==================== uart_msg_tx
### Metal 1, uart_msg_tx

Scale bar: 20 um. Cells faint in the background.
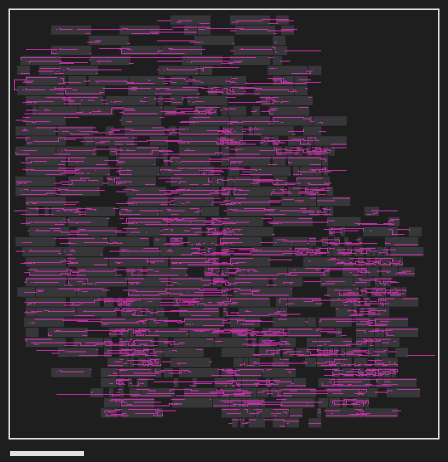

<file path="src/rtl/msg_pkg.sv">
// msg_pkg: ASCII constants, clock/baud settings and serialiser state encoding shared by the message datapath.
package msg_pkg;
  localparam int CLK_FREQ = 50_000_000;
  localparam int BAUD = 115200;
  localparam logic [7:0] ASCII_B = 8'h42;
  localparam logic [7:0] ASCII_C = 8'h43;
  localparam logic [7:0] ASCII_D = 8'h44;
  localparam logic [7:0] ASCII_E = 8'h45;
  localparam logic [7:0] ASCII_F = 8'h46;
  localparam logic [7:0] ASCII_I = 8'h49;
  localparam logic [7:0] ASCII_M = 8'h4D;
  localparam logic [7:0] ASCII_N = 8'h4E;
  localparam logic [7:0] ASCII_P = 8'h50;
  localparam logic [7:0] ASCII_R = 8'h52;
  localparam logic [7:0] ASCII_S = 8'h53;
  localparam logic [7:0] ASCII_U = 8'h55;
  localparam logic [7:0] ASCII_1 = 8'h31;
  localparam logic [7:0] ASCII_2 = 8'h32;
  localparam logic [7:0] ASCII_3 = 8'h33;
  localparam logic [7:0] ASCII_4 = 8'h34;
  localparam logic [7:0] ASCII_DASH = 8'h2D;
  localparam logic [7:0] ASCII_HASH = 8'h23;
  typedef enum logic [1:0] {IDLE, START, DATA, STOP} tx_state_t;
endpackage

</file>
<file path="src/rtl/byte_fifo.sv">
// byte_fifo: synchronous byte FIFO; full/empty come from count alone, so pointers carry no wrap bit.
module byte_fifo #(
  parameter int DEPTH = 16,
  parameter int ADDR_W = 4
) (
  input  logic              clk_50M,
  input  logic              reset,
  input  logic              push,
  input  logic              pop,
  input  logic [7:0]        din,
  output logic [7:0]        dout,
  output logic [ADDR_W:0]   count
);
  logic [7:0] mem [DEPTH];
  logic [ADDR_W-1:0] wr_ptr, rd_ptr;
  assign dout = mem[rd_ptr];
  always_ff @(posedge clk_50M or posedge reset)
    if (reset) begin
      wr_ptr <= '0;
      rd_ptr <= '0;
      count <= '0;
    end else begin
      if (push) wr_ptr <= wr_ptr + 1'b1;
      if (pop) rd_ptr <= rd_ptr + 1'b1;
      count <= count + {{ADDR_W{1'b0}}, push} - {{ADDR_W{1'b0}}, pop};
    end
  always_ff @(posedge clk_50M)
    if (push) mem[wr_ptr] <= din;
endmodule

</file>
<file path="src/rtl/uart_msg_tx.sv">
// uart_msg_tx: buffers message bytes and serialises them as 8N1 UART frames on tx.
module uart_msg_tx import msg_pkg::*; #(
  parameter int CLKS_PER_BIT = CLK_FREQ / BAUD,
  parameter int FIFO_DEPTH = 16,
  parameter int ADDR_W = $clog2(FIFO_DEPTH)
) (
  input  logic              clk_50M,
  input  logic              reset,
  input  logic [7:0]        tx_byte,
  input  logic              tx_valid,
  output logic              tx_ready,
  output logic              tx,
  output logic              tx_busy,
  output logic [ADDR_W:0]   fifo_count,
  output logic              overflow
);
  localparam int CNT_W = CLKS_PER_BIT > 1 ? $clog2(CLKS_PER_BIT) : 1;
  tx_state_t state;
  logic [CNT_W-1:0] baud_cnt;
  logic [2:0] bit_idx;
  logic [7:0] shift, fifo_dout;
  logic push, pop, bit_done;
  assign tx_ready = fifo_count != (ADDR_W+1)'(FIFO_DEPTH);
  assign push = tx_valid && tx_ready;
  assign pop = state == IDLE && fifo_count != '0;
  assign tx_busy = state != IDLE || fifo_count != '0;
  assign bit_done = baud_cnt == CNT_W'(CLKS_PER_BIT - 1);
  byte_fifo #(.DEPTH(FIFO_DEPTH), .ADDR_W(ADDR_W)) u_fifo (
    .clk_50M(clk_50M),
    .reset(reset),
    .push(push),
    .pop(pop),
    .din(tx_byte),
    .dout(fifo_dout),
    .count(fifo_count)
  );
  // shift holds the remaining data bits; tx always shows the bit currently on the line
  always_ff @(posedge clk_50M or posedge reset)
    if (reset) begin
      state <= IDLE;
      tx <= 1'b1;
      baud_cnt <= '0;
      bit_idx <= '0;
      shift <= '0;
      overflow <= 1'b0;
    end else begin
      if (tx_valid && !tx_ready) overflow <= 1'b1;
      case (state)
        IDLE:
          if (pop) begin
            state <= START;
            shift <= fifo_dout;
            tx <= 1'b0;
            baud_cnt <= '0;
          end
        START:
          if (bit_done) begin
            state <= DATA;
            bit_idx <= '0;
            tx <= shift[0];
            baud_cnt <= '0;
          end else baud_cnt <= baud_cnt + 1'b1;
        DATA:
          if (bit_done) begin
            baud_cnt <= '0;
            if (bit_idx == 3'd7) begin
              state <= STOP;
              tx <= 1'b1;
            end else begin
              bit_idx <= bit_idx + 1'b1;
              shift <= {1'b0, shift[7:1]};
              tx <= shift[1];
            end
          end else baud_cnt <= baud_cnt + 1'b1;
        STOP:
          if (bit_done) begin
            state <= IDLE;
            baud_cnt <= '0;
          end else baud_cnt <= baud_cnt + 1'b1;
        default: state <= IDLE;
      endcase
    end
endmodule
</file>
<file path="config.mk">
export PLATFORM = sky130hd
export DESIGN_NAME = uart_msg_tx
export DESIGN_NICKNAME = d
export VERILOG_FILES = /design/src/rtl/msg_pkg.sv /design/src/rtl/byte_fifo.sv /design/src/rtl/uart_msg_tx.sv
export SDC_FILE = /design/constraint.sdc
export NUM_CORES = 1
export LEC_CHECK = 0
export CAP_MARGIN = 15
export CORE_UTILIZATION = 55
export CTS_BUF_LIST = sky130_fd_sc_hd__clkbuf_8
export DETAILED_ROUTE_END_ITERATION = 10
export PLACE_DENSITY = 0.82
export SLEW_MARGIN = 20
export SYNTH_ARGS = -nofsm -noshare
export SYNTH_HDL_FRONTEND = slang
export SYNTH_SLANG_ARGS = --single-unit
</file>
<file path="constraint.sdc">
create_clock -name clk_50M -period 3.4 [get_ports clk_50M]
set_clock_uncertainty 0.15 [all_clocks]
set_input_delay 0.34 -clock clk_50M [delete_from_list [all_inputs] [get_ports clk_50M]]
set_output_delay 0.34 -clock clk_50M [all_outputs]
set_load 0.05 [all_outputs]
</file>
==================== udma_rx_dp_packer
## src/rtl/udma_rx_dp_pkg.sv

```systemverilog
// Shared types and helpers for the uDMA RX data-path packer: beat sizes, FSM states,
// the queued L2 write-request entry, and byte-enable / lane-mask helpers.
package udma_rx_dp_pkg;

  localparam int L2_ADDR_W = 32;

  typedef enum logic [1:0] {
    DS_BYTE = 2'd0,
    DS_HALF = 2'd1,
    DS_WORD = 2'd2
  } dsize_e;

  typedef enum logic [1:0] {
    ST_IDLE  = 2'd0,
    ST_RUN   = 2'd1,
    ST_DRAIN = 2'd2
  } state_e;

  typedef struct packed {
    logic [L2_ADDR_W-1:0] addr;
    logic [31:0]          wdata;
    logic [3:0]           be;
  } req_entry_t;

  // ((1 << nbytes) - 1) << lane, limited to the four byte lanes of a word
  function automatic logic [3:0] calc_be(input logic [2:0] nbytes, input logic [1:0] lane);
    logic [7:0] m;
    m = (8'd1 << nbytes) - 8'd1;
    m = m << lane;
    return m[3:0];
  endfunction

  function automatic logic [31:0] be_to_mask(input logic [3:0] be);
    logic [31:0] m;
    m = '0;
    for (int i = 0; i < 4; i++) begin
      m[8*i +: 8] = {8{be[i]}};
    end
    return m;
  endfunction

endpackage

```

## src/rtl/udma_rx_dp_req_fifo.sv

```systemverilog
// Small synchronous FIFO of L2 write-request entries with full/empty flags,
// an occupancy count, and concurrent push/pop (also when full).
module udma_rx_dp_req_fifo
  import udma_rx_dp_pkg::*;
#(
  parameter int DEPTH = 4
) (
  input  logic                     clk_i,
  input  logic                     rstn_i,
  input  logic                     push_i,
  input  req_entry_t               push_data_i,
  input  logic                     pop_i,
  output req_entry_t               head_o,
  output logic                     full_o,
  output logic                     empty_o,
  output logic [$clog2(DEPTH):0]   count_o
);
  localparam int PTR_W = $clog2(DEPTH);

  req_entry_t       r_mem [DEPTH];
  logic [PTR_W-1:0] r_wr_ptr;
  logic [PTR_W-1:0] r_rd_ptr;
  logic [PTR_W:0]   r_count;
  logic             w_push;
  logic             w_pop;

  assign full_o  = (r_count == (PTR_W+1)'(DEPTH));
  assign empty_o = (r_count == '0);
  assign count_o = r_count;
  assign head_o  = r_mem[r_rd_ptr];

  assign w_pop  = pop_i && !empty_o;
  assign w_push = push_i && (!full_o || w_pop);

  // Storage carries no reset; only the pointers define what is valid.
  always_ff @(posedge clk_i) begin
    if (w_push) begin
      r_mem[r_wr_ptr] <= push_data_i;
    end
  end

  always_ff @(posedge clk_i or negedge rstn_i) begin
    if (!rstn_i) begin
      r_wr_ptr <= '0;
      r_rd_ptr <= '0;
      r_count  <= '0;
    end else begin
      if (w_push) r_wr_ptr <= r_wr_ptr + 1'b1;
      if (w_pop)  r_rd_ptr <= r_rd_ptr + 1'b1;
      case ({w_push, w_pop})
        2'b10:   r_count <= r_count + 1'b1;
        2'b01:   r_count <= r_count - 1'b1;
        default: r_count <= r_count;
      endcase
    end
  end

endmodule

```

## src/rtl/udma_rx_dp_packer.sv

```systemverilog
// RX packer: converts peripheral RX beats into byte-enabled 32-bit L2 write requests.
// Define UDMA_RX_DP_CONT_EN to add cfg_continuous_i (auto-reload of address/size).
module udma_rx_dp_packer
  import udma_rx_dp_pkg::*;
#(
  parameter int ADDR_W     = 32,
  parameter int TRANS_W    = 20,
  parameter int FIFO_DEPTH = 4
) (
  input  logic               clk_i,
  input  logic               rstn_i,
  input  logic               cfg_start_i,
  input  logic [ADDR_W-1:0]  cfg_addr_i,
  input  logic [TRANS_W-1:0] cfg_size_i,
  input  logic               cfg_stop_i,
`ifdef UDMA_RX_DP_CONT_EN
  input  logic               cfg_continuous_i,
`endif
  input  logic               rx_valid_i,
  output logic               rx_ready_o,
  input  logic [31:0]        rx_data_i,
  input  logic [1:0]         rx_datasize_i,
  output logic               dp_req_o,
  input  logic               dp_gnt_i,
  output logic               dp_we_o,
  output logic [ADDR_W-1:0]  dp_addr_o,
  output logic [31:0]        dp_wdata_o,
  output logic [3:0]         dp_be_o,
  output logic               busy_o,
  output logic [TRANS_W-1:0] bytes_left_o,
  output logic               done_o,
  output logic               err_o
);
  localparam int CNT_W = $clog2(FIFO_DEPTH) + 1;

  state_e             r_state;
  logic [ADDR_W-1:0]  r_addr;
  logic [TRANS_W-1:0] r_bytes_left;
  logic               r_done;
  logic               r_err;
`ifdef UDMA_RX_DP_CONT_EN
  logic [ADDR_W-1:0]  r_shadow_addr;
  logic [TRANS_W-1:0] r_shadow_size;
`endif

  logic               w_full;
  logic               w_empty;
  logic [CNT_W-1:0]   w_count;
  logic               w_accept;
  logic               w_misaligned;
  logic               w_push;
  logic               w_pop;
  logic               w_empty_next;
  logic [2:0]         w_nbytes;
  logic [2:0]         w_eff;
  logic [1:0]         w_lane;
  logic [3:0]         w_be;
  logic [TRANS_W-1:0] w_left_after;
  req_entry_t         w_push_entry;
  req_entry_t         w_head;

  assign rx_ready_o = (r_state == ST_RUN) && !w_full;
  assign w_accept   = rx_valid_i && rx_ready_o;
  assign w_lane     = r_addr[1:0];

  // Reserved size code 3 falls into the word branch.
  always_comb begin
    w_nbytes     = 3'd4;
    w_misaligned = |r_addr[1:0];
    case (rx_datasize_i)
      DS_BYTE: begin
        w_nbytes     = 3'd1;
        w_misaligned = 1'b0;
      end
      DS_HALF: begin
        w_nbytes     = 3'd2;
        w_misaligned = r_addr[0];
      end
      default: ;
    endcase
  end

  assign w_eff        = (TRANS_W'(w_nbytes) > r_bytes_left) ? r_bytes_left[2:0] : w_nbytes;
  assign w_be         = calc_be(w_eff, w_lane);
  assign w_left_after = r_bytes_left - TRANS_W'(w_eff);
  assign w_push       = w_accept && !w_misaligned;

  always_comb begin
    w_push_entry       = '0;
    w_push_entry.addr  = L2_ADDR_W'({r_addr[ADDR_W-1:2], 2'b00});
    w_push_entry.wdata = (rx_data_i << {w_lane, 3'b000}) & be_to_mask(w_be);
    w_push_entry.be    = w_be;
  end

  udma_rx_dp_req_fifo #(
    .DEPTH (FIFO_DEPTH)
  ) u_req_fifo (
    .clk_i       (clk_i),
    .rstn_i      (rstn_i),
    .push_i      (w_push),
    .push_data_i (w_push_entry),
    .pop_i       (w_pop),
    .head_o      (w_head),
    .full_o      (w_full),
    .empty_o     (w_empty),
    .count_o     (w_count)
  );

  assign dp_req_o   = !w_empty;
  assign dp_we_o    = dp_req_o;
  assign w_pop      = dp_req_o && dp_gnt_i;
  assign dp_addr_o  = w_empty ? '0 : w_head.addr[ADDR_W-1:0];
  assign dp_wdata_o = w_empty ? '0 : w_head.wdata;
  assign dp_be_o    = w_empty ? '0 : w_head.be;

  assign busy_o       = (r_state != ST_IDLE) || !w_empty;
  assign bytes_left_o = r_bytes_left;
  assign done_o       = r_done;
  assign err_o        = r_err;

  // True when the FIFO will hold nothing after this cycle's push/pop.
  assign w_empty_next = ((w_count == CNT_W'(0)) && !w_push) ||
                        ((w_count == CNT_W'(1)) && w_pop && !w_push);

  always_ff @(posedge clk_i or negedge rstn_i) begin
    if (!rstn_i) begin
      r_state      <= ST_IDLE;
      r_addr       <= '0;
      r_bytes_left <= '0;
      r_done       <= 1'b0;
      r_err        <= 1'b0;
`ifdef UDMA_RX_DP_CONT_EN
      r_shadow_addr <= '0;
      r_shadow_size <= '0;
`endif
    end else begin
      r_done <= 1'b0;
      r_err  <= w_accept && w_misaligned;
      if (cfg_stop_i) begin
        r_bytes_left <= '0;
        if (w_empty_next) begin
          r_state <= ST_IDLE;
          r_done  <= 1'b1;
        end else begin
          r_state <= ST_DRAIN;
        end
      end else begin
        case (r_state)
          ST_IDLE: begin
            if (cfg_start_i && (cfg_size_i != '0)) begin
              r_addr       <= cfg_addr_i;
              r_bytes_left <= cfg_size_i;
              r_state      <= ST_RUN;
`ifdef UDMA_RX_DP_CONT_EN
              r_shadow_addr <= cfg_addr_i;
              r_shadow_size <= cfg_size_i;
`endif
            end
          end
          ST_RUN: begin
            if (w_push) begin
              r_addr       <= r_addr + ADDR_W'(w_eff);
              r_bytes_left <= w_left_after;
              if (w_left_after == '0) begin
`ifdef UDMA_RX_DP_CONT_EN
                if (cfg_continuous_i) begin
                  r_addr       <= r_shadow_addr;
                  r_bytes_left <= r_shadow_size;
                  r_done       <= 1'b1;
                end else begin
                  r_state <= ST_DRAIN;
                end
`else
                r_state <= ST_DRAIN;
`endif
              end
            end
          end
          ST_DRAIN: begin
            if (w_empty_next) begin
              r_state <= ST_IDLE;
              r_done  <= 1'b1;
            end
          end
          default: r_state <= ST_IDLE;
        endcase
      end
    end
  end

endmodule

```

## config.mk

```make
export PLATFORM = sky130hd
export DESIGN_NAME = udma_rx_dp_packer
export DESIGN_NICKNAME = d
export VERILOG_FILES = /design/src/rtl/udma_rx_dp_pkg.sv /design/src/rtl/udma_rx_dp_req_fifo.sv /design/src/rtl/udma_rx_dp_packer.sv
export SDC_FILE = /design/constraint.sdc
export NUM_CORES = 1
export LEC_CHECK = 0
export ABC_CLOCK_PERIOD_IN_PS = 9800
export CORE_MARGIN = 2
export CORE_UTILIZATION = 45
export CTS_BUF_LIST = sky130_fd_sc_hd__clkbuf_16
export DETAILED_ROUTE_END_ITERATION = 10
export PLACE_DENSITY = 0.78
export SKIP_CTS_REPAIR_TIMING = 1
export SYNTH_ARGS = -nofsm -noshare
export SYNTH_HDL_FRONTEND = slang
export SYNTH_SLANG_ARGS = --single-unit
```

## constraint.sdc

```tcl
create_clock -name clk_i -period 9.8 [get_ports clk_i]
set_input_delay 1.96 -clock clk_i [delete_from_list [all_inputs] [get_ports clk_i]]
set_output_delay 1.96 -clock clk_i [all_outputs]
set_load 0.01 [all_outputs]
```

### Routing congestion map, uart_msg_tx

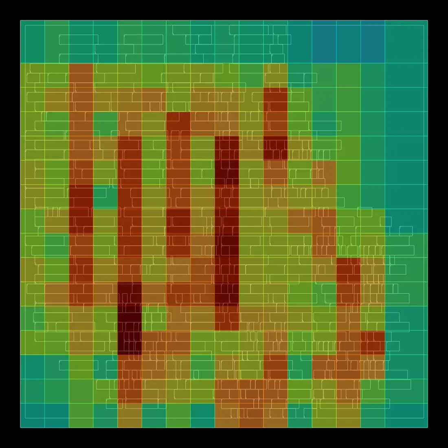
met3 Track Usage GR: 0.0586
global-route track usage on met2: 0.372
met1 usage in global routing: 0.280

## Picture notes: 'Metal 1' of uart_msg_tx
nets with wire on the layer: 487
main direction: horizontal

==> out/metrics.yaml, uart_msg_tx <==
routing:
  length_of_the_first_detailed_routing_pass_in_iterations: 5
synth:
  synth-main-ff-cell: "edfxtp_1"
  netlist.top_cell.by_instances: "edfxtp_1"
  synthMuxAreaShare: 0.110
  synth.cellmix.adderShare: 0.0381
critical_path:
  slowest_delay_ps: 710
  critical_path.startpoint_type: "flop"
  setup.worst_path.start: "u_fifo.count[2]$_DFF_PP0_"
final_layout:
  number_of_combinational_gates_with_multiple_inputs: 247
  logic_area_um2: 2120
  registers.top_by_ff_count: "u_fifo.mem"
status:
  run_status: "finished, final reports clean"
final_timing:
  fin_crit_sh: 0.888
  clock.fmax_mhz: 331
global_routing:
  grt_use_total: 0.221
die:
  core_util_floorplan: 0.563
  floorplan.die.height_um: 116
  core_area_um2: 12600
clocking:
  late_pin_clk_latency_ps: 460
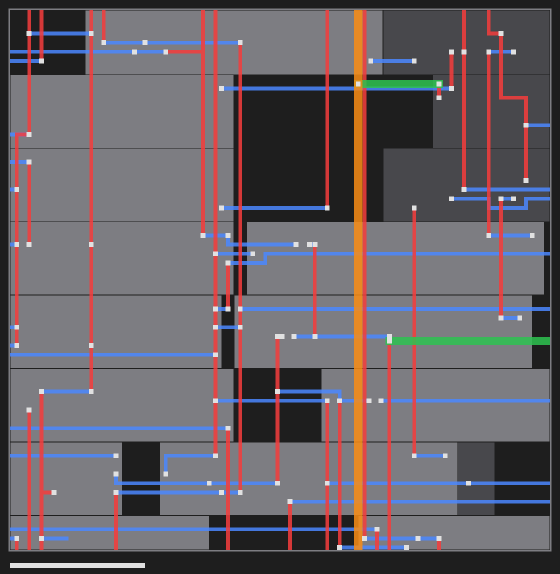
*Close-up of the layout, udma_rx_dp_packer*
Scale bar: 5 um. Window x 132 to 152, y 132 to 152 um. Cells in gray, sequential cells in the stronger gray; small squares are vias.
legend:
  met2:
    color: red
  met4:
    color: orange
  met3:
    color: green
  met1:
    color: blue
netlist names of flops here include: u_req_fifo.r_mem (7), r_addr (3)
sequential cells in the window: 10
cells with their middle in the window: 13
most frequent: edfxtp_1 (7), dfrtp_1 (3), mux4_2 (2)

==> out/metrics.yaml, udma_rx_dp_packer <==
final_timing:
  worst-slew-pin-transition_ps: 1050
  grt_setup_unrepaired: "false"
  postLayoutSetupSlackWorst_ps: 3570
  hold-worst-slack_ps: 529
synth:
  netlist.top_cell.by_area: "edfxtp_1"
  post_synth_ao_oa_area_fraction: 0.106
  ys_area_um2: 15400
  synthMuxAreaShare: 0.108
  synth_warnings: 0
  post_synth_inst_count: 1119
final_layout:
  flip_flop_count_of_the_largest_register_all_copies_and_words_added: 264
  seq_area_frac: 0.507
  logic_area_um2: 5570
  clk_share: 0.0598
routing:
  met2_wirelength_um: 18300
  highest-signal-layer: "met5"
  vias_per_cell: 5.78
status:
  run_status: "finished, final reports clean"
critical_path:
  critical_path.most_common_cell: "nor2_1"
global_routing:
  grt_first_pass_wirelength_um: 58700

==================== fp_sum_seq
### Close-up of the layout, fp_sum_seq

Scale bar: 5 um. Window x 83 to 103, y 74 to 94 um. Cells in gray, sequential cells in the stronger gray; small squares are vias.
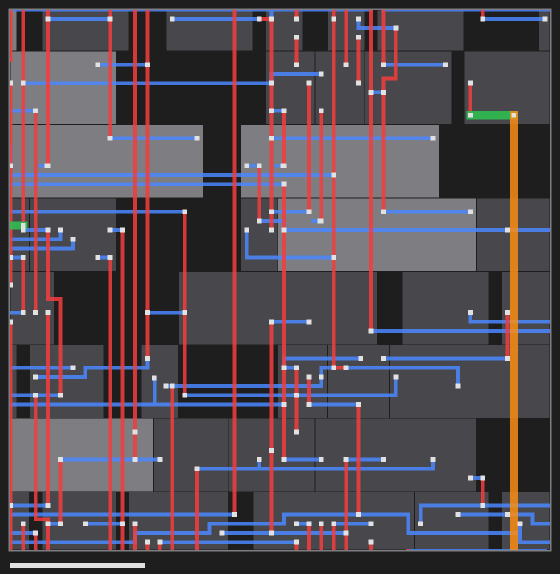

==> src/rtl/fp_sum_seq.sv <==
// fp_sum_seq: drives an external FP32 add/sub unit to accumulate a stream of terms,
// returning the series sum with sticky overflow and add_done timeout status.
module fp_sum_seq #(
   parameter int TIMEOUT_CYCLES = 64,
   parameter int CNT_W          = 8
) (
   input  logic             clk,
   input  logic             rst,
   input  logic [31:0]      term_in,
   input  logic             term_valid,
   input  logic             term_last,
   output logic             term_ready,
   output logic [31:0]      add_op1,
   output logic [31:0]      add_op2,
   output logic             add_start,
   input  logic [31:0]      add_result,
   input  logic             add_done,
   input  logic             add_overflow,
   output logic [31:0]      sum_result,
   output logic             sum_valid,
   input  logic             sum_ack,
   output logic             sum_overflow,
   output logic             sum_timeout,
   output logic [CNT_W-1:0] term_count,
   output logic             busy
);

   localparam int TW = $clog2(TIMEOUT_CYCLES + 1);
   localparam logic [TW-1:0] WAIT_LIMIT = TW'(TIMEOUT_CYCLES - 1);

   typedef enum logic [2:0] {
      S_IDLE,
      S_ISSUE,
      S_WAIT,
      S_COLLECT,
      S_DONE
   } state_t;

   state_t        state;
   logic [31:0]   acc;
   logic [31:0]   term;
   logic          last;
   logic [TW-1:0] wait_cnt;

   assign term_ready = (state == S_IDLE) || (state == S_COLLECT);
   assign busy       = (state != S_IDLE);
   assign add_op1    = acc;
   assign add_op2    = term;

   // wait_cnt holds k-1 in the k-th WAIT cycle, so the TIMEOUT_CYCLES-th
   // cycle without add_done aborts while a done in that same cycle still wins.
   always_ff @(posedge clk) begin
      if (rst) begin
         state        <= S_IDLE;
         acc          <= '0;
         term         <= '0;
         last         <= 1'b0;
         wait_cnt     <= '0;
         add_start    <= 1'b0;
         sum_result   <= '0;
         sum_valid    <= 1'b0;
         sum_overflow <= 1'b0;
         sum_timeout  <= 1'b0;
         term_count   <= '0;
      end else begin
         add_start <= 1'b0;
         case (state)
            S_IDLE, S_COLLECT: begin
               if (term_valid) begin
                  term      <= term_in;
                  last      <= term_last;
                  add_start <= 1'b1;
                  state     <= S_ISSUE;
                  if (state == S_IDLE) begin
                     acc          <= '0;
                     term_count   <= '0;
                     sum_overflow <= 1'b0;
                     sum_timeout  <= 1'b0;
                  end
               end
            end
            S_ISSUE: begin
               wait_cnt <= '0;
               state    <= S_WAIT;
            end
            S_WAIT: begin
               if (add_done) begin
                  acc          <= add_result;
                  sum_overflow <= sum_overflow | add_overflow;
                  if (term_count != '1) term_count <= term_count + 1'b1;
                  if (last) begin
                     sum_result <= add_result;
                     sum_valid  <= 1'b1;
                     state      <= S_DONE;
                  end else begin
                     state <= S_COLLECT;
                  end
               end else if (wait_cnt == WAIT_LIMIT) begin
                  sum_timeout <= 1'b1;
                  sum_result  <= acc;
                  sum_valid   <= 1'b1;
                  state       <= S_DONE;
               end else begin
                  wait_cnt <= wait_cnt + 1'b1;
               end
            end
            S_DONE: begin
               if (sum_ack) begin
                  sum_valid <= 1'b0;
                  state     <= S_IDLE;
               end
            end
            default: state <= S_IDLE;
         endcase
      end
   end

endmodule

==> config.mk <==
export PLATFORM = sky130hd
export DESIGN_NAME = fp_sum_seq
export DESIGN_NICKNAME = d
export VERILOG_FILES = /design/src/rtl/fp_sum_seq.sv
export SDC_FILE = /design/constraint.sdc
export NUM_CORES = 1
export LEC_CHECK = 0
export CAP_MARGIN = 10
export CORE_ASPECT_RATIO = 0.9
export CORE_MARGIN = 4
export CORE_UTILIZATION = 40
export CTS_CLUSTER_DIAMETER = 80
export DETAILED_ROUTE_END_ITERATION = 16
export PLACE_DENSITY_LB_ADDON = 0.3
export SLEW_MARGIN = 40
export SYNTH_ARGS = -nofsm -noshare
export SYNTH_HDL_FRONTEND = slang
export SYNTH_SLANG_ARGS = --single-unit
export TNS_END_PERCENT = 50
==> constraint.sdc <==
create_clock -name clk -period 1.7 [get_ports clk]
set_input_delay 0.34 -clock clk [delete_from_list [all_inputs] [get_ports clk]]
set_output_delay 0.34 -clock clk [all_outputs]
set_load 0.02 [all_outputs]
==================== alu_bist_flat
--- src/rtl/alu_pkg.sv ---
// Shared opcode, polynomial and state definitions for ALU32 and its BIST engine.
// Latency: n/a (declarations only).
// Backpressure: n/a.
package alu_pkg;

   localparam logic [4:0] ALU_AND  = 5'b00000;
   localparam logic [4:0] ALU_OR   = 5'b00001;
   localparam logic [4:0] ALU_ADD  = 5'b00010;
   localparam logic [4:0] ALU_SUB  = 5'b01110;
   localparam logic [4:0] ALU_SLT  = 5'b01111;
   localparam logic [4:0] ALU_NOR  = 5'b11000;
   localparam logic [4:0] ALU_NAND = 5'b11001;

   // x^32 + x^22 + x^2 + x + 1, shared by the operand LFSR and the MISR
   localparam logic [31:0] BIST_POLY     = 32'h0040_0007;
   localparam int          BIST_OP_COUNT = 7;
   // position of SUB in the opcode sequence; only SUB defines the eq flag
   localparam logic [2:0]  BIST_SUB_IDX  = 3'd3;

   typedef enum logic [1:0] {IDLE, RUN, DONE} bist_state_t;

   // One Galois shift step with optional data folded in (data=0 gives a plain LFSR step)
   function automatic logic [31:0] bist_step(input logic [31:0] cur, input logic [31:0] din);
      return {cur[30:0], 1'b0} ^ (cur[31] ? BIST_POLY : 32'h0) ^ din;
   endfunction

   // Fixed opcode sequence walked by the BIST
   function automatic logic [4:0] bist_opcode(input logic [2:0] idx);
      logic [4:0] op;
      case (idx)
         3'd0:    op = ALU_AND;
         3'd1:    op = ALU_OR;
         3'd2:    op = ALU_ADD;
         3'd3:    op = ALU_SUB;
         3'd4:    op = ALU_SLT;
         3'd5:    op = ALU_NOR;
         default: op = ALU_NAND;
      endcase
      return op;
   endfunction

endpackage

--- src/rtl/alu_bist_if.sv ---
// Operand/opcode/result bundle between the BIST engine and ALU32.
// Latency: none, plain wires; ALU32 answers combinationally.
// Backpressure: none; one vector per clock.
// master: BIST side (drives alu_a/alu_b/alu_op, reads alu_s/alu_eq); slave: ALU32 side.
interface alu_bist_if;
   logic [31:0] alu_a;
   logic [31:0] alu_b;
   logic [4:0]  alu_op;
   logic [31:0] alu_s;
   logic        alu_eq;

   modport master (output alu_a, output alu_b, output alu_op, input alu_s, input alu_eq);
   modport slave  (input alu_a, input alu_b, input alu_op, output alu_s, output alu_eq);
endinterface

--- src/rtl/alu_bist_lfsr.sv ---
// Galois shift register usable as a plain LFSR (misr_mode=0) or as a MISR.
// Latency: state updates one clock after load/en.
// Backpressure: none; load has priority over en.
// Ports: clk/rst, load+seed (synchronous preload), en (advance), data_in+misr_mode (fold-in), state.
module alu_bist_lfsr #(
   parameter int               WIDTH     = 32,
   parameter logic [WIDTH-1:0] POLY      = 32'h0040_0007,
   parameter logic [WIDTH-1:0] RESET_VAL = '0
) (
   input  logic             clk,
   input  logic             rst,
   input  logic             load,
   input  logic [WIDTH-1:0] seed,
   input  logic             en,
   input  logic [WIDTH-1:0] data_in,
   input  logic             misr_mode,
   output logic [WIDTH-1:0] state
);

   logic [WIDTH-1:0] state_nxt;

   always_comb begin
      state_nxt = {state[WIDTH-2:0], 1'b0} ^ (state[WIDTH-1] ? POLY : '0)
                ^ (misr_mode ? data_in : '0);
   end

   always_ff @(posedge clk or posedge rst) begin
      if (rst)       state <= RESET_VAL;
      else if (load) state <= seed;
      else if (en)   state <= state_nxt;
   end

endmodule

--- src/rtl/alu_bist.sv ---
// BIST engine: walks 7 ALU32 opcodes x VECTORS pseudo-random operand pairs, compacts results in a MISR.
// Latency: 7*VECTORS cycles from the start edge to done; each result absorbed one edge after presentation.
// Backpressure: none; start is ignored while busy.
// Ports: clk, rst, start; alu (master side of alu_bist_if); busy, done, pass, signature.
module alu_bist
   import alu_pkg::*;
#(
   parameter int          VECTORS     = 64,
   parameter logic [31:0] LFSR_SEED   = 32'hACE1_2024,
   parameter logic [31:0] MISR_GOLDEN = 32'h0000_0000
) (
   input  logic           clk,
   input  logic           rst,
   input  logic           start,
   alu_bist_if.master     alu,
   output logic           busy,
   output logic           done,
   output logic           pass,
   output logic [31:0]    signature
);

   localparam logic [15:0] LAST_VEC = 16'(VECTORS - 1);
   localparam logic [2:0]  LAST_OP  = 3'(BIST_OP_COUNT - 1);
   // vector 0 uses the seed itself, so the register is preloaded one step ahead
   localparam logic [31:0] SEED_NEXT = bist_step(LFSR_SEED, 32'h0);

   bist_state_t state_q, state_d;
   logic [31:0] a_q, a_d, b_q, b_d;
   logic [4:0]  op_q, op_d;
   logic [15:0] vec_q, vec_d;
   logic [2:0]  idx_q, idx_d;
   logic        busy_d, done_d, pass_d;
   logic        lfsr_load, lfsr_en, misr_load, misr_en;
   logic [31:0] lfsr_q, misr_q, misr_din, misr_next;

   // eq only carries meaning for SUB, so it is masked for every other opcode
   assign misr_din  = alu.alu_s ^ {31'b0, (idx_q == BIST_SUB_IDX) & alu.alu_eq};
   assign misr_next = bist_step(misr_q, misr_din);

   alu_bist_lfsr #(.WIDTH(32), .POLY(BIST_POLY), .RESET_VAL(LFSR_SEED)) u_operand (
      .clk(clk), .rst(rst), .load(lfsr_load), .seed(SEED_NEXT), .en(lfsr_en),
      .data_in(32'h0), .misr_mode(1'b0), .state(lfsr_q)
   );

   alu_bist_lfsr #(.WIDTH(32), .POLY(BIST_POLY), .RESET_VAL(32'h0)) u_misr (
      .clk(clk), .rst(rst), .load(misr_load), .seed(32'h0), .en(misr_en),
      .data_in(misr_din), .misr_mode(1'b1), .state(misr_q)
   );

   always_comb begin
      state_d   = state_q;
      a_d       = a_q;
      b_d       = b_q;
      op_d      = op_q;
      vec_d     = vec_q;
      idx_d     = idx_q;
      busy_d    = busy;
      done_d    = done;
      pass_d    = pass;
      lfsr_load = 1'b0;
      lfsr_en   = 1'b0;
      misr_load = 1'b0;
      misr_en   = 1'b0;
      case (state_q)
         IDLE, DONE: begin
            if (start) begin
               state_d   = RUN;
               a_d       = LFSR_SEED;
               b_d       = LFSR_SEED;
               op_d      = bist_opcode(3'd0);
               vec_d     = 16'd0;
               idx_d     = 3'd0;
               busy_d    = 1'b1;
               done_d    = 1'b0;
               pass_d    = 1'b0;
               lfsr_load = 1'b1;
               misr_load = 1'b1;
            end
         end
         RUN: begin
            misr_en = 1'b1;
            if (vec_q == LAST_VEC && idx_q == LAST_OP) begin
               // alu_* hold the final vector; pass judges the signature being written now
               state_d = DONE;
               busy_d  = 1'b0;
               done_d  = 1'b1;
               pass_d  = (misr_next == MISR_GOLDEN);
            end else begin
               lfsr_en = 1'b1;
               a_d     = lfsr_q;
               if (vec_q == LAST_VEC) begin
                  // first vector of a new opcode: equal operands so eq=1 is exercised
                  vec_d = 16'd0;
                  idx_d = idx_q + 3'd1;
                  op_d  = bist_opcode(idx_q + 3'd1);
                  b_d   = lfsr_q;
               end else begin
                  vec_d = vec_q + 16'd1;
                  b_d   = lfsr_q ^ {lfsr_q[15:0], lfsr_q[31:16]};
               end
            end
         end
         default: state_d = IDLE;
      endcase
   end

   always_ff @(posedge clk or posedge rst) begin
      if (rst) begin
         state_q <= IDLE;
         a_q     <= 32'h0;
         b_q     <= 32'h0;
         op_q    <= 5'b00000;
         vec_q   <= 16'd0;
         idx_q   <= 3'd0;
         busy    <= 1'b0;
         done    <= 1'b0;
         pass    <= 1'b0;
      end else begin
         state_q <= state_d;
         a_q     <= a_d;
         b_q     <= b_d;
         op_q    <= op_d;
         vec_q   <= vec_d;
         idx_q   <= idx_d;
         busy    <= busy_d;
         done    <= done_d;
         pass    <= pass_d;
      end
   end

   assign alu.alu_a  = a_q;
   assign alu.alu_b  = b_q;
   assign alu.alu_op = op_q;
   assign signature  = misr_q;

endmodule

--- src/flat_wrapper.sv ---
// flat-port wrapper written by rule: the top's interface ports become plain ports
module alu_bist_flat import alu_pkg::*;
#(
   parameter int          VECTORS     = 64,
   parameter logic [31:0] LFSR_SEED   = 32'hACE1_2024,
   parameter logic [31:0] MISR_GOLDEN = 32'h0000_0000
)
  (clk, rst, start, busy, done, pass, signature, alu_alu_a, alu_alu_b, alu_alu_op, alu_alu_s, alu_alu_eq);
  alu_bist_if alu_i ();
  input  logic clk;
  input  logic rst;
  input  logic start;
  output logic busy;
  output logic done;
  output logic pass;
  output logic [31:0] signature;
  output wire logic [$bits(alu_i.alu_a)-1:0] alu_alu_a;
  output wire logic [$bits(alu_i.alu_b)-1:0] alu_alu_b;
  output wire logic [$bits(alu_i.alu_op)-1:0] alu_alu_op;
  input wire logic [$bits(alu_i.alu_s)-1:0] alu_alu_s;
  input wire logic [$bits(alu_i.alu_eq)-1:0] alu_alu_eq;
  assign alu_alu_a = alu_i.alu_a;
  assign alu_alu_b = alu_i.alu_b;
  assign alu_alu_op = alu_i.alu_op;
  assign alu_i.alu_s = alu_alu_s;
  assign alu_i.alu_eq = alu_alu_eq;
  alu_bist #(.VECTORS(VECTORS), .LFSR_SEED(LFSR_SEED), .MISR_GOLDEN(MISR_GOLDEN)) u_core (.clk(clk), .rst(rst), .start(start), .alu(alu_i), .busy(busy), .done(done), .pass(pass), .signature(signature));
endmodule
--- config.mk ---
export PLATFORM = sky130hd
export DESIGN_NAME = alu_bist_flat
export DESIGN_NICKNAME = d
export VERILOG_FILES = /design/src/rtl/alu_pkg.sv /design/src/rtl/alu_bist_if.sv /design/src/rtl/alu_bist_lfsr.sv /design/src/rtl/alu_bist.sv /design/src/flat_wrapper.sv
export SDC_FILE = /design/constraint.sdc
export NUM_CORES = 1
export LEC_CHECK = 0
export ABC_AREA = 1
export CELL_PAD_IN_SITES_DETAIL_PLACEMENT = 1
export CELL_PAD_IN_SITES_GLOBAL_PLACEMENT = 2
export CORE_MARGIN = 2
export CORE_UTILIZATION = 33
export DETAILED_ROUTE_END_ITERATION = 12
export GPL_TIMING_DRIVEN = 0
export PLACE_DENSITY_LB_ADDON = 0.3
export RECOVER_POWER = 50
export SYNTH_ARGS = -nofsm -noshare
export SYNTH_HDL_FRONTEND = slang
export SYNTH_HIERARCHICAL = 1
export SYNTH_SLANG_ARGS = --single-unit
--- constraint.sdc ---
create_clock -name clk -period 9.66 [get_ports clk]
set_input_delay 1.932 -clock clk [delete_from_list [all_inputs] [get_ports clk]]
set_output_delay 1.932 -clock clk [all_outputs]
set_load 0.03 [all_outputs]
==================== ocp_arbiter_flat
## src/rtl/ocp_arbiter_if.sv

```systemverilog
// Bundle of the N-requester OCP command bus and the shared slave-side command bus
// that the arbiter multiplexes onto.
interface ocp_arbiter_if #(
   parameter int N_REQ     = 4,
   parameter int ADDR_WDTH = 64,
   parameter int DATA_WDTH = 8
);
   // Handshake: a requester holds read/write plus its attributes stable until the
   // cycle in which it sees req_cmd_accept high; that cycle is the transfer. The
   // slave side is the same contract on read_request/write_request vs s_cmd_accept.
   logic [N_REQ-1:0]           req_read;
   logic [N_REQ-1:0]           req_write;
   logic [N_REQ*ADDR_WDTH-1:0] req_address;
   logic [N_REQ*10-1:0]        req_burst_length;
   logic [N_REQ*DATA_WDTH-1:0] req_write_data;
   logic [N_REQ-1:0]           req_cmd_accept;
   logic [N_REQ-1:0]           grant;
   logic [ADDR_WDTH-1:0]       address;
   logic                       read_request;
   logic                       write_request;
   logic [9:0]                 burst_length;
   logic [DATA_WDTH-1:0]       write_data;
   logic                       s_cmd_accept;
   logic                       busy;
   logic                       proto_err;

   modport slave (
      input  req_read, req_write, req_address, req_burst_length, req_write_data,
      input  s_cmd_accept,
      output req_cmd_accept, grant, address, read_request, write_request,
      output burst_length, write_data, busy, proto_err
   );

   modport master (
      output req_read, req_write, req_address, req_burst_length, req_write_data,
      output s_cmd_accept,
      input  req_cmd_accept, grant, address, read_request, write_request,
      input  burst_length, write_data, busy, proto_err
   );
endinterface

```

## src/rtl/ocp_arbiter.sv

```systemverilog
// Round-robin burst arbiter: grants one OCP requester at a time and holds the
// grant for the whole burst, muxing the owner's command onto the slave bus.
module ocp_arbiter #(
   parameter int N_REQ     = 4,
   parameter int ADDR_WDTH = 64,
   parameter int DATA_WDTH = 8
) (
   input  logic          clk,
   input  logic          reset,
   ocp_arbiter_if.slave  bus,
   output logic [1:0]    dbg_state
);
   localparam int IDX_W = (N_REQ > 1) ? $clog2(N_REQ) : 1;

   typedef enum logic [1:0] {IDLE = 2'd0, GRANT = 2'd1, BURST = 2'd2} state_t;

   state_t             state_q, state_d;
   logic [N_REQ-1:0]   grant_q, grant_d;
   logic [N_REQ-1:0]   active;
   logic [IDX_W-1:0]   owner_q, owner_d;
   logic [IDX_W-1:0]   last_q, last_d;
   logic [IDX_W-1:0]   win_idx;
   logic               win_found;
   logic [9:0]         beat_cnt_q, beat_cnt_d;
   logic [9:0]         total_q, total_d;
   logic [9:0]         owner_bl;
   logic               owned, own_rd, own_wr;
   logic               illegal, illegal_q;
   logic               beat;

   assign active = bus.req_read | bus.req_write;

   // Search starts one past the previous owner so every requester gets a turn.
   always_comb begin
      win_idx   = last_q;
      win_found = 1'b0;
      for (int k = 1; k <= N_REQ; k++) begin
         if (!win_found && active[(int'(last_q) + k) % N_REQ]) begin
            win_found = 1'b1;
            win_idx   = IDX_W'((int'(last_q) + k) % N_REQ);
         end
      end
   end

   assign owned    = |grant_q;
   assign own_rd   = owned & bus.req_read[owner_q];
   assign own_wr   = owned & bus.req_write[owner_q];
   assign owner_bl = bus.req_burst_length[int'(owner_q)*10 +: 10];
   assign illegal  = own_rd & own_wr;
   assign beat     = (state_q == BURST) & (own_rd ^ own_wr) & bus.s_cmd_accept;

   always_comb begin
      state_d    = state_q;
      grant_d    = grant_q;
      owner_d    = owner_q;
      last_d     = last_q;
      beat_cnt_d = beat_cnt_q;
      total_d    = total_q;
      case (state_q)
         IDLE: begin
            if (win_found) begin
               state_d = GRANT;
               owner_d = win_idx;
               grant_d = {{(N_REQ-1){1'b0}}, 1'b1} << win_idx;
            end
         end
         GRANT: begin
            total_d    = (owner_bl == 10'd0) ? 10'd1 : owner_bl;
            beat_cnt_d = 10'd0;
            state_d    = BURST;
         end
         BURST: begin
            if (beat) begin
               beat_cnt_d = beat_cnt_q + 10'd1;
               if (beat_cnt_q + 10'd1 == total_q) begin
                  grant_d = '0;
                  last_d  = owner_q;
                  state_d = IDLE;
               end
            end
         end
         default: begin
            state_d = IDLE;
            grant_d = '0;
         end
      endcase
   end

   always_ff @(posedge clk or negedge reset) begin
      if (!reset) begin
         state_q    <= IDLE;
         grant_q    <= '0;
         owner_q    <= '0;
         last_q     <= IDX_W'(N_REQ - 1);
         beat_cnt_q <= 10'd0;
         total_q    <= 10'd0;
         illegal_q  <= 1'b0;
      end else begin
         state_q    <= state_d;
         grant_q    <= grant_d;
         owner_q    <= owner_d;
         last_q     <= last_d;
         beat_cnt_q <= beat_cnt_d;
         total_q    <= total_d;
         illegal_q  <= illegal;
      end
   end

   // Everything on the slave side derives from grant_q, so a cleared grant
   // (including asynchronous reset) forces the whole bus to zero.
   always_comb begin
      bus.address       = '0;
      bus.burst_length  = '0;
      bus.write_data    = '0;
      bus.read_request  = 1'b0;
      bus.write_request = 1'b0;
      if (owned) begin
         bus.address       = bus.req_address[int'(owner_q)*ADDR_WDTH +: ADDR_WDTH];
         bus.burst_length  = owner_bl;
         bus.write_data    = bus.req_write_data[int'(owner_q)*DATA_WDTH +: DATA_WDTH];
         bus.read_request  = own_rd & ~own_wr;
         bus.write_request = own_wr & ~own_rd;
      end
   end

   assign bus.grant          = grant_q;
   assign bus.req_cmd_accept = grant_q & {N_REQ{bus.s_cmd_accept && (state_q == BURST)}};
   assign bus.busy           = (state_q != IDLE);
   assign bus.proto_err      = illegal & ~illegal_q;
   assign dbg_state          = state_q;
endmodule

```

## src/flat_wrapper.sv

```systemverilog
// flat-port wrapper written by rule: the top's interface ports become plain ports
module ocp_arbiter_flat 
#(
   parameter int N_REQ     = 4,
   parameter int ADDR_WDTH = 64,
   parameter int DATA_WDTH = 8
)
  (clk, reset, dbg_state, bus_req_read, bus_req_write, bus_req_address, bus_req_burst_length, bus_req_write_data, bus_s_cmd_accept, bus_req_cmd_accept, bus_grant, bus_address, bus_read_request, bus_write_request, bus_burst_length, bus_write_data, bus_busy, bus_proto_err);
  ocp_arbiter_if #(.N_REQ(N_REQ), .ADDR_WDTH(ADDR_WDTH), .DATA_WDTH(DATA_WDTH)) bus_i ();
  input  logic clk;
  input  logic reset;
  output logic [1:0] dbg_state;
  input wire logic [$bits(bus_i.req_read)-1:0] bus_req_read;
  input wire logic [$bits(bus_i.req_write)-1:0] bus_req_write;
  input wire logic [$bits(bus_i.req_address)-1:0] bus_req_address;
  input wire logic [$bits(bus_i.req_burst_length)-1:0] bus_req_burst_length;
  input wire logic [$bits(bus_i.req_write_data)-1:0] bus_req_write_data;
  input wire logic [$bits(bus_i.s_cmd_accept)-1:0] bus_s_cmd_accept;
  output wire logic [$bits(bus_i.req_cmd_accept)-1:0] bus_req_cmd_accept;
  output wire logic [$bits(bus_i.grant)-1:0] bus_grant;
  output wire logic [$bits(bus_i.address)-1:0] bus_address;
  output wire logic [$bits(bus_i.read_request)-1:0] bus_read_request;
  output wire logic [$bits(bus_i.write_request)-1:0] bus_write_request;
  output wire logic [$bits(bus_i.burst_length)-1:0] bus_burst_length;
  output wire logic [$bits(bus_i.write_data)-1:0] bus_write_data;
  output wire logic [$bits(bus_i.busy)-1:0] bus_busy;
  output wire logic [$bits(bus_i.proto_err)-1:0] bus_proto_err;
  assign bus_i.req_read = bus_req_read;
  assign bus_i.req_write = bus_req_write;
  assign bus_i.req_address = bus_req_address;
  assign bus_i.req_burst_length = bus_req_burst_length;
  assign bus_i.req_write_data = bus_req_write_data;
  assign bus_i.s_cmd_accept = bus_s_cmd_accept;
  assign bus_req_cmd_accept = bus_i.req_cmd_accept;
  assign bus_grant = bus_i.grant;
  assign bus_address = bus_i.address;
  assign bus_read_request = bus_i.read_request;
  assign bus_write_request = bus_i.write_request;
  assign bus_burst_length = bus_i.burst_length;
  assign bus_write_data = bus_i.write_data;
  assign bus_busy = bus_i.busy;
  assign bus_proto_err = bus_i.proto_err;
  ocp_arbiter #(.N_REQ(N_REQ), .ADDR_WDTH(ADDR_WDTH), .DATA_WDTH(DATA_WDTH)) u_core (.clk(clk), .reset(reset), .bus(bus_i), .dbg_state(dbg_state));
endmodule
```

## config.mk

```make
export PLATFORM = sky130hd
export DESIGN_NAME = ocp_arbiter_flat
export DESIGN_NICKNAME = d
export VERILOG_FILES = /design/src/rtl/ocp_arbiter_if.sv /design/src/rtl/ocp_arbiter.sv /design/src/flat_wrapper.sv
export SDC_FILE = /design/constraint.sdc
export NUM_CORES = 1
export LEC_CHECK = 0
export CAP_MARGIN = 20
export CORE_AREA = 3 3 168 170
export DETAILED_ROUTE_END_ITERATION = 7
export DIE_AREA = 0 0 171 173
export PLACE_DENSITY = 0.5
export REMOVE_ABC_BUFFERS = 1
export SLEW_MARGIN = 20
export SYNTH_ARGS = -nofsm -noshare
export SYNTH_HDL_FRONTEND = slang
export SYNTH_SLANG_ARGS = --single-unit
```

## constraint.sdc

```tcl
create_clock -name clk -period 6.1 [get_ports clk]
set_clock_uncertainty 0.05 [all_clocks]
set_input_delay 1.83 -clock clk [delete_from_list [all_inputs] [get_ports clk]]
set_output_delay 1.83 -clock clk [all_outputs]
set_load 0.01 [all_outputs]
```

==================== switch_mcast_fifo
===== src/rtl/switch_mcast_fifo.sv =====
// Packet switch: learned address table, input packet FIFO, unicast/broadcast
// delivery on per-port lanes with a per-packet timeout and completion status.
module switch_mcast_fifo #(
  parameter int NUM_OF_PORTS     = 10,
  parameter int PORT_ADDR_LENGTH = 8,
  parameter int DATA_WIDTH       = 8,
  parameter int FIFO_DEPTH       = 4,
  parameter int TIMEOUT_CYCLES   = 16
) (
  input  logic                               clk,
  input  logic                               reset,
  input  logic                               mem_write,
  input  logic [$clog2(NUM_OF_PORTS)-1:0]    mem_port_index,
  input  logic [PORT_ADDR_LENGTH-1:0]        mem_address,
  input  logic                               pkt_valid,
  output logic                               pkt_ready,
  input  logic [PORT_ADDR_LENGTH-1:0]        pkt_address,
  input  logic [DATA_WIDTH-1:0]              pkt_data,
  output logic [$clog2(FIFO_DEPTH+1)-1:0]    fifo_count,
  output logic                               packet_finished,
  output logic [1:0]                         packet_status,
  output logic [NUM_OF_PORTS-1:0]            port_req,
  output logic [NUM_OF_PORTS*DATA_WIDTH-1:0] port_data,
  input  logic [NUM_OF_PORTS-1:0]            port_received
);

  localparam int IDX_W = $clog2(NUM_OF_PORTS);
  localparam int CNT_W = $clog2(FIFO_DEPTH + 1);
  localparam int PTR_W = $clog2(FIFO_DEPTH);
  localparam int TMR_W = $clog2(TIMEOUT_CYCLES);
  localparam int LW    = NUM_OF_PORTS * DATA_WIDTH;

  localparam logic [PORT_ADDR_LENGTH-1:0] BCAST_ADDR  = {PORT_ADDR_LENGTH{1'b1}};
  localparam logic [IDX_W:0]              NUM_PORTS_L = (IDX_W+1)'(NUM_OF_PORTS);
  localparam logic [CNT_W-1:0]            DEPTH_L     = CNT_W'(FIFO_DEPTH);
  localparam logic [PTR_W-1:0]            PTR_LAST    = PTR_W'(FIFO_DEPTH - 1);
  localparam logic [TMR_W-1:0]            TMR_LAST    = TMR_W'(TIMEOUT_CYCLES - 1);
  localparam logic [1:0] STAT_OK      = 2'b00;
  localparam logic [1:0] STAT_MISS    = 2'b01;
  localparam logic [1:0] STAT_TIMEOUT = 2'b10;

  typedef enum logic [1:0] {
    ST_IDLE   = 2'd0,
    ST_LOOKUP = 2'd1,
    ST_SEND   = 2'd2,
    ST_DONE   = 2'd3
  } state_t;

  function automatic logic [PTR_W-1:0] ptr_inc(input logic [PTR_W-1:0] p);
    return (p == PTR_LAST) ? {PTR_W{1'b0}} : p + PTR_W'(1);
  endfunction

  logic [NUM_OF_PORTS-1:0]     tbl_valid_r;
  logic [PORT_ADDR_LENGTH-1:0] tbl_addr_r [NUM_OF_PORTS];
  logic [NUM_OF_PORTS-1:0]     dup_s;
  logic                        wr_ok_s;

  logic [PORT_ADDR_LENGTH-1:0] fifo_addr_r [FIFO_DEPTH];
  logic [DATA_WIDTH-1:0]       fifo_data_r [FIFO_DEPTH];
  logic [PTR_W-1:0]            wr_ptr_r;
  logic [PTR_W-1:0]            rd_ptr_r;
  logic [CNT_W-1:0]            fifo_count_r;
  logic [CNT_W-1:0]            cnt_nxt_s;
  logic                        ready_r;
  logic                        push_s;
  logic                        pop_s;

  state_t                      state_r;
  state_t                      state_nxt_s;
  logic [PORT_ADDR_LENGTH-1:0] hold_addr_r;
  logic [DATA_WIDTH-1:0]       hold_data_r;
  logic [NUM_OF_PORTS-1:0]     hit_s;
  logic [NUM_OF_PORTS-1:0]     mask_s;
  logic [NUM_OF_PORTS-1:0]     left_s;
  logic [NUM_OF_PORTS-1:0]     pending_r;
  logic [NUM_OF_PORTS-1:0]     pending_nxt_s;
  logic [TMR_W-1:0]            timer_r;
  logic [TMR_W-1:0]            timer_nxt_s;
  logic [1:0]                  status_r;
  logic [1:0]                  status_nxt_s;
  logic                        finished_r;
  logic [LW-1:0]               port_data_r;
  logic [LW-1:0]               port_data_nxt_s;

  // A write is dropped when the index is out of range, the address is the
  // broadcast value, or the address is already owned by another entry.
  always_comb begin
    for (int i = 0; i < NUM_OF_PORTS; i++) begin
      dup_s[i] = tbl_valid_r[i] && (tbl_addr_r[i] == mem_address) &&
                 (IDX_W'(i) != mem_port_index);
    end
    wr_ok_s = mem_write && ({1'b0, mem_port_index} < NUM_PORTS_L) &&
              (mem_address != BCAST_ADDR) && !(|dup_s);
  end

  always_ff @(posedge clk or negedge reset) begin
    if (!reset) begin
      tbl_valid_r <= {NUM_OF_PORTS{1'b0}};
      for (int i = 0; i < NUM_OF_PORTS; i++) begin
        tbl_addr_r[i] <= {PORT_ADDR_LENGTH{1'b0}};
      end
    end else if (wr_ok_s) begin
      tbl_valid_r[mem_port_index] <= 1'b1;
      tbl_addr_r[mem_port_index]  <= mem_address;
    end
  end

  assign push_s = pkt_valid && ready_r;

  always_comb begin
    case ({push_s, pop_s})
      2'b10:   cnt_nxt_s = fifo_count_r + CNT_W'(1);
      2'b01:   cnt_nxt_s = fifo_count_r - CNT_W'(1);
      default: cnt_nxt_s = fifo_count_r;
    endcase
  end

  // Ready is registered from the next count so a full queue never accepts.
  always_ff @(posedge clk or negedge reset) begin
    if (!reset) begin
      wr_ptr_r     <= {PTR_W{1'b0}};
      rd_ptr_r     <= {PTR_W{1'b0}};
      fifo_count_r <= {CNT_W{1'b0}};
      ready_r      <= 1'b1;
      for (int i = 0; i < FIFO_DEPTH; i++) begin
        fifo_addr_r[i] <= {PORT_ADDR_LENGTH{1'b0}};
        fifo_data_r[i] <= {DATA_WIDTH{1'b0}};
      end
    end else begin
      if (push_s) begin
        fifo_addr_r[wr_ptr_r] <= pkt_address;
        fifo_data_r[wr_ptr_r] <= pkt_data;
        wr_ptr_r              <= ptr_inc(wr_ptr_r);
      end
      if (pop_s) begin
        rd_ptr_r <= ptr_inc(rd_ptr_r);
      end
      fifo_count_r <= cnt_nxt_s;
      ready_r      <= (cnt_nxt_s < DEPTH_L);
    end
  end

  always_comb begin
    for (int i = 0; i < NUM_OF_PORTS; i++) begin
      hit_s[i] = tbl_valid_r[i] && (tbl_addr_r[i] == hold_addr_r);
    end
  end

  assign mask_s = (hold_addr_r == BCAST_ADDR) ? tbl_valid_r : hit_s;
  assign left_s = pending_r & ~port_received;

  always_comb begin
    state_nxt_s   = state_r;
    pending_nxt_s = pending_r;
    timer_nxt_s   = timer_r;
    status_nxt_s  = status_r;
    pop_s         = 1'b0;
    case (state_r)
      ST_IDLE: begin
        if (fifo_count_r != {CNT_W{1'b0}}) begin
          pop_s       = 1'b1;
          state_nxt_s = ST_LOOKUP;
        end else begin
          state_nxt_s = ST_IDLE;
        end
      end
      ST_LOOKUP: begin
        if (mask_s == {NUM_OF_PORTS{1'b0}}) begin
          status_nxt_s = STAT_MISS;
          state_nxt_s  = ST_DONE;
        end else begin
          pending_nxt_s = mask_s;
          timer_nxt_s   = {TMR_W{1'b0}};
          state_nxt_s   = ST_SEND;
        end
      end
      ST_SEND: begin
        if (left_s == {NUM_OF_PORTS{1'b0}}) begin
          pending_nxt_s = {NUM_OF_PORTS{1'b0}};
          status_nxt_s  = STAT_OK;
          state_nxt_s   = ST_DONE;
        end else if (timer_r == TMR_LAST) begin
          pending_nxt_s = {NUM_OF_PORTS{1'b0}};
          status_nxt_s  = STAT_TIMEOUT;
          state_nxt_s   = ST_DONE;
        end else begin
          pending_nxt_s = left_s;
          timer_nxt_s   = timer_r + TMR_W'(1);
        end
      end
      ST_DONE: begin
        state_nxt_s = ST_IDLE;
      end
      default: begin
        pending_nxt_s = {NUM_OF_PORTS{1'b0}};
        state_nxt_s   = ST_IDLE;
      end
    endcase
  end

  // Lane data is registered from the next pending mask so it lines up with port_req.
  always_comb begin
    port_data_nxt_s = {LW{1'b0}};
    for (int i = 0; i < NUM_OF_PORTS; i++) begin
      if (pending_nxt_s[i]) begin
        port_data_nxt_s[i*DATA_WIDTH +: DATA_WIDTH] = hold_data_r;
      end else begin
        port_data_nxt_s[i*DATA_WIDTH +: DATA_WIDTH] = {DATA_WIDTH{1'b0}};
      end
    end
  end

  always_ff @(posedge clk or negedge reset) begin
    if (!reset) begin
      state_r     <= ST_IDLE;
      hold_addr_r <= {PORT_ADDR_LENGTH{1'b0}};
      hold_data_r <= {DATA_WIDTH{1'b0}};
      pending_r   <= {NUM_OF_PORTS{1'b0}};
      timer_r     <= {TMR_W{1'b0}};
      status_r    <= STAT_OK;
      finished_r  <= 1'b0;
      port_data_r <= {LW{1'b0}};
    end else begin
      if (pop_s) begin
        hold_addr_r <= fifo_addr_r[rd_ptr_r];
        hold_data_r <= fifo_data_r[rd_ptr_r];
      end
      state_r     <= state_nxt_s;
      pending_r   <= pending_nxt_s;
      timer_r     <= timer_nxt_s;
      status_r    <= status_nxt_s;
      finished_r  <= (state_nxt_s == ST_DONE);
      port_data_r <= port_data_nxt_s;
    end
  end

  assign pkt_ready       = ready_r;
  assign fifo_count      = fifo_count_r;
  assign packet_finished = finished_r;
  assign packet_status   = status_r;
  assign port_req        = pending_r;
  assign port_data       = port_data_r;

endmodule

===== config.mk =====
export PLATFORM = sky130hd
export DESIGN_NAME = switch_mcast_fifo
export DESIGN_NICKNAME = d
export VERILOG_FILES = /design/src/rtl/switch_mcast_fifo.sv
export SDC_FILE = /design/constraint.sdc
export NUM_CORES = 1
export LEC_CHECK = 0
export ABC_CLOCK_PERIOD_IN_PS = 4500
export CAP_MARGIN = 20
export CORE_ASPECT_RATIO = 0.8
export CORE_MARGIN = 2
export CORE_UTILIZATION = 35
export DETAILED_ROUTE_END_ITERATION = 10
export SLEW_MARGIN = 5
export SYNTH_ARGS = -nofsm -noshare
export SYNTH_HDL_FRONTEND = slang
export SYNTH_SLANG_ARGS = --single-unit

===== constraint.sdc =====
create_clock -name clk -period 4.5 [get_ports clk]
set_input_delay 0.9 -clock clk [delete_from_list [all_inputs] [get_ports clk]]
set_output_delay 0.9 -clock clk [all_outputs]
set_load 0.05 [all_outputs]

### Signal wires by layer, switch_mcast_fifo

Scale bar: 50 um. Only two layers are drawn.
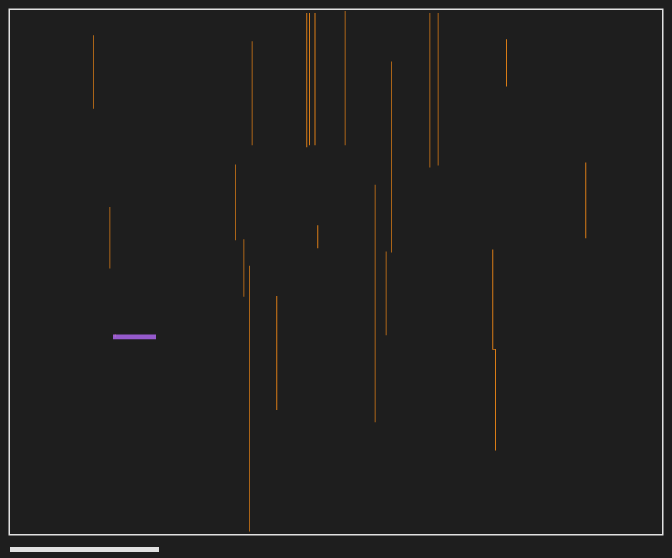
legend:
  met5:
    color: purple
    wire_length: 12.9 um
  met4:
    color: orange
    wire_length: 820 um
Wirelength per Cell: 19.3 um
total routing usage reported by global routing: 0.170

==> out/metrics.yaml, switch_mcast_fifo <==
final_timing:
  final_hold_viol_count: 0
  clock.fmax_mhz: 284
routing:
  antenna_left: 0
  met2_wirelength_um: 14700
final_layout:
  final_area_um2: 16100
  logic_area_um2: 5650
pwr:
  internal-power_mw: 6.58
  combinational_fraction_of_design_power: 0.330
clocking:
  hold_buffers: 0
  cts_inserted_buffers: 31
  cts_post_setup_buffers_inserted: 0
status:
  run_status: "finished, final reports clean"
critical_path:
  rrSetupSlack_ps: 1090
synth:
  netlist.top_cell.by_instances: "dfrtp_1"
  yosysUniqueCellTypes: 57
  main_kind_of_combinational_logic_by_area: "multiplexers"
job:
  cap_viol_max_count: 0
global_routing:
  globalRoute.totalOverflow: 0
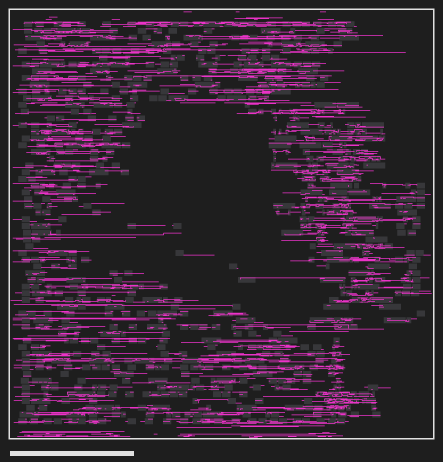
*Metal 1, ocp_arbiter_flat*
Scale bar: 50 um. Cells faint in the background.
wire length on this layer: 9740 um
nets with wire on the layer: 1021
main direction: horizontal

==> out/metrics.yaml, ocp_arbiter_flat <==
clocking:
  cts_post_setup_buffers_inserted: 0
placed_design:
  routabilityCongestion: 0.912
job:
  cap_viol_max_count: 0
critical_path:
  slowest_delay_ps: 530
  critPathBufInv: 3
routing:
  detailedRoute.firstIterationViolations: 271
  length_of_the_first_detailed_routing_pass_in_iterations: 4
  finalWirelength_um: 26600
synth:
  synthMuxAreaShare: 0.440
  netlist.top_cell.by_area: "mux4_2"
  synth-main-ff-cell: "dfrtp_1"
  main_kind_of_combinational_logic_by_area: "multiplexers"
final_layout:
  area_dominant_class: "non-clock buffers"
  ff_latch_area_um2: 786
status:
  run_status: "finished, final reports clean"
final_timing:
  hold-worst-slack_ps: 450
  worst_slew_margin_rel: 0.406
die:
  core_util_floorplan: 0.162
  die.size.x_um: 171
pwr:
  total_switching_power_mw: 1.33
hold_path:
  worst_hold_path_type: "flop to flop"
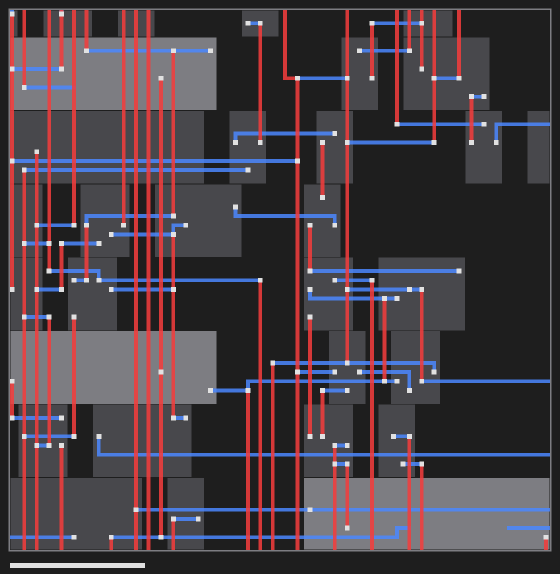
*Close-up of the layout, alu_bist_flat*
Scale bar: 5 um. Window x 117 to 137, y 117 to 137 um. Cells in gray, sequential cells in the stronger gray; small squares are vias.
legend:
  met1:
    color: blue
  met2:
    color: red
most frequent: nand2_1 (6)
sequential cells in the window: 3
netlist names of flops here include: u_core/u_misr/state (3)
cells with their middle in the window: 25

==> out/metrics.yaml, alu_bist_flat <==
synth:
  ys.flops: 157
  yosys-top-cells-count: "nand2_1 (398), nand3_1 (163), dfrtp_1 (146)"
  synth_stat.cells: 1225
  synth.yosys.seq_area_share: 0.439
  mappedNetlistArea_um2: 8970
routing:
  finalWirelength_um: 32600
  detailroute.via_count: 9206
  highest-signal-layer: "met4"
  antenna_left: 0
status:
  run_status: "finished, final reports clean"
final_layout:
  lay_top_count: "nand2_1"
  num_antenna_cells: 0
  final-instance-count-excl-fill: 1861
final_timing:
  final_hold_viol_count: 0
  timing.final.crit_period_ps: 4140
hold_path:
  holdPathStages: 2
clocking:
  cts_resized: 0
  tritoncts_clock_tree: "yes"
  htree_levels: 4
critical_path:
  critical_path.endpoint_type: "flop"
  timing.critical_path.arrival_ps: 4500
  setup.worst_path.start: "start"
  rrSetupSlack_ps: 6650
pwr:
  clock_power_uw: 668
job:
  cap_viol_max_count: 0
global_routing:
  met3_track_usage_gr: 0.0241
  grt_start_max_net_pins: 68
die:
  core_area_um2: 26800
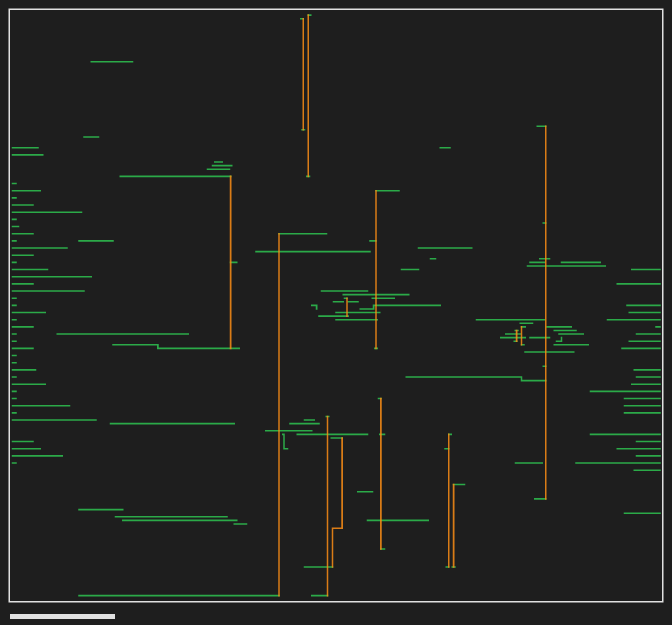
*Signal wires by layer, fp_sum_seq*
Scale bar: 20 um. Only two layers are drawn.
legend:
  met4:
    color: orange
    wire_length: 392 um
  met3:
    color: green
    wire_length: 850 um

About 'Close-up of the layout' of fp_sum_seq:
legend:
  met3:
    color: green
  met1:
    color: blue
  met4:
    color: orange
  met2:
    color: red
most frequent: nand2_1 (4), dlygate4sd2_1 (4), buf_4 (4)
netlist names of flops here include: add_op2 (3), state (2)
cells with their middle in the window: 33
sequential cells in the window: 5

==> out/metrics.yaml, fp_sum_seq <==
status:
  run_status: "finished with violations"
  violations: "setup timing"
final_timing:
  timing.final.crit_period_ps: 1760
  postLayoutSetupSlackWorst_ps: -63.3
  setup_violations: 5
die:
  tapcells_inserted: 156
routing:
  met2_wirelength_um: 7660
  finalWirelength_um: 15700
final_layout:
  non_clock_inverter_count: 7
synth:
  ys_async_sr_fraction: 0
  yosysUniqueCellTypes: 43
clocking:
  clock_sink_count: 119
  cts_resized: 115
placed_design:
  routabilityCongestion: 0.871
hold_path:
  holdPathStages: 3
pwr:
  comb_cell_power_mw: 3.10
  clock_power_mw: 3.50
global_routing:
  globalRoute.totalOverflow: 0


==> screenshots <==
Routing congestion map.
image #1
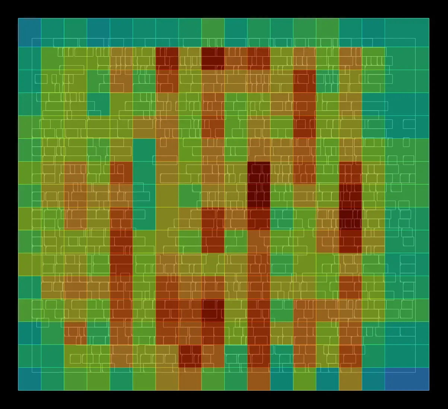
image #2
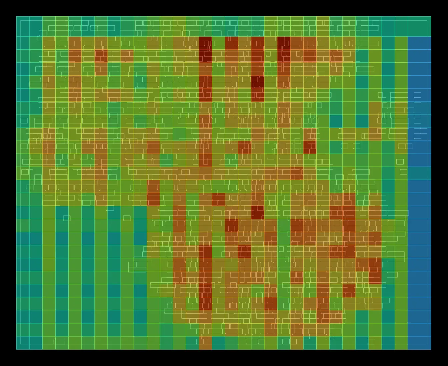
image #3
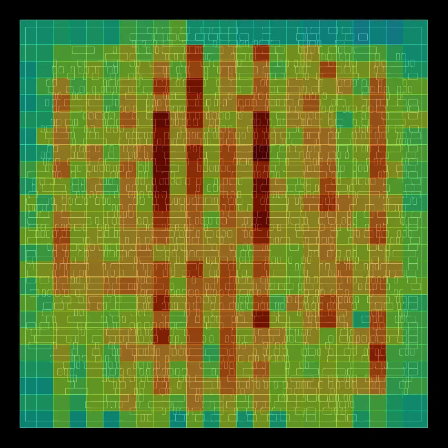
image #4
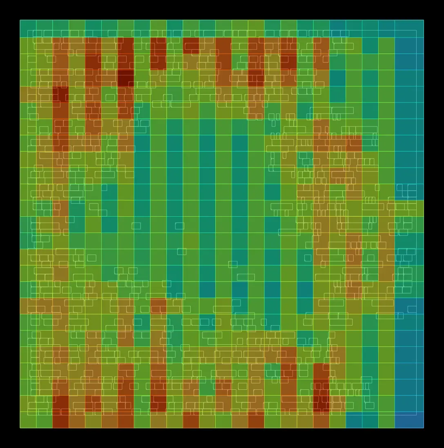
image #5
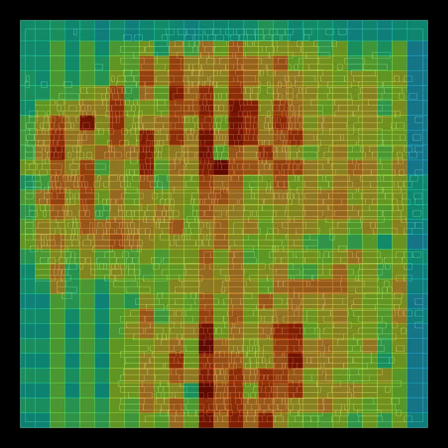
image #3: alu_bist_flat
image #1: fp_sum_seq
image #5: udma_rx_dp_packer
image #4: ocp_arbiter_flat
image #2: switch_mcast_fifo
The one with the lowest utilization is image #4.
The one with the highest utilization is image #1.


==> gallery <==
Close-up of the layout.
shot_01.png
Scale bar: 5 um. Window x 154 to 174, y 122 to 142 um. Cells in gray, sequential cells in the stronger gray; small squares are vias.
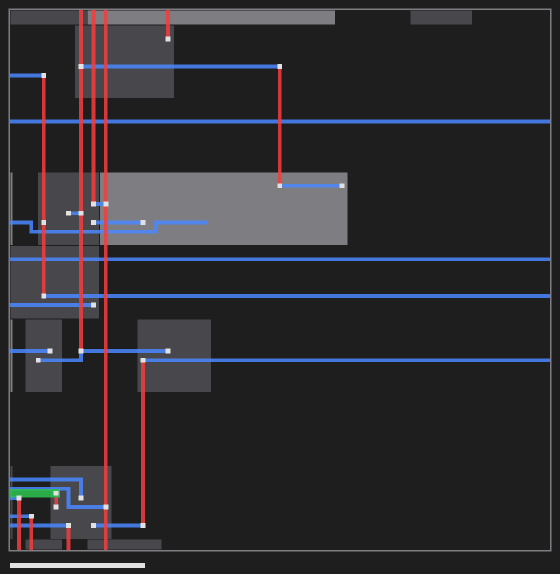
shot_02.png
Scale bar: 5 um. Window x 77 to 97, y 77 to 97 um. Cells in gray, sequential cells in the stronger gray; small squares are vias.
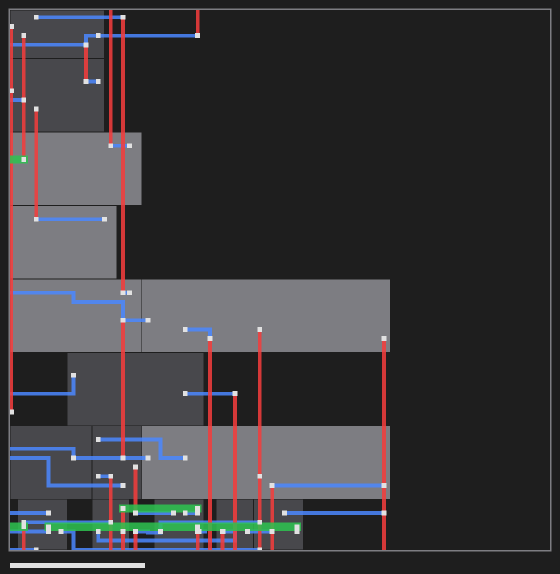
shot_03.png
Scale bar: 5 um. Window x 118 to 138, y 120 to 140 um. Cells in gray, sequential cells in the stronger gray; small squares are vias.
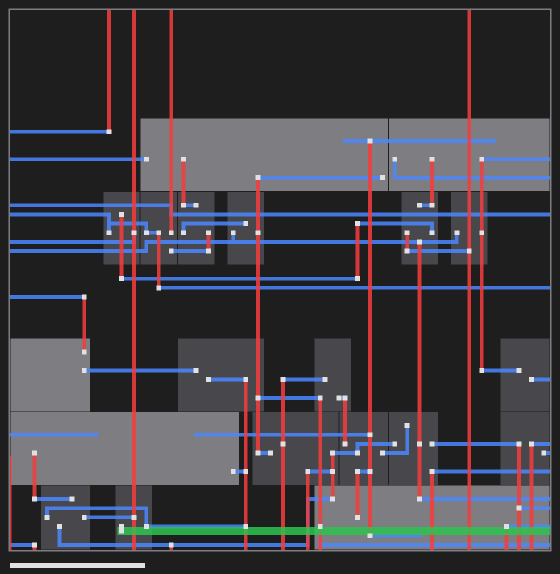
The one with the largest die is shot_01.png.
The one with the smallest die is shot_02.png.
shot_01.png is switch_mcast_fifo.
shot_02.png is uart_msg_tx.
shot_03.png is ocp_arbiter_flat.

Power and IR drop assume default switching activity.
